==================== alu_issue_wb
Fig. 1: alu_issue_wb, clock network drawn from the DEF
The bar under the picture is 20 µm long.
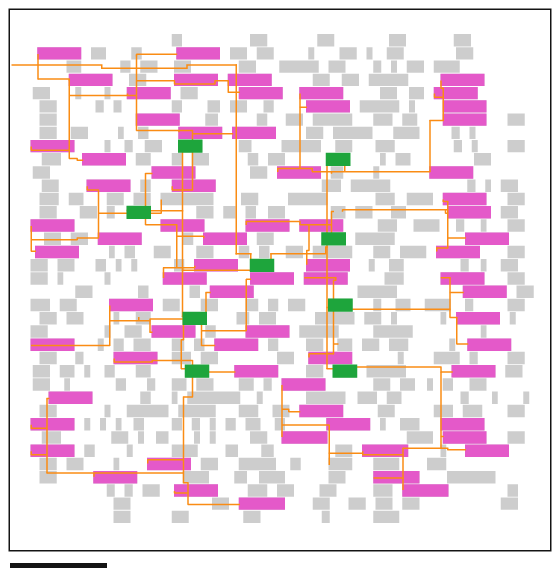
Fig. 2: alu_issue_wb, routing congestion
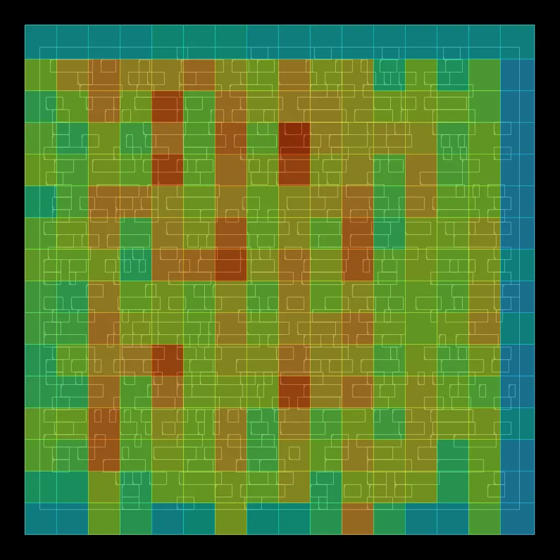
==> src/rtl/alu_issue_wb.sv <==
// rtl/alu_issue_wb.sv - operand-fetch / write-back stage around an external 8-bit ALU
module alu_issue_wb #(
    parameter int NUM_REGS = 4,
    parameter int REG_AW   = 2
) (
    input  logic              clk,
    input  logic              rst,
    input  logic              in_valid,
    output logic              in_ready,
    input  logic [4:0]        in_op,
    input  logic [REG_AW-1:0] in_rd,
    input  logic [REG_AW-1:0] in_rs1,
    input  logic [REG_AW-1:0] in_rs2,
    input  logic              in_use_imm,
    input  logic [7:0]        in_imm,
    output logic [7:0]        alu_a,
    output logic [7:0]        alu_b,
    output logic [4:0]        alu_opcode,
    input  logic [7:0]        alu_result,
    input  logic              alu_carry,
    input  logic              alu_zero,
    input  logic              alu_parity,
    input  logic              alu_overflow,
    input  logic              alu_borrow,
    output logic              done,
    output logic [7:0]        wb_data,
    output logic [4:0]        flags,
    input  logic [REG_AW-1:0] dbg_addr,
    output logic [7:0]        dbg_data
);

    localparam logic [4:0] OP_ADD = 5'h00;
    localparam logic [4:0] OP_SUB = 5'h01;
    localparam logic [4:0] OP_LDI = 5'h10;

    typedef enum logic {IDLE, EXEC} state_t;

    state_t            state;
    logic [7:0]        regs [NUM_REGS];
    logic [REG_AW-1:0] rd_q;
    logic              carry_ok;

    assign in_ready = (state == IDLE);
    assign dbg_data = regs[dbg_addr];

    // The ALU leaves carry undefined outside ADD/SUB, so it must be masked.
    assign carry_ok = (alu_opcode == OP_ADD) || (alu_opcode == OP_SUB);

    always_ff @(posedge clk or posedge rst) begin
        if (rst) begin
            state      <= IDLE;
            for (int i = 0; i < NUM_REGS; i++) regs[i] <= 8'h00;
            rd_q       <= '0;
            alu_a      <= 8'h00;
            alu_b      <= 8'h00;
            alu_opcode <= 5'h1F;
            done       <= 1'b0;
            wb_data    <= 8'h00;
            flags      <= 5'h00;
        end else begin
            done <= 1'b0;
            case (state)
                IDLE: begin
                    if (in_valid) begin
                        if (in_op == OP_LDI) begin
                            regs[in_rd] <= in_imm;
                            wb_data     <= in_imm;
                            done        <= 1'b1;
                        end else begin
                            alu_a      <= regs[in_rs1];
                            alu_b      <= in_use_imm ? in_imm : regs[in_rs2];
                            alu_opcode <= in_op;
                            rd_q       <= in_rd;
                            state      <= EXEC;
                        end
                    end
                end
                EXEC: begin
                    regs[rd_q] <= alu_result;
                    wb_data    <= alu_result;
                    done       <= 1'b1;
                    flags      <= {alu_borrow, alu_overflow, alu_parity, alu_zero,
                                   alu_carry & carry_ok};
                    state      <= IDLE;
                end
                default: state <= IDLE;
            endcase
        end
    end

endmodule

==> config.mk <==
export PLATFORM = sky130hd
export DESIGN_NAME = alu_issue_wb
export DESIGN_NICKNAME = d
export VERILOG_FILES = /design/src/rtl/alu_issue_wb.sv
export SDC_FILE = /design/constraint.sdc
export NUM_CORES = 1
export LEC_CHECK = 0
export ABC_AREA = 0
export CELL_PAD_IN_SITES_DETAIL_PLACEMENT = 2
export CELL_PAD_IN_SITES_GLOBAL_PLACEMENT = 2
export CORE_MARGIN = 3
export CORE_UTILIZATION = 34
export CTS_CLUSTER_DIAMETER = 120
export DETAILED_ROUTE_END_ITERATION = 12
export GPL_TIMING_DRIVEN = 0
export PLACE_DENSITY_LB_ADDON = 0.1
export SLEW_MARGIN = 20
export SYNTH_ARGS = -nofsm -noshare
export SYNTH_HDL_FRONTEND = slang
export SYNTH_SLANG_ARGS = --single-unit
==> constraint.sdc <==
create_clock -name clk -period 3.1 [get_ports clk]
set_input_delay 0.62 -clock clk [delete_from_list [all_inputs] [get_ports clk]]
set_output_delay 0.62 -clock clk [all_outputs]
set_load 0.01 [all_outputs]
==> GITHUB_STEP_SUMMARY <==
### Flow metrics

| Metric | Value |
|---|---|
| Status | `complete, no violations` |
| Endpoints failing setup | `0` |
| Cell taking the most area after synthesis | `dfrtp_1` |
| Top Family by Delay on Critical Path | `buffers and inverters` |
| Crit end category | `output port` |
| Vias in the first global route | `between 3,000 and 4,000` |
| Non-clock buffering overhead | `a little under a fifth` |
| Hold depth | `1` |
| Die Span X | `roughly 110 µm` |
| Seq pwr share | `a little over two fifths` |
| Asr flop ratio synth | `100%` |
| Power Density | `716 mW/mm²` |
| Overflow after GRT | `0` |
| Post-route insts no fill | `approximately 520` |
| Max FO, Critical Path | `10` |
| Max reg flops | `32` |
| Power Clock | `approximately 0.86 mW` |
| Clk tree area frac | `under 10%` |
| Die Area | `between 0.01 and 0.015 mm²` |
| Area leader share | `roughly 43%` |
| Worst IR Drop VDD | `223 µV` |
| Met1 GRT Util | `26.1%` |
| Buffers, non-clock | `around 96` |
Notes on Fig. 1 above:
flip-flops: shown in magenta, count 70. clock wires: shown in orange, length 1,020 µm. clock drivers: shown in green, count 9.
Position of the flops: spread over the die. There are 10 routed clock nets.

Notes on Fig. 2 above:
Total Routing Usage GR: 18.8%
grt met3 use: 2.78%


==================== input_debounce
Fig. 3: input_debounce, M4 wires
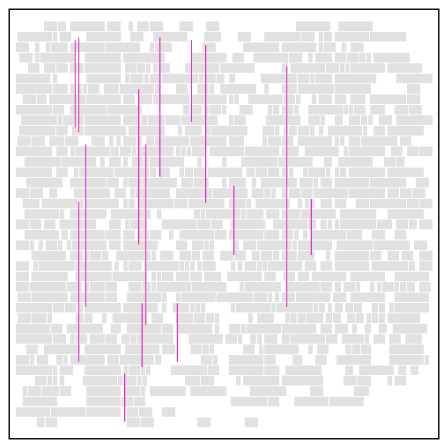
Fig. 4: input_debounce, clock network drawn from the DEF
The bar under the picture is 20 µm long.
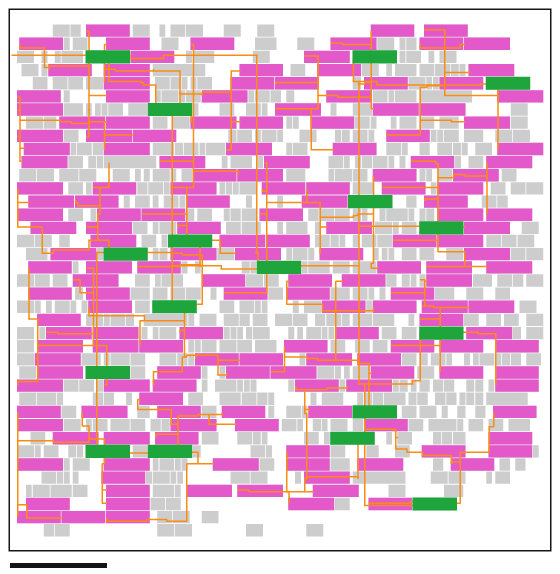
Fig. 5: input_debounce, I/O pins on the die edge
Pins as bars across the die edge, other pins in gray.
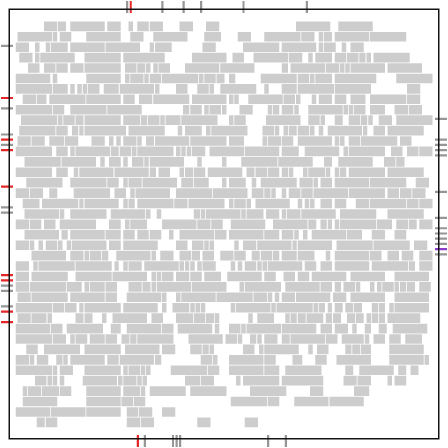
**config.mk**
```make
export PLATFORM = sky130hd
export DESIGN_NAME = input_debounce
export DESIGN_NICKNAME = d
export VERILOG_FILES = /design/src/rtl/neo_input_pkg.sv /design/src/rtl/debounce_bit.sv /design/src/rtl/input_debounce.sv
export SDC_FILE = /design/constraint.sdc
export NUM_CORES = 1
export LEC_CHECK = 0
export CORE_UTILIZATION = 64
export CTS_BUF_LIST = sky130_fd_sc_hd__clkbuf_16
export DETAILED_ROUTE_END_ITERATION = 10
export PLACE_DENSITY = 0.94
export SLEW_MARGIN = 20
export SYNTH_ARGS = -nofsm -noshare
export SYNTH_HDL_FRONTEND = slang
export SYNTH_HIERARCHICAL = 1
export SYNTH_SLANG_ARGS = --single-unit
```
**constraint.sdc**
```tcl
create_clock -name CLK_24M -period 12.4 [get_ports CLK_24M]
set_input_delay 2.48 -clock CLK_24M [delete_from_list [all_inputs] [get_ports CLK_24M]]
set_output_delay 2.48 -clock CLK_24M [all_outputs]
set_load 0.005 [all_outputs]
```
**src/rtl/neo_input_pkg.sv**
```systemverilog
// -----------------------------------------------------------------------------
// neo_input_pkg
// Shared definitions for the player input path.
//   - Bit indices of the 10-bit active-low player input word.
//   - Width of the per-bit debounce counter.
//   - socd_clean(): releases opposing directions that are pressed together.
//     It is only called when INPUT_SOCD_FILTER_EN is defined.
// -----------------------------------------------------------------------------
package neo_input_pkg;

   localparam int IN_W   = 10;

   localparam int UP     = 0;
   localparam int DOWN   = 1;
   localparam int LEFT   = 2;
   localparam int RIGHT  = 3;
   localparam int BTN_A  = 4;
   localparam int BTN_B  = 5;
   localparam int BTN_C  = 6;
   localparam int BTN_D  = 7;
   localparam int START  = 8;
   localparam int SELECT = 9;

   // Counter width; holds counts up to 15, which bounds DB_COUNT.
   localparam int CNT_W  = 4;

   // Inputs are active-low. A pair that reads "both pressed" is reported as
   // "neither pressed", so downstream logic never sees an impossible direction.
   function automatic logic [IN_W-1:0] socd_clean(input logic [IN_W-1:0] s);
      logic [IN_W-1:0] r;
      r = s;
      if (!s[UP] && !s[DOWN]) begin
         r[UP]   = 1'b1;
         r[DOWN] = 1'b1;
      end
      if (!s[LEFT] && !s[RIGHT]) begin
         r[LEFT]  = 1'b1;
         r[RIGHT] = 1'b1;
      end
      return r;
   endfunction

endpackage

```
**src/rtl/debounce_bit.sv**
```systemverilog
// -----------------------------------------------------------------------------
// debounce_bit
// One raw input pin: 2-flop synchronizer, stable state S and agreement
// counter C. A new level is accepted once it has disagreed with S on
// DB_COUNT consecutive ticks; any cycle in agreement restarts the count.
//
// Ports
//   clk_i     in   clock, rising edge
//   rst_i     in   asynchronous active-high reset
//   tick_i    in   one-cycle debounce tick from the shared prescaler
//   raw_i     in   asynchronous raw pin (active-low)
//   stable_o  out  debounced state S (reset 1)
// -----------------------------------------------------------------------------
module debounce_bit
   import neo_input_pkg::*;
#(
   parameter int DB_COUNT = 4
) (
   input  logic clk_i,
   input  logic rst_i,
   input  logic tick_i,
   input  logic raw_i,
   output logic stable_o
);

   localparam logic [CNT_W-1:0] C_LAST = CNT_W'(DB_COUNT - 1);

   logic             sync1_q, sync2_q;
   logic             s_q, s_d;
   logic [CNT_W-1:0] c_q, c_d;

   // NOTE: every always_comb signal gets a default first so no path leaves it
   // unassigned, which would infer a latch.
   always_comb begin
      s_d = s_q;
      c_d = c_q;
      if (sync2_q == s_q) begin
         c_d = '0;
      end else if (tick_i) begin
         if (c_q == C_LAST) begin
            s_d = sync2_q;
            c_d = '0;
         end else begin
            c_d = c_q + CNT_W'(1);
         end
      end
   end

   // NOTE: sequential state uses non-blocking assignments so every flop samples
   // pre-edge values; this is what makes sync1 -> sync2 a real two-stage chain.
   always_ff @(posedge clk_i or posedge rst_i) begin
      if (rst_i) begin
         sync1_q <= 1'b1;
         sync2_q <= 1'b1;
         s_q     <= 1'b1;
         c_q     <= '0;
      end else begin
         sync1_q <= raw_i;
         sync2_q <= sync1_q;
         s_q     <= s_d;
         c_q     <= c_d;
      end
   end

   assign stable_o = s_q;

endmodule

```
**src/rtl/input_debounce.sv**
```systemverilog
// -----------------------------------------------------------------------------
// input_debounce
// Debounces both player input ports (20 active-low pins). A shared prescaler
// produces a one-cycle tick every PRESCALE clocks; each pin runs through its
// own debounce_bit. Debounced words are registered and a change pulse is
// raised in the cycle the registered word changes.
//
// Optional feature: define INPUT_SOCD_FILTER_EN to release opposing
// directions (up+down, left+right) pressed together, applied before the
// output register so the change pulse follows the filtered value.
//
// Parameters
//   PRESCALE  clock cycles per debounce tick (>= 1)
//   DB_COUNT  consecutive disagreeing ticks to accept a change (1..15)
//
// Ports
//   CLK_24M  in   clock, rising edge
//   RESET    in   asynchronous active-high reset
//   P1_RAW   in   [9:0] raw player-1 pins, active-low
//   P2_RAW   in   [9:0] raw player-2 pins, active-low
//   P1_IN    out  [9:0] debounced player-1 word, registered
//   P2_IN    out  [9:0] debounced player-2 word, registered
//   P1_CHG   out  one-cycle pulse when P1_IN changes
//   P2_CHG   out  one-cycle pulse when P2_IN changes
// -----------------------------------------------------------------------------
module input_debounce
   import neo_input_pkg::*;
#(
   parameter int PRESCALE = 24000,
   parameter int DB_COUNT = 4
) (
   input  logic       CLK_24M,
   input  logic       RESET,
   input  logic [9:0] P1_RAW,
   input  logic [9:0] P2_RAW,
   output logic [9:0] P1_IN,
   output logic [9:0] P2_IN,
   output logic       P1_CHG,
   output logic       P2_CHG
);

   localparam int              PS_W    = (PRESCALE > 1) ? $clog2(PRESCALE) : 1;
   localparam logic [PS_W-1:0] PS_LAST = PS_W'(PRESCALE - 1);

   logic [PS_W-1:0] ps_q, ps_d;
   logic            tick;

   // With PRESCALE=1 the counter is pinned at 0 and tick is constantly high.
   always_comb begin
      tick = (ps_q == PS_LAST);
      ps_d = tick ? '0 : ps_q + PS_W'(1);
   end

   always_ff @(posedge CLK_24M or posedge RESET) begin
      if (RESET) ps_q <= '0;
      else       ps_q <= ps_d;
   end

   // Bits 9:0 are player 1, bits 19:10 player 2.
   logic [2*IN_W-1:0] raw_all;
   logic [2*IN_W-1:0] s_all;

   assign raw_all = {P2_RAW, P1_RAW};

   for (genvar i = 0; i < 2*IN_W; i++) begin : g_bit
      debounce_bit #(
         .DB_COUNT (DB_COUNT)
      ) u_debounce_bit (
         .clk_i    (CLK_24M),
         .rst_i    (RESET),
         .tick_i   (tick),
         .raw_i    (raw_all[i]),
         .stable_o (s_all[i])
      );
   end

   logic [IN_W-1:0] p1_filt, p2_filt;

`ifdef INPUT_SOCD_FILTER_EN
   assign p1_filt = socd_clean(s_all[IN_W-1:0]);
   assign p2_filt = socd_clean(s_all[2*IN_W-1:IN_W]);
`else
   assign p1_filt = s_all[IN_W-1:0];
   assign p2_filt = s_all[2*IN_W-1:IN_W];
`endif

   logic [IN_W-1:0] p1_in_q, p2_in_q;
   logic            p1_chg_q, p2_chg_q;
   logic            p1_chg_d, p2_chg_d;

   // The pulse is registered alongside the word, so both update on the same edge.
   assign p1_chg_d = (p1_filt != p1_in_q);
   assign p2_chg_d = (p2_filt != p2_in_q);

   always_ff @(posedge CLK_24M or posedge RESET) begin
      if (RESET) begin
         p1_in_q  <= '1;
         p2_in_q  <= '1;
         p1_chg_q <= 1'b0;
         p2_chg_q <= 1'b0;
      end else begin
         p1_in_q  <= p1_filt;
         p2_in_q  <= p2_filt;
         p1_chg_q <= p1_chg_d;
         p2_chg_q <= p2_chg_d;
      end
   end

   assign P1_IN  = p1_in_q;
   assign P2_IN  = p2_in_q;
   assign P1_CHG = p1_chg_q;
   assign P2_CHG = p2_chg_q;

endmodule

```
==> GITHUB_STEP_SUMMARY <==
### Flow metrics

| Metric | Value |
|---|---|
| Status | `complete, but fails checks` |
| Failing checks | `DRC` |
| DRC Markers | `3` |
| Mean post-synth cell area | `between 10 and 15 µm²` |
| P_int | `about 0.94 mW` |
| Met1 GRT Util | `about a third` |
| IO Count | `44` |
| Nets | `about 750` |
| P_seq | `a little under 0.6 mW` |
| Tapcell Cnt | `roughly 140` |
| Fp_density | `about two thirds` |
| Slowest cell delay on critical path | `approximately 560 ps` |
| Maximum number of pins on one net before global-route repair | `between 100 and 150` |
| 1st-iter DRT viols | `between 300 and 400` |
| Average routed wire per standard cell | `17.6 µm` |
| Comb area leader | `simple AND/OR/NAND/NOR gates` |
| Grt met3 use | `5.39%` |
| H-tree Lvls | `4` |
| Vias in the first global route | `~5,400` |
| Root Buffer | `clkbuf_16` |
| Post-route insts no fill | `859` |
| Seq area share | `50.6%` |
| Most numerous logic cell after layout | `dfrtp_1` |
| Area post-placement | `0.00833 mm²` |
| Hold depth | `0` |
| CTS Buf Count | `17` |
| Cell area after synthesis | `0.00770 mm²` |
| Syn_nets | `about 680` |
| Combinational power | `0.0271 mW` |
| Top reg by flops | `g_bit.u_debounce_bit/c_q` |
| DRT antenna net count | `0` |
| Worst flop-to-flop path startpoint | `ps_q[8]` |
| CTS-repair resized insts | `0` |
| Synth Area in XOR/XNOR | `8.07%` |
| Clk tree area frac | `approximately 6.9%` |
## Picture notes: Fig. 3
The layer carries 454 µm of wire. The layer holds 3.0% of the routed length. The wires run mostly vertical.
WL final: 15,100 µm
vias: 5,073

## Picture notes: Fig. 4
flip-flops: shown in magenta, count 177. clock drivers: shown in green, count 17. clock wires: shown in orange, length 1,830 µm.
There are 18 routed clock nets. Position of the flops: spread over the die.
clock share of power: 47.2%
Latency at later pin: 430 ps
skew final: 8.71 ps

## Picture notes: Fig. 5
P1_RAW: shown in red, pins 10, direction input, edge 8 left, 1 top, 1 bottom. P2_CHG: shown in purple, pins 1, direction output, edge right.
All pins by edge: 17 left, 13 right, 7 bottom, 7 top.
I/O Buffers: 43
Die Span X: 112 µm
Die Y: 112 µm


==================== fadd_pipe
Fig. 6: fadd_pipe, routing congestion
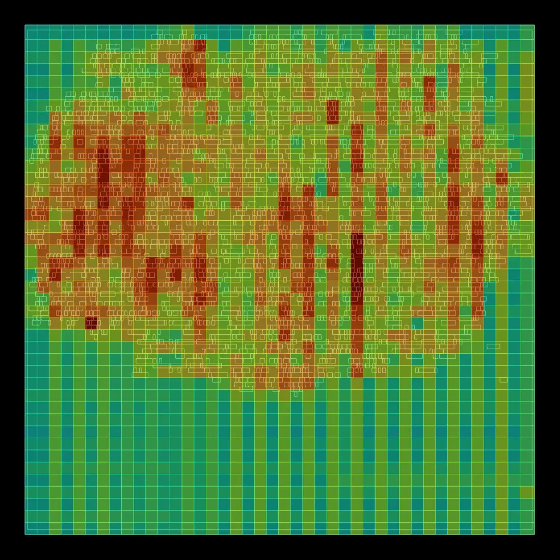
Fig. 7: fadd_pipe, I/O pins on the die edge
Pins as bars across the die edge, other pins in gray.
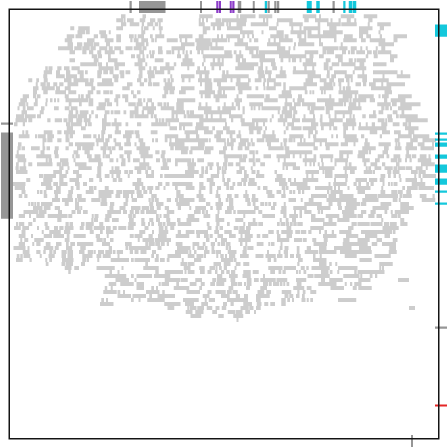
Fig. 8: fadd_pipe, clock network drawn from the DEF
The bar under the picture is 100 µm long.
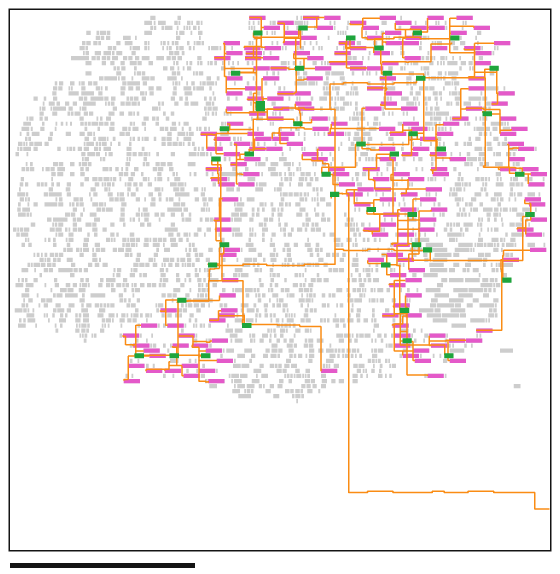
--- src/rtl/fadd_pipe.sv ---
// fadd_pipe: three-stage pipelined IEEE-754 single-precision adder (y = x1 + x2).
// The pipe advances as a whole whenever the output register is empty or being
// drained; otherwise every stage holds. An opaque tag travels with each operation.
module fadd_pipe #(
    parameter int TAG_W = 4
) (
    input  logic             clk,
    input  logic             rst,
    input  logic             in_valid,
    output logic             in_ready,
    input  logic [31:0]      x1,
    input  logic [31:0]      x2,
    input  logic [TAG_W-1:0] in_tag,
    output logic             out_valid,
    input  logic             out_ready,
    output logic [31:0]      y,
    output logic             ovf,
    output logic [TAG_W-1:0] out_tag
);

    // Leading-zero count over {hidden, mantissa, guard, round, sticky}; 27 when all zero.
    function automatic logic [4:0] lzc27(input logic [26:0] v);
        logic [4:0] n;
        logic       found;
        n     = 5'd27;
        found = 1'b0;
        for (int unsigned i = 0; i < 27; i++) begin
            if (!found && v[26-i]) begin
                n     = i[4:0];
                found = 1'b1;
            end
        end
        return n;
    endfunction

    logic w_adv;

    // ---------------- stage 1: unpack / align ----------------
    logic             w_x1_big;
    logic [31:0]      w_big, w_sml;
    logic [7:0]       w_eb, w_es, w_diff;
    logic [23:0]      w_mb, w_ms;
    logic [4:0]       w_shamt;
    logic [55:0]      w_align;
    logic             w_inf1, w_inf2, w_nan1, w_nan2, w_spec;
    logic [31:0]      w_spec_y;

    logic             r1_valid;
    logic [TAG_W-1:0] r1_tag;
    logic             r1_sign, r1_sub, r1_zsign, r1_sticky, r1_spec;
    logic [7:0]       r1_exp;
    logic [23:0]      r1_mb;
    logic [25:0]      r1_ms;
    logic [31:0]      r1_spec_y;

    // Pick the larger magnitude; a raw {exp,mant} compare orders finite values correctly.
    always_comb begin
        w_x1_big = (x1[30:0] >= x2[30:0]);
        w_big    = w_x1_big ? x1 : x2;
        w_sml    = w_x1_big ? x2 : x1;
        w_eb     = (w_big[30:23] == 8'd0) ? 8'd1 : w_big[30:23];
        w_es     = (w_sml[30:23] == 8'd0) ? 8'd1 : w_sml[30:23];
        w_mb     = {w_big[30:23] != 8'd0, w_big[22:0]};
        w_ms     = {w_sml[30:23] != 8'd0, w_sml[22:0]};
        w_diff   = w_eb - w_es;
        w_shamt  = (w_diff > 8'd31) ? 5'd31 : w_diff[4:0];
        w_align  = {w_ms, 32'd0} >> w_shamt;
    end

    // Infinity / NaN handling; NaNs are always returned quieted.
    always_comb begin
        w_inf1   = (x1[30:23] == 8'hFF);
        w_inf2   = (x2[30:23] == 8'hFF);
        w_nan1   = w_inf1 && (x1[22:0] != 23'd0);
        w_nan2   = w_inf2 && (x2[22:0] != 23'd0);
        w_spec   = w_inf1 | w_inf2;
        w_spec_y = '0;
        if (w_inf1 && !w_inf2)
            w_spec_y = w_nan1 ? (x1 | 32'h0040_0000) : x1;
        else if (!w_inf1 && w_inf2)
            w_spec_y = w_nan2 ? (x2 | 32'h0040_0000) : x2;
        else if (w_inf1 && w_inf2) begin
            if (w_nan2)
                w_spec_y = x2 | 32'h0040_0000;
            else if (w_nan1)
                w_spec_y = x1 | 32'h0040_0000;
            else if (x1[31] == x2[31])
                w_spec_y = x1;
            else
                w_spec_y = 32'hFFC0_0000;
        end
    end

    // Stage-1 register: aligned operands, guard/round kept, shifted-out bits ORed into sticky.
    always_ff @(posedge clk or posedge rst) begin
        if (rst) begin
            r1_valid  <= 1'b0;
            r1_tag    <= '0;
            r1_sign   <= 1'b0;
            r1_sub    <= 1'b0;
            r1_zsign  <= 1'b0;
            r1_sticky <= 1'b0;
            r1_spec   <= 1'b0;
            r1_exp    <= '0;
            r1_mb     <= '0;
            r1_ms     <= '0;
            r1_spec_y <= '0;
        end else if (w_adv) begin
            r1_valid  <= in_valid;
            r1_tag    <= in_tag;
            r1_sign   <= w_big[31];
            r1_sub    <= x1[31] ^ x2[31];
            r1_zsign  <= x1[31] & x2[31];
            r1_sticky <= |w_align[29:0];
            r1_spec   <= w_spec;
            r1_exp    <= w_eb;
            r1_mb     <= w_mb;
            r1_ms     <= w_align[55:30];
            r1_spec_y <= w_spec_y;
        end
    end

    // ---------------- stage 2: add / normalize count ----------------
    // The sticky bit rides as an extra LSB through the subtract so that a borrow
    // from discarded bits is reflected in the integer part, not lost.
    logic [27:0]      w_a, w_b, w_sum, w_norm;
    logic [7:0]       w_exp2, w_lim;
    logic [4:0]       w_lz, w_shift;

    logic             r2_valid;
    logic [TAG_W-1:0] r2_tag;
    logic             r2_sign, r2_zsign, r2_zero, r2_spec;
    logic [7:0]       r2_exp;
    logic [27:0]      r2_w;
    logic [4:0]       r2_shift;
    logic [31:0]      r2_spec_y;

    // Magnitude add/subtract, carry-out renormalize, clamped leading-zero count.
    always_comb begin
        w_a     = {1'b0, r1_mb, 3'b000};
        w_b     = {1'b0, r1_ms, r1_sticky};
        w_sum   = r1_sub ? (w_a - w_b) : (w_a + w_b);
        w_norm  = w_sum[27] ? {1'b0, w_sum[27:2], w_sum[1] | w_sum[0]} : w_sum;
        w_exp2  = r1_exp + {7'd0, w_sum[27]};
        w_lz    = lzc27(w_norm[26:0]);
        w_lim   = w_exp2 - 8'd1;
        w_shift = ({3'd0, w_lz} > w_lim) ? w_lim[4:0] : w_lz;
    end

    // Stage-2 register.
    always_ff @(posedge clk or posedge rst) begin
        if (rst) begin
            r2_valid  <= 1'b0;
            r2_tag    <= '0;
            r2_sign   <= 1'b0;
            r2_zsign  <= 1'b0;
            r2_zero   <= 1'b0;
            r2_spec   <= 1'b0;
            r2_exp    <= '0;
            r2_w      <= '0;
            r2_shift  <= '0;
            r2_spec_y <= '0;
        end else if (w_adv) begin
            r2_valid  <= r1_valid;
            r2_tag    <= r1_tag;
            r2_sign   <= r1_sign;
            r2_zsign  <= r1_zsign;
            r2_zero   <= (w_norm == 28'd0);
            r2_spec   <= r1_spec;
            r2_exp    <= w_exp2;
            r2_w      <= w_norm;
            r2_shift  <= w_shift;
            r2_spec_y <= r1_spec_y;
        end
    end

    // ---------------- stage 3: round / pack ----------------
    logic [27:0]      w_n;
    logic [7:0]       w_ef;
    logic             w_up;
    logic [31:0]      w_rnd;
    logic [31:0]      w_y;
    logic             w_ovf;

    logic             r3_valid;
    logic [31:0]      r3_y;
    logic             r3_ovf;
    logic [TAG_W-1:0] r3_tag;

    // Round to nearest even; the mantissa carry ripples into the exponent field,
    // which also lifts a subnormal that rounds up to 2^-126 into exponent 1.
    always_comb begin
        w_n   = r2_w << r2_shift;
        w_ef  = w_n[26] ? (r2_exp - {3'd0, r2_shift}) : 8'd0;
        w_up  = w_n[2] & (w_n[1] | w_n[0] | w_n[3]);
        w_rnd = {1'b0, w_ef, w_n[25:3]} + {31'd0, w_up};
        w_y   = {r2_sign, w_rnd[30:0]};
        w_ovf = 1'b0;
        if (r2_spec) begin
            w_y = r2_spec_y;
        end else if (r2_zero) begin
            w_y = {r2_zsign, 31'd0};
        end else if (w_rnd[31] || (w_rnd[30:23] == 8'hFF)) begin
            w_y   = {r2_sign, 8'hFF, 23'd0};
            w_ovf = 1'b1;
        end
    end

    // Output register; holds while the consumer stalls.
    always_ff @(posedge clk or posedge rst) begin
        if (rst) begin
            r3_valid <= 1'b0;
            r3_y     <= '0;
            r3_ovf   <= 1'b0;
            r3_tag   <= '0;
        end else if (w_adv) begin
            r3_valid <= r2_valid;
            r3_y     <= w_y;
            r3_ovf   <= w_ovf;
            r3_tag   <= r2_tag;
        end
    end

    assign w_adv     = ~r3_valid | out_ready;
    assign in_ready  = w_adv;
    assign out_valid = r3_valid;
    assign y         = r3_y;
    assign ovf       = r3_ovf;
    assign out_tag   = r3_tag;

endmodule
--- config.mk ---
export PLATFORM = sky130hd
export DESIGN_NAME = fadd_pipe
export DESIGN_NICKNAME = d
export VERILOG_FILES = /design/src/rtl/fadd_pipe.sv
export SDC_FILE = /design/constraint.sdc
export NUM_CORES = 1
export LEC_CHECK = 0
export CAP_MARGIN = 10
export CORE_UTILIZATION = 24
export CTS_BUF_LIST = sky130_fd_sc_hd__clkbuf_4 sky130_fd_sc_hd__clkbuf_8
export DETAILED_ROUTE_END_ITERATION = 8
export DONT_BUFFER_PORTS = 1
export PLACE_DENSITY_LB_ADDON = 0.25
export SKIP_LAST_GASP = 1
export SLEW_MARGIN = 10
export SYNTH_ARGS = -nofsm -noshare
export SYNTH_HDL_FRONTEND = slang
export SYNTH_SLANG_ARGS = --single-unit
--- constraint.sdc ---
create_clock -name clk -period 7.4 [get_ports clk]
set_input_delay 1.11 -clock clk [delete_from_list [all_inputs] [get_ports clk]]
set_output_delay 1.11 -clock clk [all_outputs]
set_load 0.1 [all_outputs]
==> GITHUB_STEP_SUMMARY <==
### Flow metrics

| Metric | Value |
|---|---|
| Status | `complete, no violations` |
| Most numerous logic cell after layout | `nand2_1` |
| Crit path kind | `in2reg` |
| Period Utilization, post-route | `93.4%` |
| Comb/total area | `a little under three fifths` |
| H-tree Lvls | `2` |
| Post-route insts no fill | `between 3,000 and 4,000` |
| P_int | `between 4 and 5 mW` |
| Main power group | `combinational cells` |
| Worst slew pin tran | `around 1300 ps` |
| Crit end category | `flip-flop` |
| Slew Viols, Final | `0` |
| Root Buffer | `clkbuf_8` |
| Fill cell count | `roughly 9,000` |
| Vias/cell | `5.30` |
| Non-clock buffering overhead | `under 10%` |
| CTS tree | `done` |
| Seq area share | `about a quarter` |
| Core Box Area | `about 0.08 mm²` |
| Vias | `between 15,000 and 20,000` |
| Syn_nets | `about 2,700` |
| Leakage | `roughly 10 nW` |
| Part of the power in combinational logic | `about three fifths` |
| Buffers, non-clock | `between 200 and 250` |
Notes on Fig. 6 above:
average routed wire per standard cell: 20.9 µm
fin util: 28.6%
Total Routing Usage GR: 18.3%

Notes on Fig. 7 above:
y: shown in cyan, pins 32, direction output, edge 21 right, 11 top. clk: shown in red, pins 1, direction input, edge right. in_tag: shown in purple, pins 4, direction input, edge top.
All pins by edge: 44 left, 43 top, 23 right, 1 bottom.

Notes on Fig. 8 above:
clock wires: shown in orange, length 3,870 µm. clock drivers: shown in green, count 42. flip-flops: shown in magenta, count 219.
There are 43 routed clock nets.


==================== kcpsmx_operand_fetch
<file path="src/rtl/kcpsmx3_inc.sv">
// Shared KCPSMX definitions: register-file geometry and the operand-fetch types.
package kcpsmx3_inc;

  localparam int REGISTER_DEPTH = 4;
  localparam int REGISTER_WIDTH = 8;
  localparam int REGISTER_SIZE  = 16;
  localparam int PEND_W         = 2;

  typedef logic [REGISTER_DEPTH-1:0] reg_addr_t;
  typedef logic [REGISTER_WIDTH-1:0] reg_data_t;
  typedef logic [PEND_W-1:0]         pend_cnt_t;

  localparam pend_cnt_t PEND_MAX = '1;

  // One resolved operand: whether it blocks issue and the value to use if not.
  typedef struct packed {
    logic      stall;
    reg_data_t value;
  } operand_t;

  // Hazard resolution for one operand register, in priority order:
  // writer just ahead in the output stage, EX forward, scoreboard, register file.
  function automatic operand_t resolve_operand(
    input logic      used,
    input reg_addr_t addr,
    input reg_data_t rf_data,
    input logic      ahead_hit,
    input logic      fwd_valid,
    input reg_addr_t fwd_addr,
    input reg_data_t fwd_data,
    input logic      busy
  );
    operand_t op;
    logic     fwd_hit;
    fwd_hit  = fwd_valid && (fwd_addr == addr);
    op.value = fwd_hit ? fwd_data : rf_data;
    op.stall = used && (ahead_hit || (!fwd_hit && busy));
    return op;
  endfunction

endpackage

</file>
<file path="src/rtl/kcpsmx_scoreboard.sv">
// Per-register in-flight write counters with saturating increment, up to two
// releases per cycle (writeback and kill), and a sticky underflow flag.
module kcpsmx_scoreboard
  import kcpsmx3_inc::*;
(
  input  logic                     clk,
  input  logic                     reset,
  input  logic                     inc_valid,
  input  logic [REGISTER_DEPTH-1:0] inc_addr,
  input  logic                     wb_valid,
  input  logic [REGISTER_DEPTH-1:0] wb_addr,
  input  logic                     kill_valid,
  input  logic [REGISTER_DEPTH-1:0] kill_addr,
  output logic [REGISTER_SIZE-1:0]  busy,
  output logic [REGISTER_SIZE-1:0]  full,
  output logic                     underflow
);

  pend_cnt_t                pend     [REGISTER_SIZE];
  pend_cnt_t                pend_nxt [REGISTER_SIZE];
  logic [REGISTER_SIZE-1:0] uf_hit;

  // Next count per register: add the new writer, subtract releases, clamp to [0, max].
  always_comb begin
    int up;
    int down;
    // NOTE: every variable gets a value before any branch so no latch is inferred.
    up     = 0;
    down   = 0;
    uf_hit = '0;
    for (int r = 0; r < REGISTER_SIZE; r++) begin
      up   = int'(pend[r]) + ((inc_valid && inc_addr == reg_addr_t'(r)) ? 1 : 0);
      down = ((wb_valid && wb_addr == reg_addr_t'(r)) ? 1 : 0)
           + ((kill_valid && kill_addr == reg_addr_t'(r)) ? 1 : 0);
      if (up < down) begin
        uf_hit[r]   = 1'b1;
        pend_nxt[r] = '0;
      end else if (up - down > int'(PEND_MAX)) begin
        pend_nxt[r] = PEND_MAX;
      end else begin
        pend_nxt[r] = pend_cnt_t'(up - down);
      end
    end
  end

  // Counter array and sticky underflow flag.
  always_ff @(posedge clk or negedge reset) begin
    if (!reset) begin
      // NOTE: the counters are a small flop array, not RAM, so they are reset
      // explicitly; a reset mid-stall must leave no stale in-flight counts.
      for (int r = 0; r < REGISTER_SIZE; r++) pend[r] <= '0;
      underflow <= 1'b0;
    end else begin
      // NOTE: non-blocking assignments keep all flops sampling pre-edge values.
      for (int r = 0; r < REGISTER_SIZE; r++) pend[r] <= pend_nxt[r];
      if (|uf_hit) underflow <= 1'b1;
    end
  end

  // Status vectors for the hazard logic.
  always_comb begin
    for (int r = 0; r < REGISTER_SIZE; r++) begin
      busy[r] = (pend[r] != '0);
      full[r] = (pend[r] == PEND_MAX);
    end
  end

endmodule

</file>
<file path="src/rtl/kcpsmx_operand_fetch.sv">
// Operand-fetch stage: register-file read, EX forwarding, RAW hazard stall,
// and a valid/ready output register feeding execute.
module kcpsmx_operand_fetch
  import kcpsmx3_inc::*;
(
  input  logic                      clk,
  input  logic                      reset,
  input  logic                      id_valid,
  output logic                      id_ready,
  input  logic [REGISTER_DEPTH-1:0] id_x_addr,
  input  logic [REGISTER_DEPTH-1:0] id_y_addr,
  input  logic                      id_use_x,
  input  logic                      id_use_y,
  input  logic [REGISTER_WIDTH-1:0] id_kk,
  input  logic                      id_wen,
  output logic [REGISTER_DEPTH-1:0] rf_x_address,
  output logic [REGISTER_DEPTH-1:0] rf_y_address,
  input  logic [REGISTER_WIDTH-1:0] rf_x_data,
  input  logic [REGISTER_WIDTH-1:0] rf_y_data,
  input  logic                      ex_fwd_valid,
  input  logic [REGISTER_DEPTH-1:0] ex_fwd_addr,
  input  logic [REGISTER_WIDTH-1:0] ex_fwd_data,
  input  logic                      wb_valid,
  input  logic [REGISTER_DEPTH-1:0] wb_addr,
  input  logic                      kill,
  output logic                      of_valid,
  input  logic                      of_ready,
  output logic [REGISTER_WIDTH-1:0] of_opa,
  output logic [REGISTER_WIDTH-1:0] of_opb,
  output logic [REGISTER_DEPTH-1:0] of_dest,
  output logic                      of_wen,
  output logic                      sb_underflow
);

  logic [REGISTER_SIZE-1:0] busy;
  logic [REGISTER_SIZE-1:0] full;
  operand_t                 op_x;
  operand_t                 op_y;
  logic                     stall;
  logic                     accept;

  assign rf_x_address = id_x_addr;
  assign rf_y_address = id_y_addr;

  // Operand resolution, stall and handshake.
  always_comb begin
    op_x = resolve_operand(id_use_x, id_x_addr, rf_x_data,
                           of_valid && of_wen && (of_dest == id_x_addr),
                           ex_fwd_valid, ex_fwd_addr, ex_fwd_data, busy[id_x_addr]);
    op_y = resolve_operand(id_use_y, id_y_addr, rf_y_data,
                           of_valid && of_wen && (of_dest == id_y_addr),
                           ex_fwd_valid, ex_fwd_addr, ex_fwd_data, busy[id_y_addr]);
    // A writer whose destination counter is saturated must wait for a release.
    stall    = op_x.stall || op_y.stall || (id_wen && full[id_x_addr]);
    id_ready = !stall && !kill && (!of_valid || of_ready);
    accept   = id_valid && id_ready;
  end

  // Output stage: load on accept, drain on consume or kill, otherwise hold.
  always_ff @(posedge clk or negedge reset) begin
    if (!reset) begin
      of_valid <= 1'b0;
      of_opa   <= '0;
      of_opb   <= '0;
      of_dest  <= '0;
      of_wen   <= 1'b0;
    end else if (accept) begin
      of_valid <= 1'b1;
      of_opa   <= op_x.value;
      of_opb   <= id_use_y ? op_y.value : id_kk;
      of_dest  <= id_x_addr;
      of_wen   <= id_wen;
    end else if (of_ready || kill) begin
      of_valid <= 1'b0;
    end
  end

  kcpsmx_scoreboard u_scoreboard (
    .clk        (clk),
    .reset      (reset),
    .inc_valid  (accept && id_wen),
    .inc_addr   (id_x_addr),
    .wb_valid   (wb_valid),
    .wb_addr    (wb_addr),
    .kill_valid (kill && of_valid && of_wen),
    .kill_addr  (of_dest),
    .busy       (busy),
    .full       (full),
    .underflow  (sb_underflow)
  );

endmodule

</file>
<file path="config.mk">
export PLATFORM = sky130hd
export DESIGN_NAME = kcpsmx_operand_fetch
export DESIGN_NICKNAME = d
export VERILOG_FILES = /design/src/rtl/kcpsmx3_inc.sv /design/src/rtl/kcpsmx_scoreboard.sv /design/src/rtl/kcpsmx_operand_fetch.sv
export SDC_FILE = /design/constraint.sdc
export NUM_CORES = 1
export LEC_CHECK = 0
export ABC_AREA = 1
export CAP_MARGIN = 20
export CORE_MARGIN = 8
export CORE_UTILIZATION = 51
export DETAILED_ROUTE_END_ITERATION = 10
export PLACE_DENSITY_LB_ADDON = 0.05
export SYNTH_ARGS = -nofsm -noshare
export SYNTH_HDL_FRONTEND = slang
export SYNTH_SLANG_ARGS = --single-unit
</file>
<file path="constraint.sdc">
create_clock -name clk -period 3.9 [get_ports clk]
set_clock_uncertainty 0.2 [all_clocks]
set_input_delay 0.78 -clock clk [delete_from_list [all_inputs] [get_ports clk]]
set_output_delay 0.78 -clock clk [all_outputs]
set_load 0.1 [all_outputs]
</file>
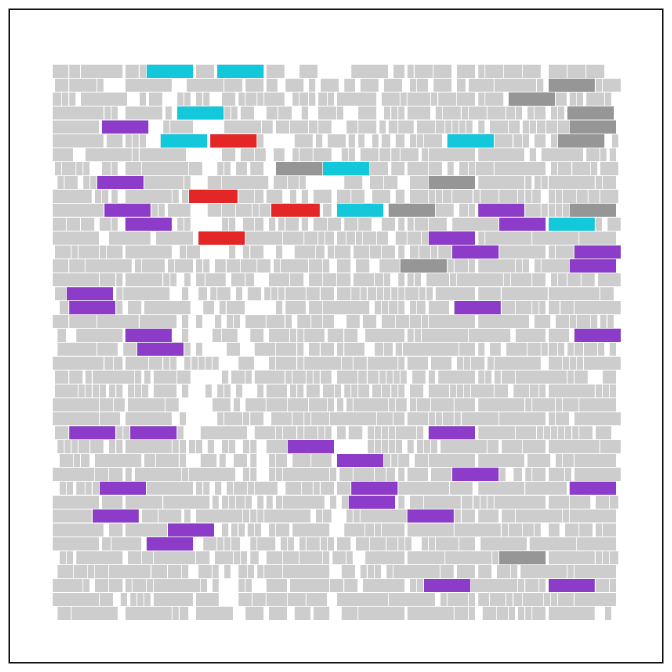
Fig. 9. Register map, names as in the netlist (kcpsmx_operand_fetch).
Other sequential cells in the stronger gray, the rest of the logic in the fainter gray.
of_dest: shown in red, sequential cells 4. u_scoreboard.pend: shown in purple, sequential cells 32. of_opb: shown in cyan, sequential cells 8.

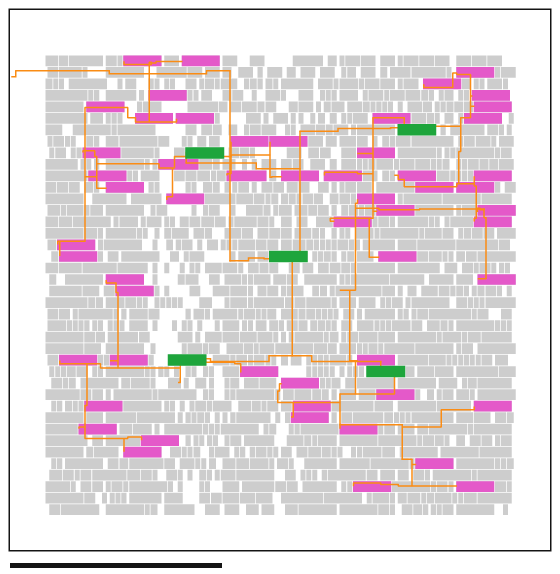
Fig. 10. Clock network drawn from the DEF (kcpsmx_operand_fetch).
The bar under the picture is 50 µm long.
flip-flops: shown in magenta, count 55. clock wires: shown in orange, length 983 µm. clock drivers: shown in green, count 5.
There are 6 routed clock nets. Position of the flops: spread over the die.

==> GITHUB_STEP_SUMMARY <==
### Flow metrics

| Metric | Value |
|---|---|
| Worst path depth | `25` |
| Synth Warn # | `0` |
| Maximum number of pins on one net before global-route repair | `37` |
| 1st-iter DRT viols | `771` |
| Tapcell Cnt | `168` |
| Fill cell count | `around 550` |
| Synth Area in XOR/XNOR | `a little under 3%` |
| Status | `complete, but fails checks` |
| Syn_nets | `roughly 1,100` |
| Worst flop-to-flop path startpoint | `u_scoreboard.pend[13]` |
| Post-route setup slack | `-812 ps` |
| Crit path kind | `in2reg` |
| Endpoints failing setup | `33` |
| Part of the power in combinational logic | `around three quarters` |
| Vias | `7,754` |
| Top cell category | `combinational gates` |
| H-tree Lvls | `2` |
| Failing checks | `setup timing` |
| Row count | `approximately 40` |
| Most Frequent Cell on Critical Path | `ha_4` |
| Combinational power | `5.30 mW` |
| HP Class | `in2async` |
| Count of non-CTS inverters in the layout | `approximately 180` |
| Cell taking the most area after synthesis | `dfrtp_1` |
| Cell area after synthesis | `~0.0064 mm²` |
| Worst IR Drop VDD | `about 420 µV` |
| Final Hold Slack | `240 ps` |
| Most numerous logic cell after layout | `nand2_1` |
| Combinational gate count | `around 630` |
| Vias/cell | `5.92` |
| CTS-repair resized insts | `between 200 and 250` |

==================== z_cla_pipe
Fig. 11: z_cla_pipe, routing congestion
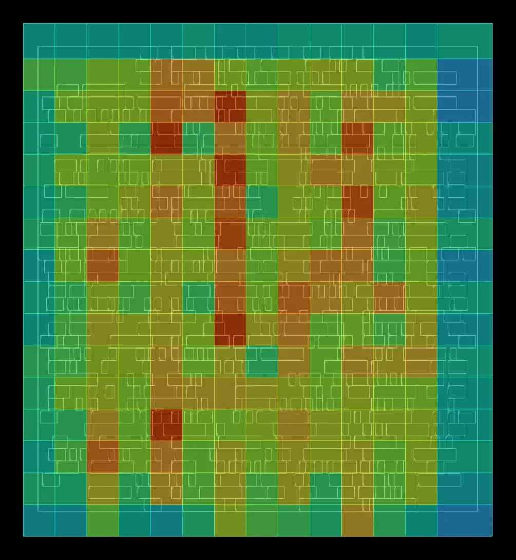
Fig. 12: z_cla_pipe, register map, names as in the netlist
Other sequential cells in the stronger gray, the rest of the logic in the fainter gray.
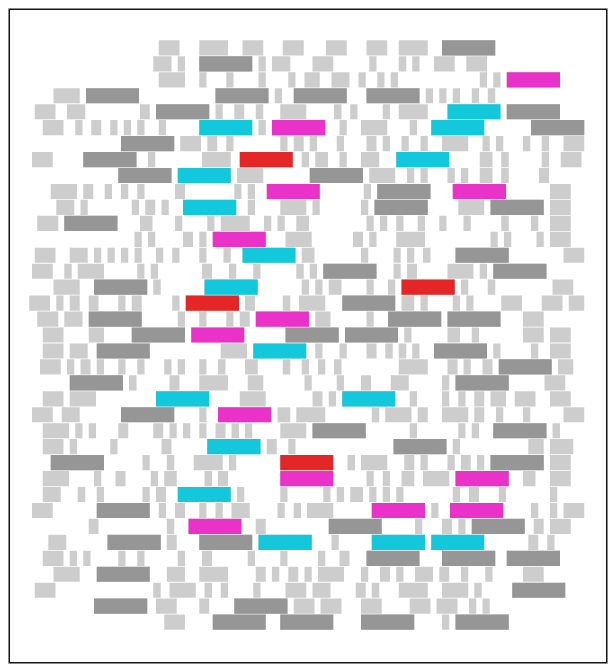
Fig. 13: z_cla_pipe, clock network drawn from the DEF
The bar under the picture is 20 µm long.
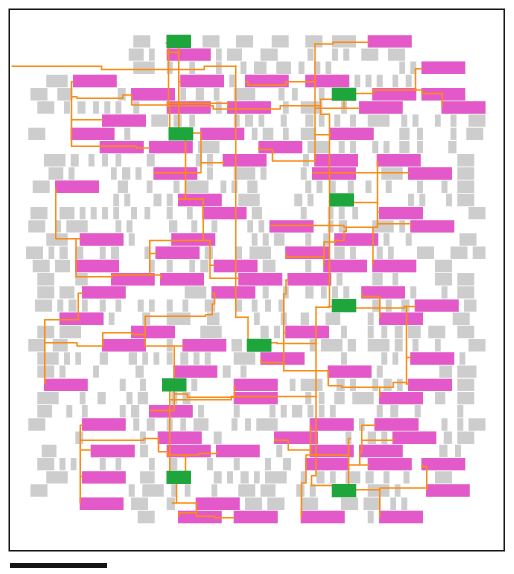
--- src/rtl/z_cla_pipe.sv ---
// ---------------------------------------------------------------------------
// z_cla_pipe -- three-stage pipelined carry-lookahead adder/subtractor
//
// Computes a+b+cin (sub=0) or a-b (sub=1) with a two-level lookahead carry
// network split over three register stages:
//   S1: per-bit propagate/generate and effective carry-in
//   S2: group propagate/generate and the carry into every group
//   S3: in-group carries, sum, cout, ovf and zero, registered as outputs
// A single global stall holds every stage while a result is presented but
// not taken, so the pipeline behaves like one valid/ready stage of depth 3.
//
// Ports
//   clk        rising-edge clock
//   rst        asynchronous active-high reset, clears all valid bits/outputs
//   in_valid   operand beat offered
//   in_ready   block accepts the beat this cycle (combinational)
//   a, b       operands, WIDTH bits
//   cin        carry-in, ignored when sub=1
//   sub        0: a+b+cin   1: a-b (a + ~b + 1)
//   out_valid  result beat present
//   out_ready  consumer accepts the result beat
//   sum        result, modulo 2^WIDTH
//   cout       carry out of the MSB (for sub, 1 = no borrow)
//   ovf        signed overflow
//   zero       sum == 0
// ---------------------------------------------------------------------------
module z_cla_pipe #(
    parameter int WIDTH = 16,
    parameter int GRP   = 4
) (
    input  logic             clk,
    input  logic             rst,
    input  logic             in_valid,
    output logic             in_ready,
    input  logic [WIDTH-1:0] a,
    input  logic [WIDTH-1:0] b,
    input  logic             cin,
    input  logic             sub,
    output logic             out_valid,
    input  logic             out_ready,
    output logic [WIDTH-1:0] sum,
    output logic             cout,
    output logic             ovf,
    output logic             zero
);

    localparam int NG = WIDTH / GRP;

    // Every stage advances together; a result waiting on the consumer
    // freezes the whole pipe.
    logic adv;
    assign in_ready = !(out_valid && !out_ready);
    assign adv      = in_ready;

    // ---------------- S1: bit propagate / generate ----------------
    logic [WIDTH-1:0] b_eff;
    assign b_eff = sub ? ~b : b;

    logic             v1;
    logic [WIDTH-1:0] p1, g1;
    logic             c0_1;

    // NOTE: state registers use non-blocking assignments so every stage
    // samples the previous stage's value from before the clock edge.
    always_ff @(posedge clk or posedge rst) begin
        if (rst) begin
            v1   <= 1'b0;
            // NOTE: datapath registers are reset too; it is cheap here and
            // keeps the outputs at a defined 0 during and after reset.
            p1   <= '0;
            g1   <= '0;
            c0_1 <= 1'b0;
        end else if (adv) begin
            v1   <= in_valid;
            p1   <= a ^ b_eff;
            g1   <= a & b_eff;
            c0_1 <= sub | cin;
        end
    end

    // ---------------- S2: group lookahead ----------------
    logic [NG:0] gcarry;
    logic        grp_p, grp_g;

    // NOTE: every variable written here gets a default first, so no path
    // through the block leaves a value unassigned and no latch is inferred.
    always_comb begin
        gcarry    = '0;
        grp_p     = 1'b0;
        grp_g     = 1'b0;
        gcarry[0] = c0_1;
        for (int k = 0; k < NG; k++) begin
            grp_p = 1'b1;
            grp_g = 1'b0;
            for (int j = 0; j < GRP; j++) begin
                grp_g = g1[k*GRP+j] | (p1[k*GRP+j] & grp_g);
                grp_p = grp_p & p1[k*GRP+j];
            end
            gcarry[k+1] = grp_g | (grp_p & gcarry[k]);
        end
    end

    logic             v2;
    logic [WIDTH-1:0] p2, g2;
    logic [NG-1:0]    gc2;   // carry into each group

    always_ff @(posedge clk or posedge rst) begin
        if (rst) begin
            v2  <= 1'b0;
            p2  <= '0;
            g2  <= '0;
            gc2 <= '0;
        end else if (adv) begin
            v2  <= v1;
            p2  <= p1;
            g2  <= g1;
            gc2 <= gcarry[NG-1:0];
        end
    end

    // ---------------- S3: in-group carries and flags ----------------
    logic [WIDTH-1:0] sum_n;
    logic             c_run, c_msb, cout_n;

    // Each group restarts from its lookahead carry, so the in-group ripple
    // is only GRP bits deep.
    always_comb begin
        sum_n  = '0;
        c_run  = 1'b0;
        c_msb  = 1'b0;
        cout_n = 1'b0;
        for (int k = 0; k < NG; k++) begin
            c_run = gc2[k];
            for (int j = 0; j < GRP; j++) begin
                sum_n[k*GRP+j] = p2[k*GRP+j] ^ c_run;
                if (k*GRP+j == WIDTH-1) c_msb = c_run;
                c_run = g2[k*GRP+j] | (p2[k*GRP+j] & c_run);
            end
        end
        cout_n = c_run;
    end

    always_ff @(posedge clk or posedge rst) begin
        if (rst) begin
            out_valid <= 1'b0;
            sum       <= '0;
            cout      <= 1'b0;
            ovf       <= 1'b0;
            zero      <= 1'b0;
        end else if (adv) begin
            out_valid <= v2;
            sum       <= sum_n;
            cout      <= cout_n;
            ovf       <= cout_n ^ c_msb;
            zero      <= (sum_n == '0);
        end
    end

endmodule

--- config.mk ---
export PLATFORM = sky130hd
export DESIGN_NAME = z_cla_pipe
export DESIGN_NICKNAME = d
export VERILOG_FILES = /design/src/rtl/z_cla_pipe.sv
export SDC_FILE = /design/constraint.sdc
export NUM_CORES = 1
export LEC_CHECK = 0
export ABC_AREA = 1
export CELL_PAD_IN_SITES_DETAIL_PLACEMENT = 1
export CELL_PAD_IN_SITES_GLOBAL_PLACEMENT = 1
export CORE_ASPECT_RATIO = 1.1
export CORE_MARGIN = 3
export CORE_UTILIZATION = 41
export DETAILED_ROUTE_END_ITERATION = 12
export PLACE_DENSITY_LB_ADDON = 0.12
export SYNTH_ARGS = -nofsm -noshare
export SYNTH_HDL_FRONTEND = slang
export SYNTH_SLANG_ARGS = --single-unit
--- constraint.sdc ---
create_clock -name clk -period 3.8 [get_ports clk]
set_input_delay 0.57 -clock clk [delete_from_list [all_inputs] [get_ports clk]]
set_output_delay 0.57 -clock clk [all_outputs]
set_load 0.05 [all_outputs]
==> GITHUB_STEP_SUMMARY <==
### Flow metrics

| Metric | Value |
|---|---|
| Status | `complete, no violations` |
| Combinational power | `between 1.5 and 2 mW` |
| Average routed wire per standard cell | `14.2 µm` |
| Yosys aoi share | `between 6 and 7%` |
| Crit path kind | `reg2reg` |
| First-pass GRT wire length | `15,300 µm` |
| CTS tree | `done` |
| Leakage | `2.52 nW` |
| Maxcap violations | `0` |
| Nets | `about 580` |
| Mean post-synth cell area | `~9 µm²` |
| Comb/total area | `34.1%` |
| Fill cell count | `1,117` |
| Hold depth | `2` |
| Die Area | `around 0.011 mm²` |
| Worst slew pin tran | `a little under 900 ps` |
| Vias | `slightly above 3,000` |
| Overflow after GRT | `0` |
| Crit end category | `flip-flop` |
| Post-route setup slack | `between 1000 and 1500 ps` |
| Distinct cells, synth | `23` |
| Asr flop ratio synth | `100%` |
| Antenna diode count | `0` |
| Top Family by Delay on Critical Path | `simple AND/OR/NAND/NOR gates` |
| Worst flop-to-flop path startpoint | `gc2[3]` |
| Root Buffer | `clkbuf_8` |
| Combinational gate count | `324` |
| DRT antenna net count | `0` |
| P_int | `2.08 mW` |
| Post-route insts no fill | `about 630` |
| Fp_density | `a little over two fifths` |
## Picture notes: Fig. 11
met1 GRT Util: 24.6%
grt met3 use: 3.65%
Total Routing Usage GR: 17.3%
GRT busiest layer: met2
fin util: 51.4%

## Picture notes: Fig. 12
g2: shown in magenta, sequential cells 13. gc2: shown in red, sequential cells 4, where center. p2: shown in cyan, sequential cells 16.
Another 55 sequential cells are not colored.
P_seq: 1.45 mW
register area: 0.00220 mm²
Seq area share: 44.7%

## Picture notes: Fig. 13
clock wires: shown in orange, length 1,150 µm. flip-flops: shown in magenta, count 88. clock drivers: shown in green, count 9.
Position of the flops: spread over the die.
skew final: 6.40 ps
Power Clock: 0.611 mW


==================== encoder4to2_reg
===== config.mk =====
export PLATFORM = sky130hd
export DESIGN_NAME = encoder4to2_reg
export DESIGN_NICKNAME = d
export VERILOG_FILES = /design/src/rtl/encoder4to2_reg_pkg.sv /design/src/rtl/encoder4to2_reg_prio_enc4.sv /design/src/rtl/encoder4to2_reg.sv
export SDC_FILE = /design/constraint.sdc
export NUM_CORES = 1
export LEC_CHECK = 0
export CORE_MARGIN = 3
export CORE_UTILIZATION = 35
export DETAILED_ROUTE_END_ITERATION = 10
export GPL_TIMING_DRIVEN = 0
export PLACE_DENSITY_LB_ADDON = 0.2
export REMOVE_ABC_BUFFERS = 1
export SYNTH_ARGS = -nofsm -noshare
export SYNTH_HDL_FRONTEND = slang
export SYNTH_HIERARCHICAL = 1
export SYNTH_SLANG_ARGS = --single-unit

===== constraint.sdc =====
create_clock -name clk -period 2.15 [get_ports clk]
set_clock_uncertainty 0.1 [all_clocks]
set_input_delay 0.43 -clock clk [delete_from_list [all_inputs] [get_ports clk]]
set_output_delay 0.43 -clock clk [all_outputs]
set_load 0.005 [all_outputs]

===== src/rtl/encoder4to2_reg_pkg.sv =====
// Shared widths, constants and types for the 4-to-2 encoder and its matching 2-to-4 decoder.
package encoder4to2_reg_pkg;

   localparam int IDX_W  = 2;
   localparam int WORD_W = 4;
   localparam logic [WORD_W-1:0] ONEHOT_ZERO = '0;

   typedef enum logic {
      ST_EMPTY = 1'b0,
      ST_FULL  = 1'b1
   } state_e;

   typedef struct packed {
      logic [IDX_W-1:0] idx;
      logic             zero;
      logic             multi;
   } enc_res_t;

endpackage


===== src/rtl/encoder4to2_reg_prio_enc4.sv =====
// Combinational 4-bit priority encoder; direction of priority chosen by PRIO_HIGH.
module prio_enc4
   import encoder4to2_reg_pkg::*;
#(
   parameter bit PRIO_HIGH = 1'b1
) (
   input  logic [WORD_W-1:0] d,
   output enc_res_t          res
);

   always_comb begin
      res = '0;
      // Scan away from the winning end so the last hit is the priority bit.
      if (PRIO_HIGH) begin
         for (int i = 0; i < WORD_W; i++) begin
            if (d[i]) res.idx = IDX_W'(i);
         end
      end else begin
         for (int i = WORD_W - 1; i >= 0; i--) begin
            if (d[i]) res.idx = IDX_W'(i);
         end
      end
      res.zero  = (d == ONEHOT_ZERO);
      res.multi = |(d & (d - WORD_W'(1)));
   end

endmodule


===== src/rtl/encoder4to2_reg.sv =====
// Registered 4-to-2 priority encoder with valid/ready handshake, status flags
// and a saturating count of malformed (zero or multi-hot) words.
module encoder4to2_reg
   import encoder4to2_reg_pkg::*;
#(
   parameter bit PRIO_HIGH = 1'b1,
   parameter int CNT_W     = 8
) (
   input  logic              clk,
   input  logic              rst_n,
   input  logic [WORD_W-1:0] d,
   input  logic              d_valid,
   output logic              d_ready,
   output logic [IDX_W-1:0]  y,
   output logic              y_zero,
   output logic              y_multi,
   output logic              y_valid,
   input  logic              y_ready,
   output logic [CNT_W-1:0]  err_cnt,
   input  logic              clr_cnt
);

   localparam logic [CNT_W-1:0] CNT_MAX = '1;

   state_e           state_q, state_d;
   enc_res_t         res_q, res_d;
   enc_res_t         enc;
   logic [CNT_W-1:0] cnt_q, cnt_d;
   logic             accept;

   prio_enc4 #(.PRIO_HIGH(PRIO_HIGH)) u_enc (
      .d   (d),
      .res (enc)
   );

   // A held result can be replaced in the same cycle it is consumed.
   assign d_ready = (state_q == ST_EMPTY) | y_ready;
   assign accept  = d_valid & d_ready;

   always_ff @(posedge clk or negedge rst_n) begin
      if (!rst_n) begin
         state_q <= ST_EMPTY;
         res_q   <= '0;
         cnt_q   <= '0;
      end else begin
         state_q <= state_d;
         res_q   <= res_d;
         cnt_q   <= cnt_d;
      end
   end

   always_comb begin
      state_d = state_q;
      unique case (state_q)
         ST_EMPTY: if (accept) state_d = ST_FULL;
         ST_FULL:  if (y_ready && !d_valid) state_d = ST_EMPTY;
         default:  state_d = ST_EMPTY;
      endcase
   end

   always_comb begin
      res_d = res_q;
      if (accept) res_d = enc;
   end

   // Clear beats increment; count sticks at all-ones.
   always_comb begin
      cnt_d = cnt_q;
      if (clr_cnt) begin
         cnt_d = '0;
      end else if (accept && (enc.zero || enc.multi) && (cnt_q != CNT_MAX)) begin
         cnt_d = cnt_q + CNT_W'(1);
      end
   end

   always_comb begin
      y_valid = (state_q == ST_FULL);
      y       = res_q.idx;
      y_zero  = res_q.zero;
      y_multi = res_q.multi;
      err_cnt = cnt_q;
   end

endmodule

==> GITHUB_STEP_SUMMARY <==
### Flow metrics

| Metric | Value |
|---|---|
| Status | `complete, no violations` |
| Seq area share | `~32%` |
| Ys cells | `slightly below 70` |
| Clk slew on worst S/H paths | `~70 ps` |
| Non-clock buffering overhead | `24.1%` |
| Final setup TNS | `0 ps` |
| Die Y | `between 50 and 60 µm` |
| Crit path kind | `in2out` |
| Hold path endpoint | `y[1]` |
| Latency at later pin | `about 270 ps` |
| Seq cells post-synth | `13` |
| Top cell category | `combinational gates` |
| Fmax | `around 480 MHz` |
| Buf+Inv Stages, Crit Path | `2` |
| Cell Chain, Critical Path | `clkdlybuf4s50_1 -> nand2b_2 -> clkdlybuf4s50_1` |
| Grt met3 use | `~5.2%` |
| HP Class | `reg2reg` |
| Max Buffers Root-to-Sink | `2` |
| Post-DP HPWL | `between 1000 and 1500 µm` |
| Root Buffer | `clkbuf_4` |
| Crit end category | `output port` |
| Metal3 WL | `around 100 µm` |
| Count of non-CTS inverters in the layout | `3` |
| CTS Buf Count | `3` |
| Worst Reg-to-Reg Cells | `5` |
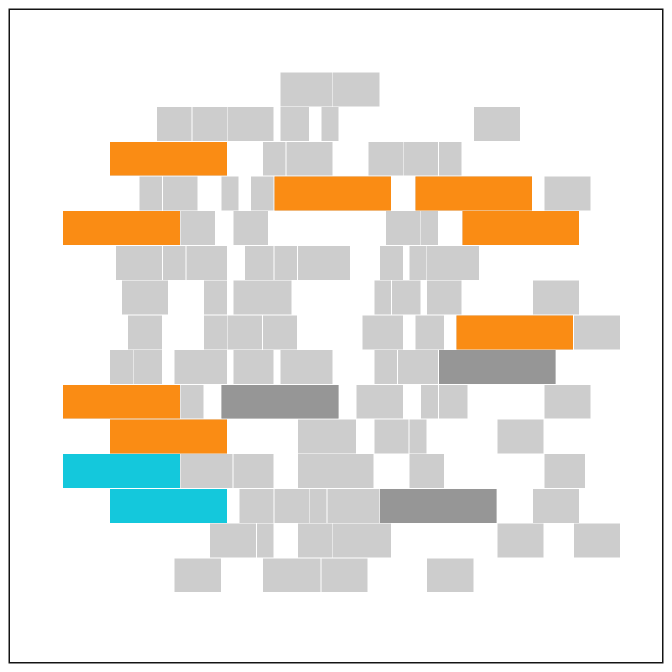
Fig. 14. Register map, names as in the netlist (encoder4to2_reg).
Other sequential cells in the stronger gray, the rest of the logic in the fainter gray.
y: shown in cyan, sequential cells 2. err_cnt: shown in orange, sequential cells 8.
Another 3 sequential cells are not colored.
register area: 325 µm²
P_seq: 0.266 mW

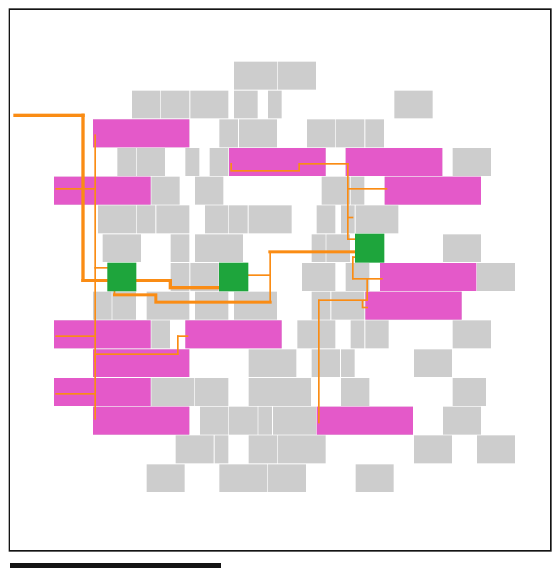
Fig. 15. Clock network drawn from the DEF (encoder4to2_reg).
The bar under the picture is 20 µm long.
flip-flops: shown in magenta, count 13. clock drivers: shown in green, count 3. clock wires: shown in orange, length 175 µm.
There are 4 routed clock nets.

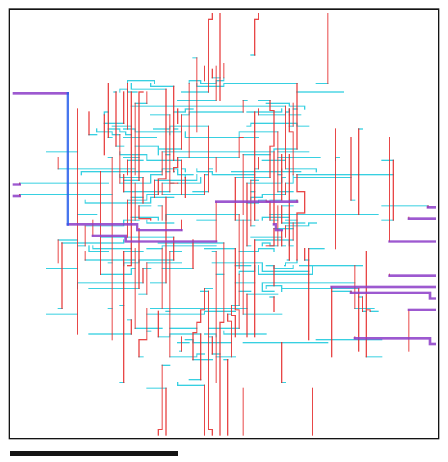
Fig. 16. Signal wires by layer (encoder4to2_reg).
The bar under the picture is 20 µm long.
metal 3: shown in purple, wire length 99.7 µm. metal 2: shown in red, wire length 827 µm. metal 1: shown in cyan, wire length 765 µm. metal 4: shown in blue, wire length 15.6 µm.
Total Routing Usage GR: 14.0%
WL final: 1710 µm
average routed wire per standard cell: 14.3 µm
vias: 634


==================== cut_window_ctrl
Fig. 17: cut_window_ctrl, routing congestion
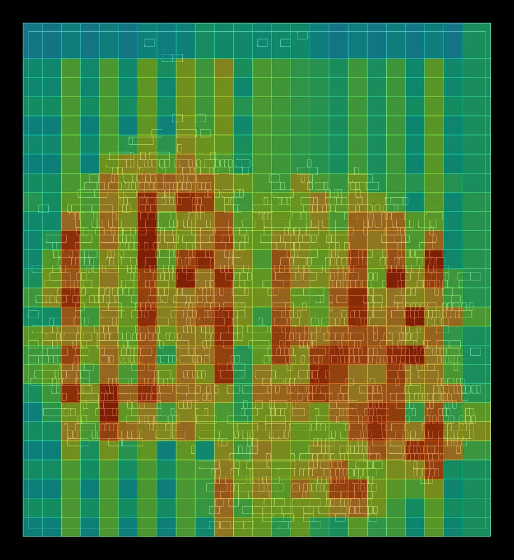
Fig. 18: cut_window_ctrl, register map, names as in the netlist
Other sequential cells in the stronger gray, the rest of the logic in the fainter gray.
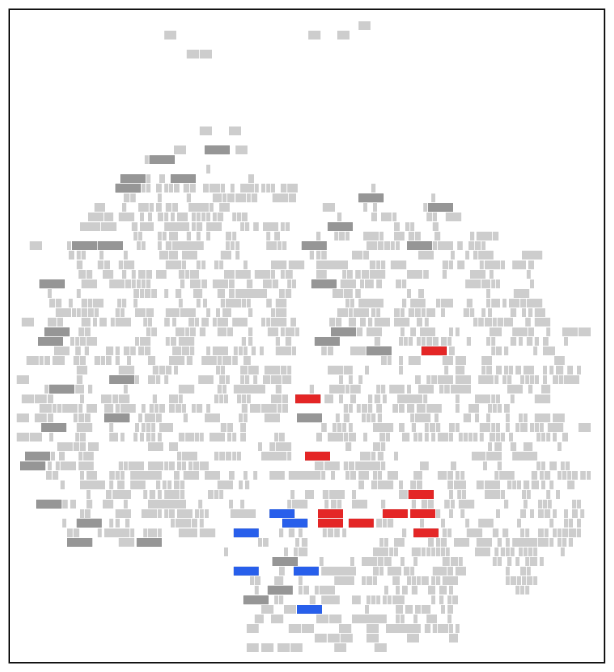
===== src/rtl/cut_window_ctrl.sv =====
// Cut-window rectangle controller: latches move/resize requests and commits all
// four coordinates together during vertical blank, once every FRAME_DIV frames.
module cut_window_ctrl #(
    parameter int H_MAX     = 640,
    parameter int V_MAX     = 480,
    parameter int INIT_X1   = 280,
    parameter int INIT_Y1   = 200,
    parameter int INIT_W    = 80,
    parameter int INIT_H    = 80,
    parameter int STEP      = 4,
    parameter int FRAME_DIV = 2,
    parameter int MIN_SIZE  = 8
) (
    input  logic       clk,
    input  logic       rst,
    input  logic       frame_tick,
    input  logic       en,
    input  logic       btn_up,
    input  logic       btn_down,
    input  logic       btn_left,
    input  logic       btn_right,
    input  logic       btn_grow,
    input  logic       btn_shrink,
    output logic [9:0] x1,
    output logic [9:0] y1,
    output logic [9:0] x2,
    output logic [9:0] y2,
    output logic       updated
);

    localparam int CNT_W = (FRAME_DIV > 1) ? $clog2(FRAME_DIV) : 1;
    localparam logic [CNT_W-1:0]   CNT_LAST = CNT_W'(FRAME_DIV - 1);
    localparam logic signed [11:0] STEP_S   = 12'(STEP);
    localparam logic signed [11:0] MIN_S    = 12'(MIN_SIZE);
    localparam logic signed [11:0] X_LIM    = 12'(H_MAX - 1);
    localparam logic signed [11:0] Y_LIM    = 12'(V_MAX - 1);

    // Request bit positions inside req_q
    localparam int R_UP = 5, R_DOWN = 4, R_LEFT = 3, R_RIGHT = 2, R_GROW = 1, R_SHRINK = 0;

    typedef enum logic {IDLE, APPLY} state_t;

    state_t           state_q, state_d;
    logic [CNT_W-1:0] cnt_q, cnt_d;
    logic [5:0]       req_q, req_d;
    logic [9:0]       x1_q, x1_d, y1_q, y1_d, x2_q, x2_d, y2_q, y2_d;
    logic             updated_q, updated_d;

    logic signed [11:0] dx, dy, dsize;
    logic [19:0]        x_new, y_new;

    // Move one axis (position preserved width), then resize from the moved edge.
    function automatic logic [19:0] step_axis(input logic [9:0] lo, input logic [9:0] hi,
                                              input logic signed [11:0] d_move,
                                              input logic signed [11:0] d_size,
                                              input logic signed [11:0] lim);
        logic signed [11:0] p, w, nw, far;
        w = signed'({2'b00, hi}) - signed'({2'b00, lo});
        p = signed'({2'b00, lo}) + d_move;
        if (p < 12'sd0)
            p = 12'sd0;
        if (p + w > lim)
            p = lim - w;
        nw = w + d_size;
        if (nw < MIN_S)
            nw = MIN_S;
        if (nw > lim - p)
            nw = lim - p;
        far = p + nw;
        return {p[9:0], far[9:0]};
    endfunction

    always_comb begin
        dx    = (req_q[R_RIGHT] ? STEP_S : 12'sd0) - (req_q[R_LEFT]   ? STEP_S : 12'sd0);
        dy    = (req_q[R_DOWN]  ? STEP_S : 12'sd0) - (req_q[R_UP]     ? STEP_S : 12'sd0);
        dsize = (req_q[R_GROW]  ? STEP_S : 12'sd0) - (req_q[R_SHRINK] ? STEP_S : 12'sd0);
        x_new = step_axis(x1_q, x2_q, dx, dsize, X_LIM);
        y_new = step_axis(y1_q, y2_q, dy, dsize, Y_LIM);
    end

    always_comb begin
        state_d   = state_q;
        cnt_d     = cnt_q;
        req_d     = req_q;
        x1_d      = x1_q;
        y1_d      = y1_q;
        x2_d      = x2_q;
        y2_d      = y2_q;
        updated_d = 1'b0;

        if (en) begin
            // Presses in the APPLY cycle survive the clear and carry to the next period
            req_d = ((state_q == APPLY) ? 6'd0 : req_q)
                  | {btn_up, btn_down, btn_left, btn_right, btn_grow, btn_shrink};
            if (frame_tick)
                cnt_d = (cnt_q == CNT_LAST) ? '0 : cnt_q + 1'b1;
        end else begin
            cnt_d = '0;
            req_d = '0;
        end

        case (state_q)
            IDLE: begin
                if (en && frame_tick && cnt_q == CNT_LAST)
                    state_d = APPLY;
            end
            APPLY: begin
                state_d = IDLE;
                if (en) begin
                    {x1_d, x2_d} = x_new;
                    {y1_d, y2_d} = y_new;
                    updated_d    = 1'b1;
                end
            end
            default: state_d = IDLE;
        endcase
    end

    always_ff @(posedge clk) begin
        if (rst) begin
            state_q   <= IDLE;
            cnt_q     <= '0;
            req_q     <= '0;
            x1_q      <= 10'(INIT_X1);
            y1_q      <= 10'(INIT_Y1);
            x2_q      <= 10'(INIT_X1 + INIT_W);
            y2_q      <= 10'(INIT_Y1 + INIT_H);
            updated_q <= 1'b0;
        end else begin
            state_q   <= state_d;
            cnt_q     <= cnt_d;
            req_q     <= req_d;
            x1_q      <= x1_d;
            y1_q      <= y1_d;
            x2_q      <= x2_d;
            y2_q      <= y2_d;
            updated_q <= updated_d;
        end
    end

    assign x1      = x1_q;
    assign y1      = y1_q;
    assign x2      = x2_q;
    assign y2      = y2_q;
    assign updated = updated_q;

endmodule


===== config.mk =====
export PLATFORM = sky130hd
export DESIGN_NAME = cut_window_ctrl
export DESIGN_NICKNAME = d
export VERILOG_FILES = /design/src/rtl/cut_window_ctrl.sv
export SDC_FILE = /design/constraint.sdc
export NUM_CORES = 1
export LEC_CHECK = 0
export ABC_AREA = 1
export CAP_MARGIN = 20
export CORE_ASPECT_RATIO = 1.1
export CORE_MARGIN = 1.5
export CORE_UTILIZATION = 25
export CTS_CLUSTER_DIAMETER = 150
export CTS_CLUSTER_SIZE = 8
export DETAILED_ROUTE_END_ITERATION = 8
export MAX_ROUTING_LAYER = met4
export PLACE_DENSITY_LB_ADDON = 0.3
export SLEW_MARGIN = 20
export SYNTH_ARGS = -nofsm -noshare
export SYNTH_HDL_FRONTEND = slang
export SYNTH_SLANG_ARGS = --single-unit

===== constraint.sdc =====
create_clock -name clk -period 8.5 [get_ports clk]
set_input_delay 1.7 -clock clk [delete_from_list [all_inputs] [get_ports clk]]
set_output_delay 1.7 -clock clk [all_outputs]
set_load 0.005 [all_outputs]

==> GITHUB_STEP_SUMMARY <==
### Flow metrics

| Metric | Value |
|---|---|
| Status | `complete, no violations` |
| Die Span X | `between 150 and 200 µm` |
| CTS-repair resized insts | `1` |
| Pre-antenna DRT Iters | `9` |
| Post-Synthesis Cells | `roughly 1,200` |
| P_int | `about 0.75 mW` |
| Yosys top cell by instances | `nand2_1` |
| Maximum number of pins on one net before global-route repair | `a little under 50` |
| HP Class | `reg2reg` |
| First-pass GRT wire length | `between 30,000 and 40,000 µm` |
| Switch share | `about half` |
| Most numerous logic cell after layout | `nand2_1` |
| Top FF cell, synth | `dfxtp_1` |
| Vias/cell | `4.66` |
| Combinational Area | `approximately 0.0058 mm²` |
| Fill cell count | `about 3,300` |
| WL final | `about 24,000 µm` |
| Maxcap violations | `0` |
| Count of non-CTS inverters in the layout | `between 200 and 250` |
| Main power group | `combinational cells` |
| Leakage | `~4.5 nW` |
| Buffers, non-clock | `approximately 73` |
| Stage-log warning count | `32` |
| Met1 GRT Util | `18.6%` |
| DRT antenna net count | `0` |
| Ys cells | `between 1,000 and 1,500` |
| Worst flop-to-flop path startpoint | `req_q[2]` |
| Clk slew on worst S/H paths | `~80 ps` |
| Top cells excl fill/tap | `nand2_1, inv_1, ha_1` |
| Power Density | `about 170 mW/mm²` |
| Synth Warn # | `0` |
| Slew Viols, Final | `0` |
| IO Count | `between 50 and 60` |
| Comb/total area | `between 60 and 70%` |
| H-tree Lvls | `2` |
| Crit path arrival time | `8000 ps` |
| Mean post-synth cell area | `between 6 and 7 µm²` |
| DR top layer | `met4` |
| Syn_nets | `between 1,000 and 1,500` |
| Area leader share | `roughly a fifth` |
| Die Y | `between 150 and 200 µm` |
| Seq share, synth | `between 10% and 20%` |
About Fig. 17:
average routed wire per standard cell: 14.4 µm
GR Util met2: 29.3%
grt met3 use: 1.39%
GRT busiest layer: met2

About Fig. 18:
req_q: shown in blue, sequential cells 6, where bottom center. y1: shown in red, sequential cells 10.
Another 33 sequential cells are not colored.
fin util: 30.0%
P_seq: 0.236 mW


==================== fifo_s
Fig. 19: fifo_s, signal wires by layer
The bar under the picture is 20 µm long.
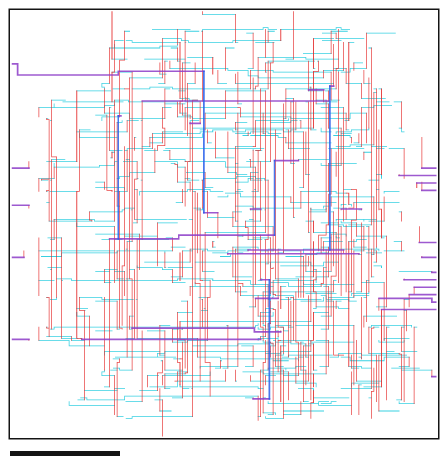
Fig. 20: fifo_s, I/O pins on the die edge
Pins as bars across the die edge, other pins in gray.
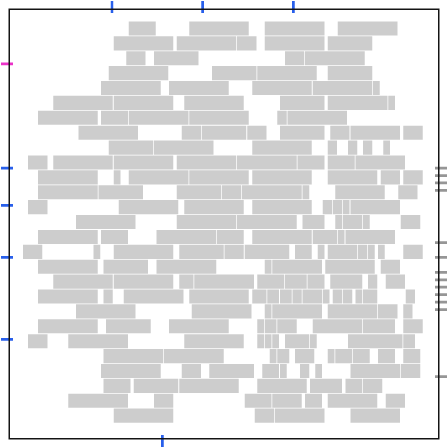
## src/rtl/fifo_s.sv

```systemverilog
// fifo_s: single-clock synchronous FIFO, registered read data.
// Ports: clk, reset_n, wen, ren, data_in -> full, empty, data_out.
module fifo_s #(
  parameter int WIDTH = 8,
  parameter int DEPTH = 8,
  parameter int ADDR  = $clog2(DEPTH) + 1
) (
  input  logic             clk,
  input  logic             reset_n,
  input  logic             wen,
  input  logic             ren,
  input  logic [WIDTH-1:0] data_in,
  output logic             full,
  output logic             empty,
  output logic [WIDTH-1:0] data_out
);

  logic [WIDTH-1:0] r_mem [DEPTH];
  logic [ADDR-1:0]  r_wp;
  logic [ADDR-1:0]  r_rp;
  logic [WIDTH-1:0] r_dout;

  logic [ADDR-2:0]  w_widx;
  logic [ADDR-2:0]  w_ridx;
  logic             w_we;
  logic             w_re;

  assign w_widx = r_wp[ADDR-2:0];
  assign w_ridx = r_rp[ADDR-2:0];

  // Wrap bit differs with equal index: writer is a full lap ahead.
  assign empty = (r_wp == r_rp);
  assign full  = (r_wp[ADDR-1] != r_rp[ADDR-1]) &&
                 (w_widx == w_ridx);

  // Requests qualified by the flags as they stand before the edge.
  assign w_we = wen & ~full;
  assign w_re = ren & ~empty;

  assign data_out = r_dout;

  always_ff @(posedge clk or negedge reset_n) begin
    if (!reset_n) begin
      r_wp <= '0;
    end else if (w_we) begin
      r_wp <= r_wp + 1'b1;
    end
  end

  always_ff @(posedge clk or negedge reset_n) begin
    if (!reset_n) begin
      r_rp   <= '0;
      r_dout <= '0;
    end else if (w_re) begin
      r_rp   <= r_rp + 1'b1;
      r_dout <= r_mem[w_ridx];
    end
  end

  // Storage is deliberately left out of reset.
  always_ff @(posedge clk) begin
    if (w_we) begin
      r_mem[w_widx] <= data_in;
    end
  end

endmodule

```

## config.mk

```make
export PLATFORM = sky130hd
export DESIGN_NAME = fifo_s
export DESIGN_NICKNAME = d
export VERILOG_FILES = /design/src/rtl/fifo_s.sv
export SDC_FILE = /design/constraint.sdc
export NUM_CORES = 1
export LEC_CHECK = 0
export CORE_MARGIN = 2
export CORE_UTILIZATION = 58
export DETAILED_ROUTE_END_ITERATION = 12
export GPL_TIMING_DRIVEN = 0
export PLACE_DENSITY_LB_ADDON = 0.3
export SYNTH_ARGS = -nofsm -noshare
export SYNTH_HDL_FRONTEND = slang
export SYNTH_SLANG_ARGS = --single-unit
export TNS_END_PERCENT = 1
```

## constraint.sdc

```tcl
create_clock -name clk -period 2.5 [get_ports clk]
set_input_delay 0.75 -clock clk [delete_from_list [all_inputs] [get_ports clk]]
set_output_delay 0.75 -clock clk [all_outputs]
set_load 0.01 [all_outputs]
```

==> GITHUB_STEP_SUMMARY <==
### Flow metrics

| Metric | Value |
|---|---|
| CTS Buf Count | `9` |
| Vias in the first global route | `about 1,600` |
| Worst path depth | `5` |
| Flop count | `roughly 80` |
| Max Buffers Root-to-Sink | `2` |
| Part of the power in combinational logic | `between 30% and 40%` |
| Comb/total area | `between 20% and 30%` |
| Endpoints failing setup | `0` |
| Multiplexer share | `~15%` |
| Total power | `4.28 mW` |
| Clk slew on worst S/H paths | `70 ps` |
| Status | `complete, no violations` |
| Crit end category | `output port` |
| H-tree Lvls | `3` |
| Most numerous logic cell after layout | `edfxtp_1` |
| Clock sinks | `~80` |
| Met2 wire length | `about 2900 µm` |
| 1st-iter DRT viols | `162` |
| Area post-placement | `about 0.0035 mm²` |
| HP Class | `reg2reg` |
| P_seq | `1.90 mW` |
| Root Buffer | `clkbuf_8` |
| Cell area after synthesis | `about 0.0032 mm²` |
| Post-route setup slack | `between 40 and 50 ps` |
| Hold buffers post-CTS | `0` |
| Combinational Area | `approximately 840 µm²` |
| Cell Chain, Critical Path | `buf_6 -> xor2_2 -> or2_1 -> nor3_2 -> clkbuf_2` |
| Skew final | `roughly 4.9 ps` |
| Adder share | `0.784%` |
| Slew Viols, Final | `0` |
| DRC Markers | `0` |
| Combinational power | `around 1.6 mW` |
| Clock share of power | `18.3%` |
| Yosys top cell by instances | `edfxtp_1` |
| Share of layout cells above drive strength 1 | `roughly 22%` |
| DR top layer | `met4` |
Notes on Fig. 19 above:
metal 3: shown in purple, wire length 300 µm. metal 2: shown in red, wire length 2,850 µm. metal 1: shown in cyan, wire length 2,220 µm. metal 4: shown in blue, wire length 114 µm.
Total Routing Usage GR: 20.0%
average routed wire per standard cell: 19.8 µm
vias: 1,591

Notes on Fig. 20 above:
clk: shown in magenta, pins 1, direction input, edge left. data_in: shown in blue, pins 8, direction input, edge 4 left, 3 top, 1 bottom.


==================== rotate_cmd_sequencer
Fig. 21: rotate_cmd_sequencer, clock network drawn from the DEF
The bar under the picture is 20 µm long.
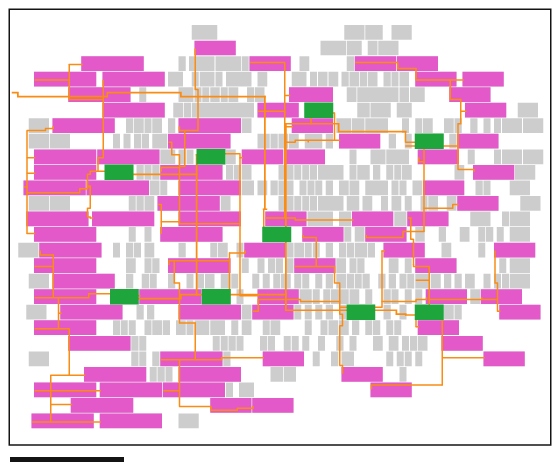
Fig. 22: rotate_cmd_sequencer, M4 wires
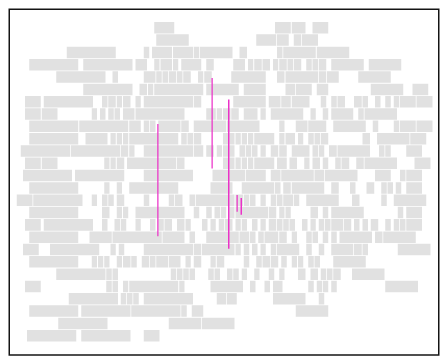
Fig. 23: rotate_cmd_sequencer, I/O pins on the die edge
Pins as bars across the die edge, other pins in gray.
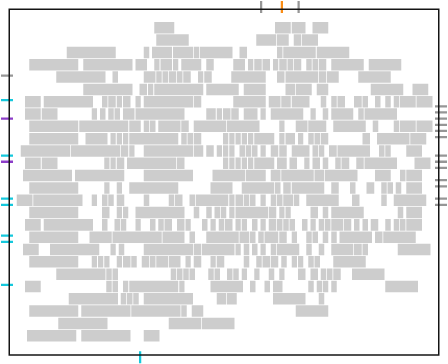
[config.mk]
export PLATFORM = sky130hd
export DESIGN_NAME = rotate_cmd_sequencer
export DESIGN_NICKNAME = d
export VERILOG_FILES = /design/src/rtl/rotseq_pkg.sv /design/src/rtl/rotseq_cmd_fifo.sv /design/src/rtl/rotate_cmd_sequencer.sv
export SDC_FILE = /design/constraint.sdc
export NUM_CORES = 1
export LEC_CHECK = 0
export ABC_AREA = 1
export CAP_MARGIN = 20
export CORE_ASPECT_RATIO = 0.8
export CORE_UTILIZATION = 50
export DETAILED_ROUTE_END_ITERATION = 6
export HOLD_SLACK_MARGIN = 0.15
export PLACE_DENSITY = 0.83
export SKIP_LAST_GASP = 1
export SYNTH_ARGS = -nofsm -noshare
export SYNTH_HDL_FRONTEND = slang
export SYNTH_SLANG_ARGS = --single-unit
[constraint.sdc]
create_clock -name clk -period 1.9 [get_ports clk]
set_input_delay 0.475 -clock clk [delete_from_list [all_inputs] [get_ports clk]]
set_output_delay 0.475 -clock clk [all_outputs]
set_load 0.02 [all_outputs]
[src/rtl/rotseq_pkg.sv]
// Shared opcode/state types for the rotate command sequencer and its FIFO.
package rotseq_pkg;

    localparam int unsigned OP_W = 2;

    typedef enum logic [OP_W-1:0] {
        OP_NOP  = 2'b00,
        OP_LOAD = 2'b01,
        OP_ROTL = 2'b10,
        OP_ROTR = 2'b11
    } op_e;

    typedef enum logic [1:0] {
        ST_IDLE = 2'd0,
        ST_EXEC = 2'd1,
        ST_DONE = 2'd2
    } state_e;

    function automatic logic is_rotate(input op_e op);
        return (op == OP_ROTL) || (op == OP_ROTR);
    endfunction

endpackage

[src/rtl/rotseq_cmd_fifo.sv]
// Command FIFO for the rotate sequencer; DEPTH must be a power of two.
// With ROTSEQ_ABORT_EN defined a flush input empties the FIFO.
module rotseq_cmd_fifo #(
    parameter int unsigned WIDTH = 10,
    parameter int unsigned DEPTH = 4
) (
    input  logic             clk,
    input  logic             rst_n,
`ifdef ROTSEQ_ABORT_EN
    input  logic             flush,
`endif
    input  logic             push,
    input  logic [WIDTH-1:0] push_data,
    input  logic             pop,
    output logic [WIDTH-1:0] pop_data,
    output logic             full,
    output logic             empty
);

    localparam int unsigned AW = (DEPTH > 1) ? $clog2(DEPTH) : 1;
    localparam int unsigned CW = AW + 1;

    logic [WIDTH-1:0] mem [DEPTH];
    logic [AW-1:0]    wr_ptr;
    logic [AW-1:0]    rd_ptr;
    logic [CW-1:0]    count;
    logic             do_push;
    logic             do_pop;

    assign do_push  = push && !full;
    assign do_pop   = pop && !empty;
    assign full     = (count == CW'(DEPTH));
    assign empty    = (count == '0);
    assign pop_data = mem[rd_ptr];

    // Pointers wrap naturally because DEPTH is a power of two.
    always_ff @(posedge clk) begin
        if (!rst_n) begin
            wr_ptr <= '0;
            rd_ptr <= '0;
            count  <= '0;
        end
`ifdef ROTSEQ_ABORT_EN
        else if (flush) begin
            wr_ptr <= '0;
            rd_ptr <= '0;
            count  <= '0;
        end
`endif
        else begin
            if (do_push) wr_ptr <= wr_ptr + AW'(1);
            if (do_pop)  rd_ptr <= rd_ptr + AW'(1);
            case ({do_push, do_pop})
                2'b10:   count <= count + CW'(1);
                2'b01:   count <= count - CW'(1);
                default: count <= count;
            endcase
        end
    end

    always_ff @(posedge clk) begin
        if (do_push) mem[wr_ptr] <= push_data;
    end

endmodule

[src/rtl/rotate_cmd_sequencer.sv]
// Queues LOAD/ROTL/ROTR/NOP commands and drives a downstream rotator.
// Optional abort port and flush logic when ROTSEQ_ABORT_EN is defined.
module rotate_cmd_sequencer
    import rotseq_pkg::*;
#(
    parameter int unsigned WIDTH = 8,
    parameter int unsigned DEPTH = 4
) (
    input  logic             clk,
    input  logic             rst_n,
`ifdef ROTSEQ_ABORT_EN
    input  logic             abort,
`endif
    input  logic             cmd_valid,
    output logic             cmd_ready,
    input  logic [1:0]       cmd_op,
    input  logic [WIDTH-1:0] cmd_arg,
    output logic             enable,
    output logic             load,
    output logic             dir,
    output logic [WIDTH-1:0] data_in,
    output logic             busy,
    output logic             done
);

    localparam int unsigned FW = OP_W + WIDTH;

    state_e           state, state_nxt;
    op_e              cur_op;
    logic [WIDTH-1:0] cur_arg;
    logic [WIDTH-1:0] step_cnt;
    logic             fifo_full, fifo_empty, fifo_push, fifo_pop;
    logic [FW-1:0]    fifo_head;
    logic             enable_nxt, load_nxt, dir_nxt, busy_nxt, done_nxt;
    logic [WIDTH-1:0] data_in_nxt;

`ifdef ROTSEQ_ABORT_EN
    assign cmd_ready = !fifo_full && !abort;
`else
    assign cmd_ready = !fifo_full;
`endif
    assign fifo_push = cmd_valid && cmd_ready;

    rotseq_cmd_fifo #(
        .WIDTH (FW),
        .DEPTH (DEPTH)
    ) u_fifo (
        .clk       (clk),
        .rst_n     (rst_n),
`ifdef ROTSEQ_ABORT_EN
        .flush     (abort),
`endif
        .push      (fifo_push),
        .push_data ({cmd_op, cmd_arg}),
        .pop       (fifo_pop),
        .pop_data  (fifo_head),
        .full      (fifo_full),
        .empty     (fifo_empty)
    );

    always_ff @(posedge clk) begin
        if (!rst_n) state <= ST_IDLE;
        else        state <= state_nxt;
    end

    // A rotate of N>0 stays in EXEC until its last step; everything else takes one cycle.
    always_comb begin
        state_nxt = state;
        fifo_pop  = 1'b0;
        case (state)
            ST_IDLE: begin
                if (!fifo_empty) begin
                    fifo_pop  = 1'b1;
                    state_nxt = ST_EXEC;
                end
            end
            ST_EXEC: begin
                if (!is_rotate(cur_op) || (step_cnt <= WIDTH'(1))) state_nxt = ST_DONE;
            end
            ST_DONE: state_nxt = ST_IDLE;
            default: state_nxt = ST_IDLE;
        endcase
`ifdef ROTSEQ_ABORT_EN
        if (abort) begin
            state_nxt = ST_IDLE;
            fifo_pop  = 1'b0;
        end
`endif
    end

    // Next values of the registered rotator controls; dir/data_in hold between commands.
    always_comb begin
        enable_nxt  = 1'b0;
        load_nxt    = 1'b0;
        dir_nxt     = dir;
        data_in_nxt = data_in;
        done_nxt    = 1'b0;
        busy_nxt    = (state != ST_IDLE);
        case (state)
            ST_EXEC: begin
                if (cur_op == OP_LOAD) begin
                    enable_nxt  = 1'b1;
                    load_nxt    = 1'b1;
                    data_in_nxt = cur_arg;
                end else if (is_rotate(cur_op) && (step_cnt != '0)) begin
                    enable_nxt = 1'b1;
                    dir_nxt    = (cur_op == OP_ROTR);
                end
            end
            ST_DONE: done_nxt = 1'b1;
            default: ;
        endcase
`ifdef ROTSEQ_ABORT_EN
        if (abort) begin
            enable_nxt  = 1'b0;
            load_nxt    = 1'b0;
            dir_nxt     = dir;
            data_in_nxt = data_in;
            done_nxt    = 1'b0;
            busy_nxt    = 1'b0;
        end
`endif
    end

    always_ff @(posedge clk) begin
        if (!rst_n) begin
            enable  <= 1'b0;
            load    <= 1'b0;
            dir     <= 1'b0;
            data_in <= '0;
            busy    <= 1'b0;
            done    <= 1'b0;
        end else begin
            enable  <= enable_nxt;
            load    <= load_nxt;
            dir     <= dir_nxt;
            data_in <= data_in_nxt;
            busy    <= busy_nxt;
            done    <= done_nxt;
        end
    end

    always_ff @(posedge clk) begin
        if (!rst_n) begin
            cur_op   <= OP_NOP;
            cur_arg  <= '0;
            step_cnt <= '0;
        end else if (fifo_pop) begin
            cur_op   <= op_e'(fifo_head[FW-1:WIDTH]);
            cur_arg  <= fifo_head[WIDTH-1:0];
            step_cnt <= fifo_head[WIDTH-1:0];
        end else if ((state == ST_EXEC) && (step_cnt != '0)) begin
            step_cnt <= step_cnt - WIDTH'(1);
        end
    end

endmodule

==> GITHUB_STEP_SUMMARY <==
### Flow metrics

| Metric | Value |
|---|---|
| Switching power total | `between 2 and 2.5 mW` |
| GR Util met2 | `a little over a third` |
| DR top layer | `met4` |
| CTS-repair resized insts | `1` |
| Final Hold Viols | `0` |
| Slew Limit Headroom | `between 60% and 70%` |
| Adder share | `under 10%` |
| Area leader share | `35.1%` |
| Critical path's slowest cell | `clkdlybuf4s50_1` |
| Leakage | `between 1.5 and 2 nW` |
| DRC Markers | `0` |
| Max Buffers Root-to-Sink | `2` |
| Crit path kind | `reg2out` |
| Combinational Area | `0.00119 mm²` |
| Core Box Area | `approximately 0.0065 mm²` |
| Seq cells post-synth | `between 80 and 90` |
| Buf+Inv Stages, Crit Path | `1` |
| Hold Startpoint | `u_fifo.count[0]` |
| 1st-iter DRT viols | `~190` |
| Top cell category | `registers` |
| Top Family by Delay on Critical Path | `buffers and inverters` |
| Fp_density | `a little over half` |
| Global placement routability congestion | `between 0.8 and 0.9` |
| Crit path arrival time | `about 1300 ps` |
| Seq share, synth | `59.6%` |
| Vias in the first global route | `between 2,000 and 2,500` |
| Power Density | `1500 mW/mm²` |
| Average routed wire per standard cell | `13.5 µm` |
| Distinct cells, synth | `27` |
| Die Area | `0.00718 mm²` |
| Period Utilization, post-route | `between 90% and 100%` |
| Clock sinks | `~80` |
| Pre-antenna DRT Iters | `5` |
| HP Class | `reg2reg` |
| Post-DP HPWL | `between 4000 and 5000 µm` |
| Cell area after synthesis | `between 0.003 and 0.004 mm²` |
| Fill cell count | `554` |
| IO Count | `27` |
| First-pass GRT wire length | `approximately 11,000 µm` |
| Max reg flops | `approximately 40` |
| Worst Reg-to-Reg Cells | `11` |
| Main power group | `sequential cells` |
| Top reg by flops | `u_fifo.mem` |
| Post-route insts no fill | `between 500 and 600` |
| Final setup TNS | `0 ps` |
| Most numerous logic cell after layout | `nor2_1` |
| Row count | `26` |
| Slew Viols, Final | `0` |
| Endpoints failing setup | `0` |
| Total power | `6.01 mW` |
| CTS tree | `done` |
| Flop count | `82` |
| Multiplexer share | `0%` |
| Cell count after placement | `494` |
| P_int | `~3.7 mW` |
| Combinational gate count | `255` |
| Seq area share | `around half` |
| Comb area leader | `simple AND/OR/NAND/NOR gates` |
| Vias/cell | `roughly 5.1` |
| Part of the power in combinational logic | `about two fifths` |
| Nets | `roughly 440` |
| Met1 GRT Util | `between 20% and 30%` |
| Worst path depth | `1` |
| Status | `complete, no violations` |
| Synthesis-to-finish area growth | `17.3%` |
| Worst Path Required | `between 1000 and 1500 ps` |
About Fig. 21:
flip-flops: shown in magenta, count 82. clock drivers: shown in green, count 9. clock wires: shown in orange, length 931 µm.
There are 10 routed clock nets.
skew final: 5.09 ps
Latency at later pin: 350 ps
Power Clock: 1.24 mW
clock share of power: 20.6%

About Fig. 22:
4 nets have wire on it. The layer carries 83.6 µm of wire.
WL final: 6870 µm
vias: 2,571

About Fig. 23:
cmd_ready: shown in orange, pins 1, direction output, edge top. cmd_op: shown in purple, pins 2, direction input, edge left. cmd_arg: shown in cyan, pins 8, direction input, edge 7 left, 1 bottom.
All pins by edge: 13 right, 10 left, 3 top, 1 bottom.


==================== oled_spi_batch_sched
Fig. 24: oled_spi_batch_sched, I/O pins on the die edge
Pins as bars across the die edge, other pins in gray.
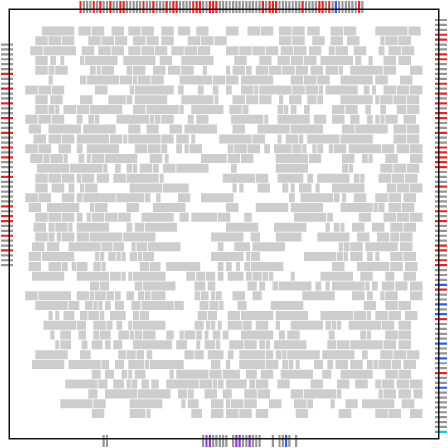
Fig. 25: oled_spi_batch_sched, M4 wires
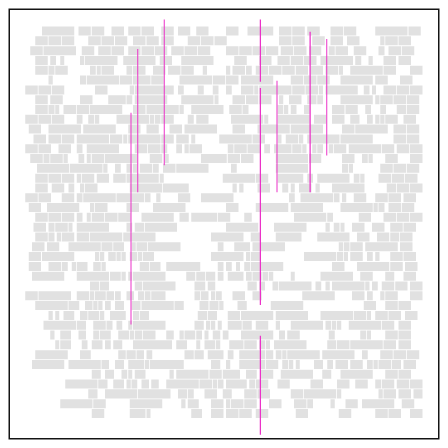
### src/rtl/oled_spi_batch_sched.sv
// OLED SPI batch scheduler: panel power-up sequencing, then arbitration of
// command/pixel batches into the MOSI byte buffer. Define OLED_SEQ_RR_EN for round-robin.
module oled_spi_batch_sched #(
    parameter int WIDTH        = 8,
    parameter int N            = 8,
    parameter int RES_CYCLES   = 1000,
    parameter int PWR_CYCLES   = 100000,
    parameter int BUSY_TIMEOUT = 15
) (
    input  logic                 i_SCK,
    input  logic                 i_RST_N,
    input  logic                 i_CMD_REQ,
    input  logic [WIDTH*N-1:0]   i_CMD_DATA,
    input  logic [N-1:0]         i_CMD_DC,
    input  logic [4:0]           i_CMD_N,
    output logic                 o_CMD_ACK,
    input  logic                 i_PIX_REQ,
    input  logic [WIDTH*N-1:0]   i_PIX_DATA,
    input  logic [N-1:0]         i_PIX_DC,
    input  logic [4:0]           i_PIX_N,
    output logic                 o_PIX_ACK,
    output logic [WIDTH*N-1:0]   o_BUF_DATA,
    output logic [N-1:0]         o_BUF_DC,
    output logic [4:0]           o_BUF_N,
    output logic                 o_BUF_START,
    input  logic                 i_BUF_BUSY,
    output logic                 o_OLED_RES_N,
    output logic                 o_READY,
    output logic                 o_ERR
);

    localparam int PMAX = (RES_CYCLES > PWR_CYCLES) ? RES_CYCLES : PWR_CYCLES;
    localparam int PCW  = $clog2(PMAX + 1);

    localparam logic [2:0] S_RES_HOLD  = 3'd0;
    localparam logic [2:0] S_PWR_WAIT  = 3'd1;
    localparam logic [2:0] S_IDLE      = 3'd2;
    localparam logic [2:0] S_LAUNCH    = 3'd3;
    localparam logic [2:0] S_WAIT_BUSY = 3'd4;
    localparam logic [2:0] S_WAIT_DONE = 3'd5;
    localparam logic [2:0] S_ACK       = 3'd6;

    logic [2:0]         r_state;
    logic [PCW-1:0]     r_pwr_cnt;
    logic [3:0]         r_to_cnt;
    logic               r_res_n;
    logic               r_ready;
    logic               r_err;
    logic               r_win_pix;
    logic [WIDTH*N-1:0] r_buf_data;
    logic [N-1:0]       r_buf_dc;
    logic [4:0]         r_buf_n;

    logic               w_any;
    logic               w_grant_pix;
    logic [4:0]         w_sel_n;
    logic [4:0]         w_clamp_n;

    assign w_any = i_CMD_REQ | i_PIX_REQ;

`ifdef OLED_SEQ_RR_EN
    logic r_last_pix;

    // On a tie, PIX wins only if CMD was granted last.
    assign w_grant_pix = i_PIX_REQ & (~i_CMD_REQ | ~r_last_pix);

    always_ff @(posedge i_SCK or negedge i_RST_N) begin
        if (!i_RST_N)
            r_last_pix <= 1'b1;
        else if (r_state == S_IDLE && w_any)
            r_last_pix <= w_grant_pix;
    end
`else
    assign w_grant_pix = i_PIX_REQ & ~i_CMD_REQ;
`endif

    assign w_sel_n   = w_grant_pix ? i_PIX_N : i_CMD_N;
    assign w_clamp_n = (w_sel_n > 5'(N)) ? 5'(N) : w_sel_n;

    always_ff @(posedge i_SCK or negedge i_RST_N) begin
        if (!i_RST_N) begin
            r_state    <= S_RES_HOLD;
            r_pwr_cnt  <= '0;
            r_to_cnt   <= '0;
            r_res_n    <= 1'b0;
            r_ready    <= 1'b0;
            r_err      <= 1'b0;
            r_win_pix  <= 1'b0;
            r_buf_data <= '0;
            r_buf_dc   <= '0;
            r_buf_n    <= '0;
        end else begin
            case (r_state)
                S_RES_HOLD: begin
                    if (r_pwr_cnt == PCW'(RES_CYCLES - 1)) begin
                        r_pwr_cnt <= '0;
                        r_res_n   <= 1'b1;
                        r_state   <= S_PWR_WAIT;
                    end else begin
                        r_pwr_cnt <= r_pwr_cnt + PCW'(1);
                    end
                end
                S_PWR_WAIT: begin
                    if (r_pwr_cnt == PCW'(PWR_CYCLES - 1)) begin
                        r_pwr_cnt <= '0;
                        r_ready   <= 1'b1;
                        r_state   <= S_IDLE;
                    end else begin
                        r_pwr_cnt <= r_pwr_cnt + PCW'(1);
                    end
                end
                S_IDLE: begin
                    if (w_any) begin
                        r_win_pix  <= w_grant_pix;
                        r_buf_data <= w_grant_pix ? i_PIX_DATA : i_CMD_DATA;
                        r_buf_dc   <= w_grant_pix ? i_PIX_DC : i_CMD_DC;
                        r_buf_n    <= w_clamp_n;
                        // Empty batches never touch the buffer.
                        r_state    <= (w_sel_n == 5'd0) ? S_ACK : S_LAUNCH;
                    end
                end
                S_LAUNCH: begin
                    if (!i_BUF_BUSY) begin
                        r_to_cnt <= '0;
                        r_state  <= S_WAIT_BUSY;
                    end
                end
                S_WAIT_BUSY: begin
                    if (i_BUF_BUSY) begin
                        r_state <= S_WAIT_DONE;
                    end else if (r_to_cnt == 4'(BUSY_TIMEOUT - 1)) begin
                        r_err   <= 1'b1;
                        r_state <= S_ACK;
                    end else begin
                        r_to_cnt <= r_to_cnt + 4'd1;
                    end
                end
                S_WAIT_DONE: begin
                    if (!i_BUF_BUSY)
                        r_state <= S_ACK;
                end
                S_ACK:   r_state <= S_IDLE;
                default: r_state <= S_RES_HOLD;
            endcase
        end
    end

    // Start is held off while the buffer still reports bytes in flight.
    assign o_BUF_START  = (r_state == S_LAUNCH) & ~i_BUF_BUSY;
    assign o_CMD_ACK    = (r_state == S_ACK) & ~r_win_pix;
    assign o_PIX_ACK    = (r_state == S_ACK) &  r_win_pix;
    assign o_BUF_DATA   = r_buf_data;
    assign o_BUF_DC     = r_buf_dc;
    assign o_BUF_N      = r_buf_n;
    assign o_OLED_RES_N = r_res_n;
    assign o_READY      = r_ready;
    assign o_ERR        = r_err;

endmodule

### config.mk
export PLATFORM = sky130hd
export DESIGN_NAME = oled_spi_batch_sched
export DESIGN_NICKNAME = d
export VERILOG_FILES = /design/src/rtl/oled_spi_batch_sched.sv
export SDC_FILE = /design/constraint.sdc
export NUM_CORES = 1
export LEC_CHECK = 0
export CORE_MARGIN = 4
export CORE_UTILIZATION = 42
export DETAILED_ROUTE_END_ITERATION = 12
export GPL_TIMING_DRIVEN = 1
export MAX_ROUTING_LAYER = met4
export PLACE_DENSITY_LB_ADDON = 0.1
export SETUP_SLACK_MARGIN = 0.15
export SLEW_MARGIN = 20
export SYNTH_ARGS = -nofsm -noshare
export SYNTH_HDL_FRONTEND = slang
export SYNTH_SLANG_ARGS = --single-unit
export TNS_END_PERCENT = 20
### constraint.sdc
create_clock -name i_SCK -period 2 [get_ports i_SCK]
set_input_delay 0.3 -clock i_SCK [delete_from_list [all_inputs] [get_ports i_SCK]]
set_output_delay 0.3 -clock i_SCK [all_outputs]
set_load 0.01 [all_outputs]
==> GITHUB_STEP_SUMMARY <==
### Flow metrics

| Metric | Value |
|---|---|
| Seq pwr share | `a little over a third` |
| Final setup TNS | `0 ps` |
| Final Hold Viols | `0` |
| Cell taking the most area after synthesis | `dfrtp_1` |
| Most numerous logic cell after layout | `clkdlybuf4s50_1` |
| Yosys aoi share | `about an eighth` |
| Worst flop-to-flop path startpoint | `r_pwr_cnt[6]` |
| CTS-repair resized insts | `5` |
| Status | `complete, no violations` |
| Simple-Gate Fraction of Synth Area | `around 15%` |
| Fill cell count | `around 940` |
| Max FO, Critical Path | `8` |
| Switch share | `roughly a third` |
| Asr flop ratio synth | `100%` |
| Core Box Area | `between 0.01 and 0.015 mm²` |
| Total Routing Usage GR | `22.9%` |
| CP startpoint kind | `flip-flop` |
| Register area | `0.00263 mm²` |
| Antenna diode count | `0` |
| Yosys Chip Area | `about 0.005 mm²` |
| Leakage | `3.89 nW` |
| Seq cells post-synth | `~110` |
| Combinational gate count | `approximately 370` |
| Non-clock buffering overhead | `between 30% and 40%` |
| Grt met3 use | `under 10%` |
| Crit path kind | `reg2reg` |
| Post-synth EDFFs | `0` |
| Cell area leaders | `dfrtp_1, mux2i_1, o21ai_0` |
| Maximum number of pins on one net before global-route repair | `between 60 and 70` |
| I/O Buffers | `around 240` |
| GR Util met2 | `between 30% and 40%` |
| Worst path depth | `4` |
| Skew final | `6.31 ps` |
| Origin of the worst setup path | `r_pwr_cnt[6]` |
| Buf+Inv Stages, Crit Path | `0` |
## Picture notes: Fig. 24
i_CMD_DC: shown in blue, pins 8, direction input, edge 6 right, 1 bottom, 1 top. o_BUF_DATA: shown in red, pins 64, direction output, edge 26 top, 25 right, 13 left. i_RST_N: shown in cyan, pins 1, direction input, edge right. i_PIX_N: shown in purple, pins 5, direction input, edge bottom.

## Picture notes: Fig. 25
The longest straight run is 59.8 µm. The wires run mostly vertical. 7 nets have wire on it.


==================== iir_decim_reader
Fig. 26: iir_decim_reader, clock network drawn from the DEF
The bar under the picture is 50 µm long.
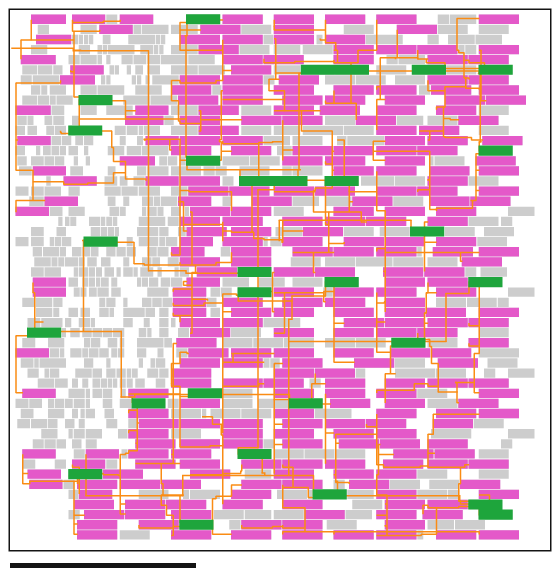
--- src/rtl/iir_decim_reader.sv ---
// Boxcar decimator + FIFO reader for the IIR sample stream.
// Define DECIM_ROUND_EN for round-half-up averaging instead of floor.
module iir_decim_reader #(
  parameter int DECIM_LOG2      = 3,
  parameter int FIFO_DEPTH_LOG2 = 4
) (
  input  logic                       clk,
  input  logic                       rst_n,
  input  logic                       s_valid,
  input  logic signed [15:0]         s_data,
  output logic                       m_valid,
  input  logic                       m_ready,
  output logic signed [15:0]         m_data,
  output logic [FIFO_DEPTH_LOG2:0]   fifo_level,
  output logic                       overflow,
  input  logic                       clr_ovf
);

  localparam int N  = 1 << DECIM_LOG2;
  localparam int D  = 1 << FIFO_DEPTH_LOG2;
  localparam int AW = 16 + DECIM_LOG2;
  localparam int CW = (DECIM_LOG2 > 0) ? DECIM_LOG2 : 1;
  localparam int PW = FIFO_DEPTH_LOG2;
  localparam int LW = FIFO_DEPTH_LOG2 + 1;

  logic signed [AW-1:0] r_acc;
  logic [CW-1:0]        r_cnt;
  logic [15:0]          r_mem [D];
  logic [PW-1:0]        r_wptr;
  logic [PW-1:0]        r_rptr;
  logic [LW-1:0]        r_level;
  logic                 r_ovf;

  logic                 w_last;
  logic signed [AW:0]   w_sum;
  logic signed [AW:0]   w_rnd;
  logic signed [15:0]   w_res;
  logic                 w_full;
  logic                 w_empty;
  logic                 w_pop;
  logic                 w_push;
  logic                 w_acc;
  logic                 w_drop;

  assign w_last = (r_cnt == CW'(N - 1));
  assign w_sum  = {r_acc[AW-1], r_acc}
                + {{(AW - 15){s_data[15]}}, s_data};

`ifdef DECIM_ROUND_EN
  // Half-LSB offset; collapses to 0 when N = 1.
  assign w_rnd = w_sum + (AW + 1)'((1 << DECIM_LOG2) >> 1);
`else
  assign w_rnd = w_sum;
`endif

  assign w_res = 16'(w_rnd >>> DECIM_LOG2);

  assign w_full  = (r_level == LW'(D));
  assign w_empty = (r_level == '0);
  assign w_pop   = !w_empty && m_ready;
  assign w_push  = s_valid && w_last;
  assign w_acc   = w_push && (!w_full || w_pop);
  assign w_drop  = w_push && w_full && !w_pop;

  always_ff @(posedge clk or negedge rst_n) begin
    if (!rst_n) begin
      r_acc <= '0;
      r_cnt <= '0;
    end else if (s_valid) begin
      if (w_last) begin
        r_acc <= '0;
        r_cnt <= '0;
      end else begin
        r_acc <= w_sum[AW-1:0];
        r_cnt <= r_cnt + CW'(1);
      end
    end
  end

  always_ff @(posedge clk) begin
    if (w_acc) r_mem[r_wptr] <= w_res;
  end

  always_ff @(posedge clk or negedge rst_n) begin
    if (!rst_n) begin
      r_wptr  <= '0;
      r_rptr  <= '0;
      r_level <= '0;
    end else begin
      if (w_acc) r_wptr <= r_wptr + PW'(1);
      if (w_pop) r_rptr <= r_rptr + PW'(1);
      unique case ({w_acc, w_pop})
        2'b10:   r_level <= r_level + LW'(1);
        2'b01:   r_level <= r_level - LW'(1);
        default: r_level <= r_level;
      endcase
    end
  end

  // A fresh drop outranks a clear in the same cycle.
  always_ff @(posedge clk or negedge rst_n) begin
    if (!rst_n)       r_ovf <= 1'b0;
    else if (w_drop)  r_ovf <= 1'b1;
    else if (clr_ovf) r_ovf <= 1'b0;
  end

  assign m_valid    = !w_empty;
  assign m_data     = w_empty ? '0 : r_mem[r_rptr];
  assign fifo_level = r_level;
  assign overflow   = r_ovf;

endmodule

--- config.mk ---
export PLATFORM = sky130hd
export DESIGN_NAME = iir_decim_reader
export DESIGN_NICKNAME = d
export VERILOG_FILES = /design/src/rtl/iir_decim_reader.sv
export SDC_FILE = /design/constraint.sdc
export NUM_CORES = 1
export LEC_CHECK = 0
export ABC_CLOCK_PERIOD_IN_PS = 3700
export CORE_UTILIZATION = 60
export DETAILED_ROUTE_END_ITERATION = 8
export PLACE_DENSITY = 0.78
export SLEW_MARGIN = 0
export SYNTH_ARGS = -nofsm -noshare
export SYNTH_HDL_FRONTEND = slang
export SYNTH_SLANG_ARGS = --single-unit
--- constraint.sdc ---
create_clock -name clk -period 3.7 [get_ports clk]
set_clock_uncertainty 0.2 [all_clocks]
set_input_delay 1.11 -clock clk [delete_from_list [all_inputs] [get_ports clk]]
set_output_delay 1.11 -clock clk [all_outputs]
set_load 0.1 [all_outputs]
==> GITHUB_STEP_SUMMARY <==
### Flow metrics

| Metric | Value |
|---|---|
| Flop count | `292` |
| Area post-placement | `0.0142 mm²` |
| Distinct cells, synth | `slightly above 50` |
| Status | `complete, but fails checks` |
| Initial antenna violation count | `0` |
| Buffers, non-clock | `around 150` |
| Syn_nets | `712` |
| Worst Path Required | `2390 ps` |
| Comb/total area | `23.4%` |
| Cell count after placement | `around 1,000` |
| Power Density | `1050 mW/mm²` |
| Setup Slack @ Placement | `-485 ps` |
| CTS tree | `done` |
| CTS Buf Count | `29` |
| Hold path endpoint | `r_cnt[0]` |
| Fp_density | `between 60% and 70%` |
| Top reg by flops | `r_mem` |
| Post-DP HPWL | `roughly 16,000 µm` |
| Met1 GRT Util | `a little over 40%` |
| Post-route setup slack | `-347 ps` |
| Worst setup path end | `m_data[0]` |
| Yosys aoi share | `roughly 4.4%` |
| 1st-iter DRT viols | `~780` |
| Register area | `0.00860 mm²` |
| Failing checks | `setup timing` |
| Cell area after synthesis | `around 0.012 mm²` |
| P_seq | `between 5 and 6 mW` |
| Multiplexer share | `between 15 and 20%` |
| Endpoints failing setup | `16` |
About Fig. 26:
clock drivers: shown in green, count 29. flip-flops: shown in magenta, count 292. clock wires: shown in orange, length 3,350 µm.
There are 30 routed clock nets.
Latency at later pin: 570 ps
clock share of power: 18.8%
Power Clock: 3.03 mW


==================== pipe_stage_hs
`src/rtl/pipe_stage_hs.sv`:
```
// Pipeline stage register with valid/ready handshake, synchronous flush, optional skid entry
// and a saturating back-pressure counter.
module pipe_stage_hs #(
  parameter int unsigned DATA_W = 71,
  parameter int unsigned SKID   = 1,
  parameter int unsigned CNT_W  = 16
) (
  input  logic              clk,
  input  logic              rst_n,
  input  logic              in_valid,
  output logic              in_ready,
  input  logic [DATA_W-1:0] in_data,
  output logic              out_valid,
  input  logic              out_ready,
  output logic [DATA_W-1:0] out_data,
  input  logic              flush,
  output logic [1:0]        occupancy,
  output logic [CNT_W-1:0]  stall_cnt,
  input  logic              stall_clr
);

  localparam bit UseSkid = (SKID != 0);

  // Bit 0 is the main-entry valid, bit 1 the skid-entry valid.
  typedef enum logic [1:0] {
    StEmpty = 2'b00,
    StMain  = 2'b01,
    StFull  = 2'b11
  } state_e;

  state_e             state_q, state_d;
  logic [DATA_W-1:0]  main_q, main_d;
  logic [DATA_W-1:0]  skid_q, skid_d;
  logic [CNT_W-1:0]   stall_cnt_q, stall_cnt_d;
  logic               main_v, skid_v;
  logic               in_xfer, out_xfer;

  assign main_v = state_q[0];
  assign skid_v = state_q[1];

  // With a skid entry the ready is a flop bit; without, it looks through to out_ready.
  assign in_ready  = UseSkid ? !skid_v : (!main_v || out_ready);
  assign out_valid = main_v;
  assign out_data  = main_q;
  assign occupancy = {1'b0, main_v} + {1'b0, skid_v};
  assign stall_cnt = stall_cnt_q;

  assign in_xfer  = in_valid && in_ready;
  assign out_xfer = out_valid && out_ready;

  always_comb begin
    state_d = state_q;
    main_d  = main_q;
    skid_d  = skid_q;
    case (state_q)
      StEmpty: begin
        if (in_xfer) begin
          main_d  = in_data;
          state_d = StMain;
        end
      end
      StMain: begin
        if (in_xfer && out_xfer) begin
          main_d = in_data;
        end else if (in_xfer) begin
          skid_d  = in_data;
          state_d = StFull;
        end else if (out_xfer) begin
          state_d = StEmpty;
        end
      end
      StFull: begin
        if (out_xfer) begin
          main_d  = skid_q;
          state_d = StMain;
        end
      end
      default: state_d = StEmpty;
    endcase
    if (flush) begin
      state_d = StEmpty;
    end
  end

  always_comb begin
    stall_cnt_d = stall_cnt_q;
    if (stall_clr) begin
      stall_cnt_d = '0;
    end else if (out_valid && !out_ready && (stall_cnt_q != {CNT_W{1'b1}})) begin
      stall_cnt_d = stall_cnt_q + CNT_W'(1);
    end
  end

  always_ff @(posedge clk) begin
    if (!rst_n) begin
      state_q     <= StEmpty;
      main_q      <= '0;
      skid_q      <= '0;
      stall_cnt_q <= '0;
    end else begin
      state_q     <= state_d;
      main_q      <= main_d;
      skid_q      <= skid_d;
      stall_cnt_q <= stall_cnt_d;
    end
  end

endmodule

```
`config.mk`:
```
export PLATFORM = sky130hd
export DESIGN_NAME = pipe_stage_hs
export DESIGN_NICKNAME = d
export VERILOG_FILES = /design/src/rtl/pipe_stage_hs.sv
export SDC_FILE = /design/constraint.sdc
export NUM_CORES = 1
export LEC_CHECK = 0
export CORE_MARGIN = 2
export CORE_UTILIZATION = 40
export DETAILED_ROUTE_END_ITERATION = 7
export GPL_TIMING_DRIVEN = 1
export PLACE_DENSITY_LB_ADDON = 0.2
export SYNTH_ARGS = -nofsm -noshare
export SYNTH_HDL_FRONTEND = slang
export SYNTH_SLANG_ARGS = --single-unit
export TNS_END_PERCENT = 1
```
`constraint.sdc`:
```
create_clock -name clk -period 3.9 [get_ports clk]
set_clock_uncertainty 0.05 [all_clocks]
set_input_delay 0.39 -clock clk [delete_from_list [all_inputs] [get_ports clk]]
set_output_delay 0.39 -clock clk [all_outputs]
set_load 0.01 [all_outputs]
```
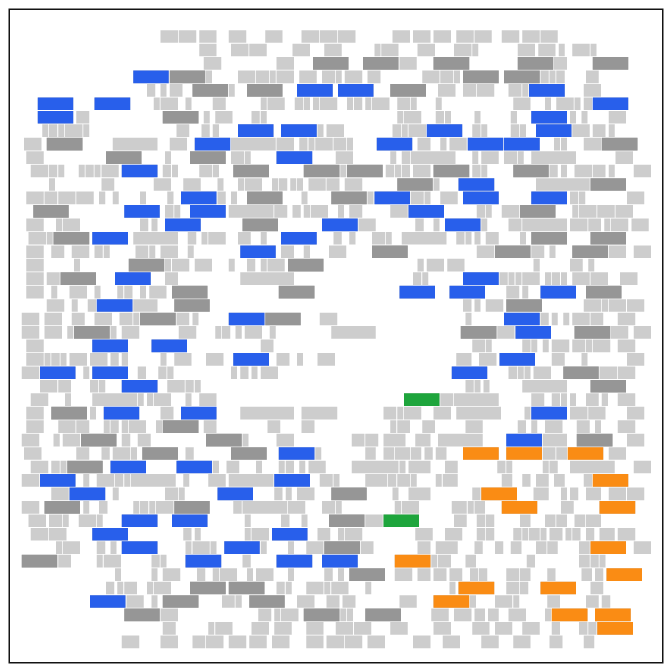
Fig. 27. Register map, names as in the netlist (pipe_stage_hs).
Other sequential cells in the stronger gray, the rest of the logic in the fainter gray.
skid_q: shown in blue, sequential cells 71, where spread over the die. state_q: shown in green, sequential cells 2. stall_cnt: shown in orange, sequential cells 16, where lower right.
register area: 0.00320 mm²
P_seq: 1.80 mW

==> GITHUB_STEP_SUMMARY <==
### Flow metrics

| Metric | Value |
|---|---|
| Nets | `between 900 and 1,000` |
| Count of non-CTS inverters in the layout | `5` |
| Period Utilization, post-route | `approximately three quarters` |
| Hold path endpoint | `skid_q[48]` |
| Status | `complete, no violations` |
| Yosys Chip Area | `about 0.0065 mm²` |
| Vias | `between 5,000 and 6,000` |
| H-tree Lvls | `4` |
| Tapcell Cnt | `between 200 and 250` |
| Seq cells post-synth | `160` |
| IO Count | `around 170` |
| WL met1 | `7920 µm` |
| Seq pwr share | `~44%` |
| Buf+Inv Stages, Crit Path | `1` |
| Crit path kind | `reg2out` |
| Post-Synthesis Cells | `between 700 and 800` |
| Die Span X | `about 130 µm` |
| Post-synth EDFFs | `0` |
| DRT antenna net count | `0` |
| RSZ-0062 raised after global routing | `false` |
| Synthesis-to-finish area growth | `36.7%` |
| Switching power total | `just under 1 mW` |
| Post-CTS setup buffers | `0` |
| Worst Path Required | `roughly 3500 ps` |
| Top cells by count | `dfxtp_1, nand2_1, a21oi_1` |
| Post-route setup slack | `approximately 1000 ps` |
| P_int | `just over 3 mW` |
| Seq area share | `about 36%` |
| Slew Viols, Final | `0` |
| Combinational Area | `between 0.003 and 0.004 mm²` |
| Origin of the worst setup path | `state_q[0]` |
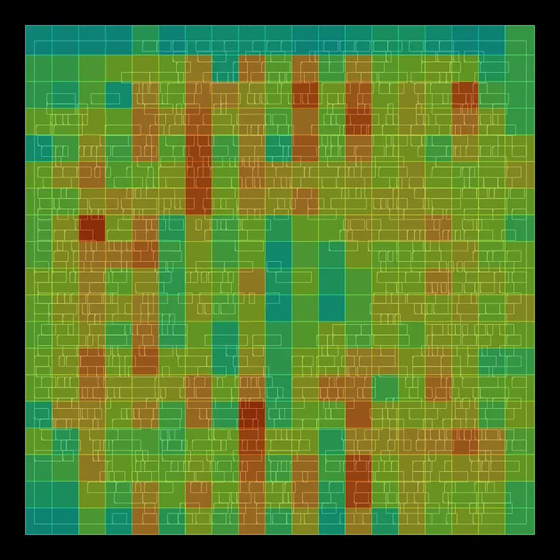
Fig. 28. Routing congestion (pipe_stage_hs).
GR Util met2: 28.2%
average routed wire per standard cell: 14.5 µm
fin util: 56.0%


==================== rr_priority_encoder
[config.mk]
export PLATFORM = sky130hd
export DESIGN_NAME = rr_priority_encoder
export DESIGN_NICKNAME = d
export VERILOG_FILES = /design/src/rtl/enc_pkg.sv /design/src/rtl/prio_scan.sv /design/src/rtl/rr_priority_encoder.sv
export SDC_FILE = /design/constraint.sdc
export NUM_CORES = 1
export LEC_CHECK = 0
export CORE_MARGIN = 4
export CORE_UTILIZATION = 30
export CTS_CLUSTER_DIAMETER = 120
export CTS_CLUSTER_SIZE = 12
export DETAILED_ROUTE_END_ITERATION = 8
export PLACE_DENSITY_LB_ADDON = 0.05
export SYNTH_ARGS = -nofsm -noshare
export SYNTH_HDL_FRONTEND = slang
export SYNTH_SLANG_ARGS = --single-unit
export TNS_END_PERCENT = 30
[constraint.sdc]
create_clock -name clk -period 8.3 [get_ports clk]
set_input_delay 1.66 -clock clk [delete_from_list [all_inputs] [get_ports clk]]
set_output_delay 1.66 -clock clk [all_outputs]
set_load 0.02 [all_outputs]
[src/rtl/enc_pkg.sv]
// Shared definitions for the request encoders: priority-mode constants,
// FSM state encoding and small index arithmetic helpers.
package enc_pkg;

   localparam int PRIO_FIXED = 0;
   localparam int PRIO_RR    = 1;

   typedef enum logic {
      ST_IDLE = 1'b0,
      ST_HOLD = 1'b1
   } enc_state_t;

   // Index width for n requesters; a single requester still needs one bit.
   function automatic int idx_width(input int n);
      return (n > 1) ? $clog2(n) : 1;
   endfunction

   function automatic int mod_inc(input int v, input int n);
      return (v + 1 >= n) ? 0 : v + 1;
   endfunction

   function automatic int mod_add(input int a, input int b, input int n);
      int s;
      s = a + b;
      if (s >= n) begin
         s = s - n;
      end
      return s;
   endfunction

endpackage

[src/rtl/prio_scan.sv]
// Combinational circular priority search: first set req bit at or after
// start (wrapping modulo N), plus "more than one request" detection.
module prio_scan
   import enc_pkg::*;
#(
   parameter int N = 8,
   parameter int W = idx_width(N)
) (
   input  logic [N-1:0] req,
   input  logic [W-1:0] start,
   output logic         found,
   output logic [W-1:0] idx,
   output logic         multi
);

   logic [N-1:0] rot;
   logic [W-1:0] off;

   // Rotate so that bit 0 of rot is the highest-priority position.
   always_comb begin
      rot = '0;
      for (int i = 0; i < N; i++) begin
         rot[i] = req[mod_add(int'(start), i, N)];
      end
   end

   always_comb begin
      off = '0;
      for (int i = N - 1; i >= 0; i--) begin
         if (rot[i]) begin
            off = W'(i);
         end
      end
   end

   assign found = |req;
   assign idx   = W'(mod_add(int'(start), int'(off), N));
   assign multi = ($countones(req) > 1);

endmodule

[src/rtl/rr_priority_encoder.sv]
// Registered N-to-log2(N) priority encoder with valid/ready output and
// fixed or round-robin priority; holds its result under backpressure.
module rr_priority_encoder
   import enc_pkg::*;
#(
   parameter  int N     = 8,
   parameter  int RR_EN = PRIO_RR,
   localparam int W     = idx_width(N)
) (
   input  logic         clk,
   input  logic         rst,
   input  logic [N-1:0] req,
   output logic         out_valid,
   output logic [W-1:0] out_idx,
   output logic         out_multi,
   input  logic         out_ready
);

   localparam bit RR = (RR_EN == PRIO_RR);

   enc_state_t   state;
   logic [W-1:0] ptr;
   logic [W-1:0] scan_start;
   logic         scan_found;
   logic [W-1:0] scan_idx;
   logic         scan_multi;
   logic         accept;

   assign accept = out_valid & out_ready;

   // The search in an acceptance cycle already skips past the accepted index.
   always_comb begin
      scan_start = ptr;
      if (RR && accept) begin
         scan_start = W'(mod_inc(int'(out_idx), N));
      end
   end

   prio_scan #(
      .N (N),
      .W (W)
   ) u_scan (
      .req   (req),
      .start (scan_start),
      .found (scan_found),
      .idx   (scan_idx),
      .multi (scan_multi)
   );

   always_ff @(posedge clk) begin
      if (rst) begin
         state     <= ST_IDLE;
         out_valid <= 1'b0;
         out_idx   <= '0;
         out_multi <= 1'b0;
         ptr       <= '0;
      end else begin
         case (state)
            ST_IDLE: begin
               if (scan_found) begin
                  state     <= ST_HOLD;
                  out_valid <= 1'b1;
                  out_idx   <= scan_idx;
                  out_multi <= scan_multi;
               end
            end
            ST_HOLD: begin
               // Without out_ready the presented index is frozen, whatever req does.
               if (out_ready) begin
                  if (scan_found) begin
                     out_idx   <= scan_idx;
                     out_multi <= scan_multi;
                     ptr       <= scan_start;
                  end else begin
                     state     <= ST_IDLE;
                     out_valid <= 1'b0;
                  end
               end
            end
            default: begin
               state     <= ST_IDLE;
               out_valid <= 1'b0;
            end
         endcase
      end
   end

endmodule

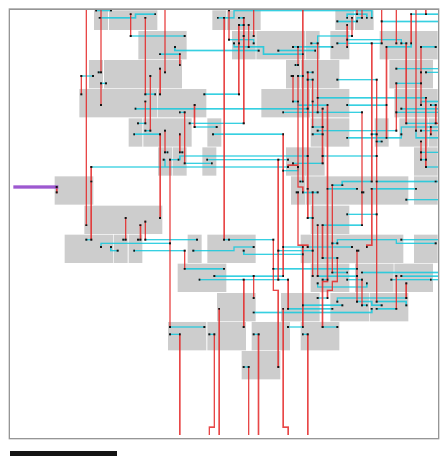
Fig. 29. Zoomed window (rr_priority_encoder).
The bar under the picture is 10 µm long. Window x 0 to 40, y 0 to 40 µm. Cells in gray, sequential cells in the stronger gray; small squares are vias.
metal 1: shown in cyan. metal 2: shown in red. metal 3: shown in purple.
Sequential cells in the window: 0. 57 logic cells have their middle in the window. Most frequent: inv_1 (14), mux2i_1 (10), ha_1 (9).

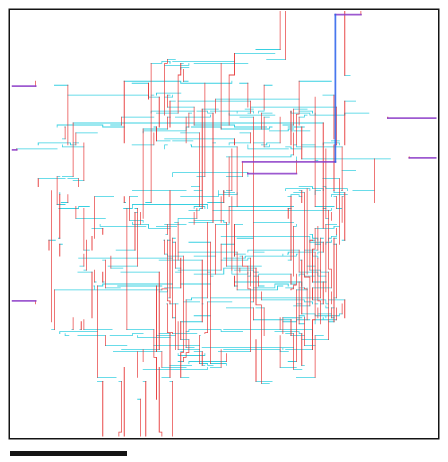
Fig. 30. Signal wires by layer (rr_priority_encoder).
The bar under the picture is 20 µm long.
metal 4: shown in blue, wire length 25.2 µm. metal 2: shown in red, wire length 1,350 µm. metal 1: shown in cyan, wire length 1,310 µm. metal 3: shown in purple, wire length 49.7 µm.
average routed wire per standard cell: 13.4 µm
Total Routing Usage GR: 11.3%
vias: 1,029
WL final: 2740 µm

==> GITHUB_STEP_SUMMARY <==
### Flow metrics

| Metric | Value |
|---|---|
| Slew Viols, Final | `0` |
| Row count | `23` |
| R2R Setup Slk | `4380 ps` |
| CP startpoint kind | `primary input` |
| Status | `complete, no violations` |
| Top cell category | `combinational gates` |
| WL met1 | `1310 µm` |
| Maximum number of pins on one net before global-route repair | `12` |
| Clk tree area frac | `between 3 and 4%` |
| Crit path kind | `in2reg` |
| Post-Synthesis Cells | `between 100 and 150` |
| Critical path's slowest cell | `clkdlybuf4s50_1` |
| Stage-log warning count | `32` |
| RR Endpoint | `out_idx[2]` |
| Mean post-synth cell area | `a little over 9 µm²` |
| CTS tree | `done` |
| DRT antenna net count | `0` |
| Initial antenna violation count | `0` |
| Worst Reg-to-Reg Cells | `12` |
| Seq share, synth | `14.1%` |
| Hold path endpoint | `out_valid` |
| Worst Path Required | `~8400 ps` |
| Cell area after synthesis | `approximately 0.0013 mm²` |
| HP Class | `reg2reg` |
| Metal3 WL | `49 µm` |
| Top cells excl fill/tap | `inv_1, mux2i_1, clkdlybuf4s50_1` |
| Die Span X | `roughly 73 µm` |
| Seq area share | `~12%` |
| Die Area | `roughly 0.0054 mm²` |
| Clk slew on worst S/H paths | `~50 ps` |
| Top Family by Delay on Critical Path | `AND-OR/OR-AND gates` |
| Tapcell Cnt | `50` |
| P_seq | `approximately 0.054 mW` |
| Overflow after GRT | `0` |
| IO Count | `16` |
| Grt met3 use | `under 10%` |
| I/O Buffers | `15` |
| Crit path arrival time | `around 5600 ps` |
| Adder share | `20.6%` |
| Main power group | `combinational cells` |
| Worst path depth | `13` |
| Yosys top cell by instances | `inv_1` |


==> notes/layouts.md <==
Pictures saved along the way, in no particular order.

M4 wires.
image #1
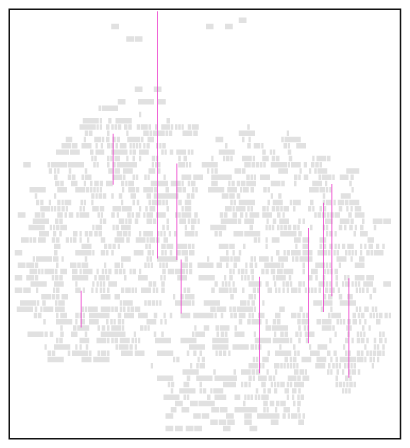
image #2
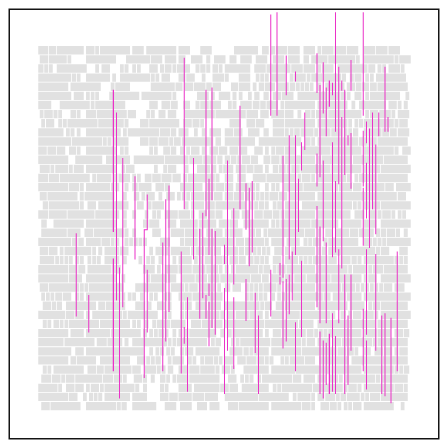
image #3
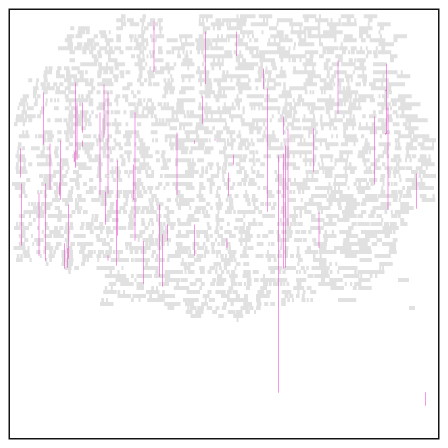
image #4
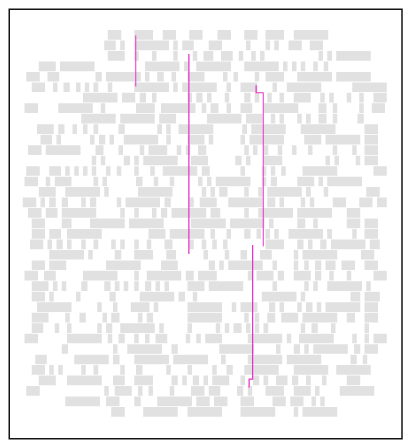
image #5
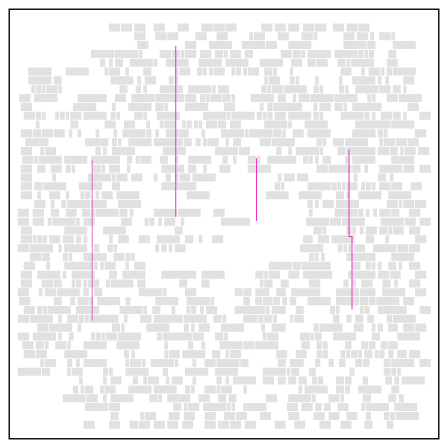
image #6
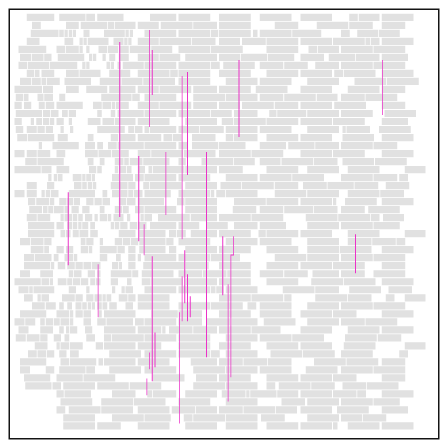
z_cla_pipe is image #4.
kcpsmx_operand_fetch is image #2.
iir_decim_reader is image #6.
fadd_pipe is image #3.
cut_window_ctrl is image #1.
pipe_stage_hs is image #5.

Key to image #3:
42 nets have wire on it. The wires run mostly vertical. The longest straight run is 161 µm.


==> notes/layouts.md <==
Pictures saved along the way, in no particular order.

Routing congestion.
Plate I
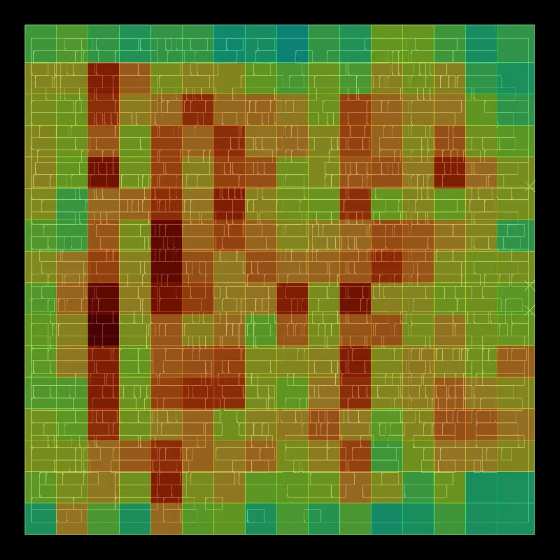
Plate II
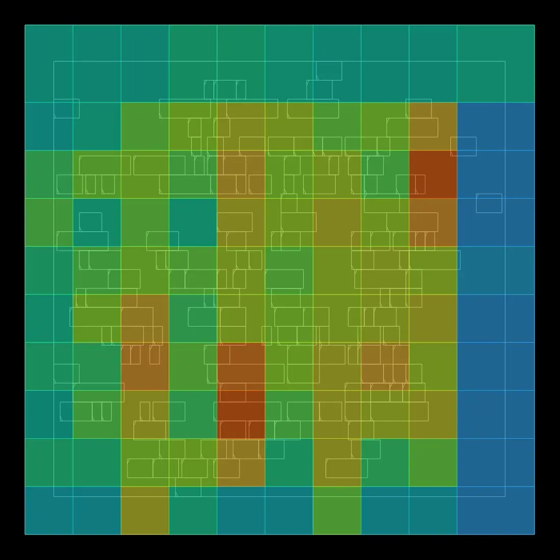
Plate III
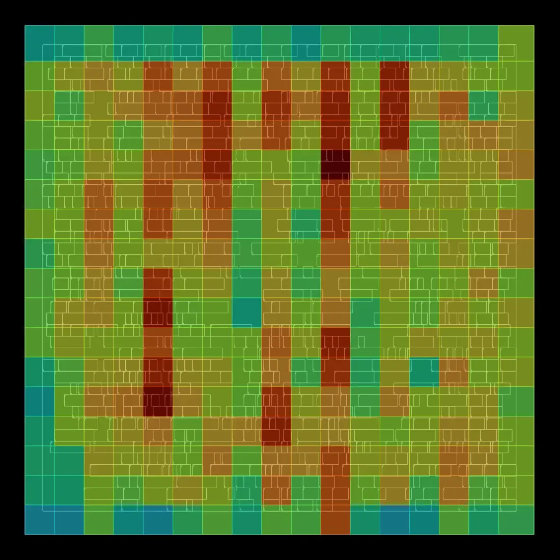
Plate IV
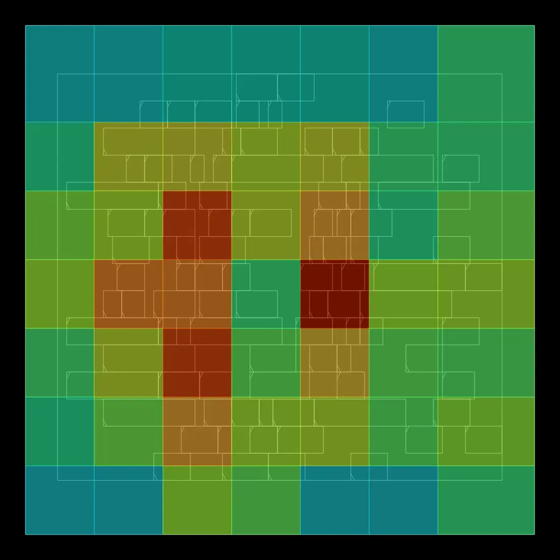
Plate V
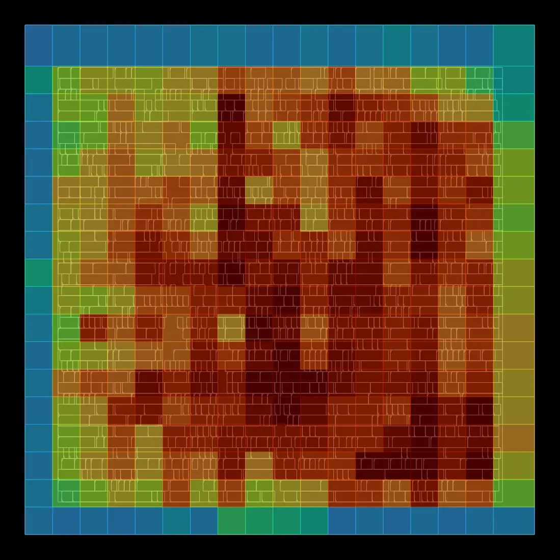
Of these, most wire per cell: Plate V
| picture | from |
|---|---|
| Plate V | kcpsmx_operand_fetch |
| Plate I | input_debounce |
| Plate III | oled_spi_batch_sched |
| Plate IV | encoder4to2_reg |
| Plate II | rr_priority_encoder |

No activity file was given, so power comes from the tool's default toggle rates.
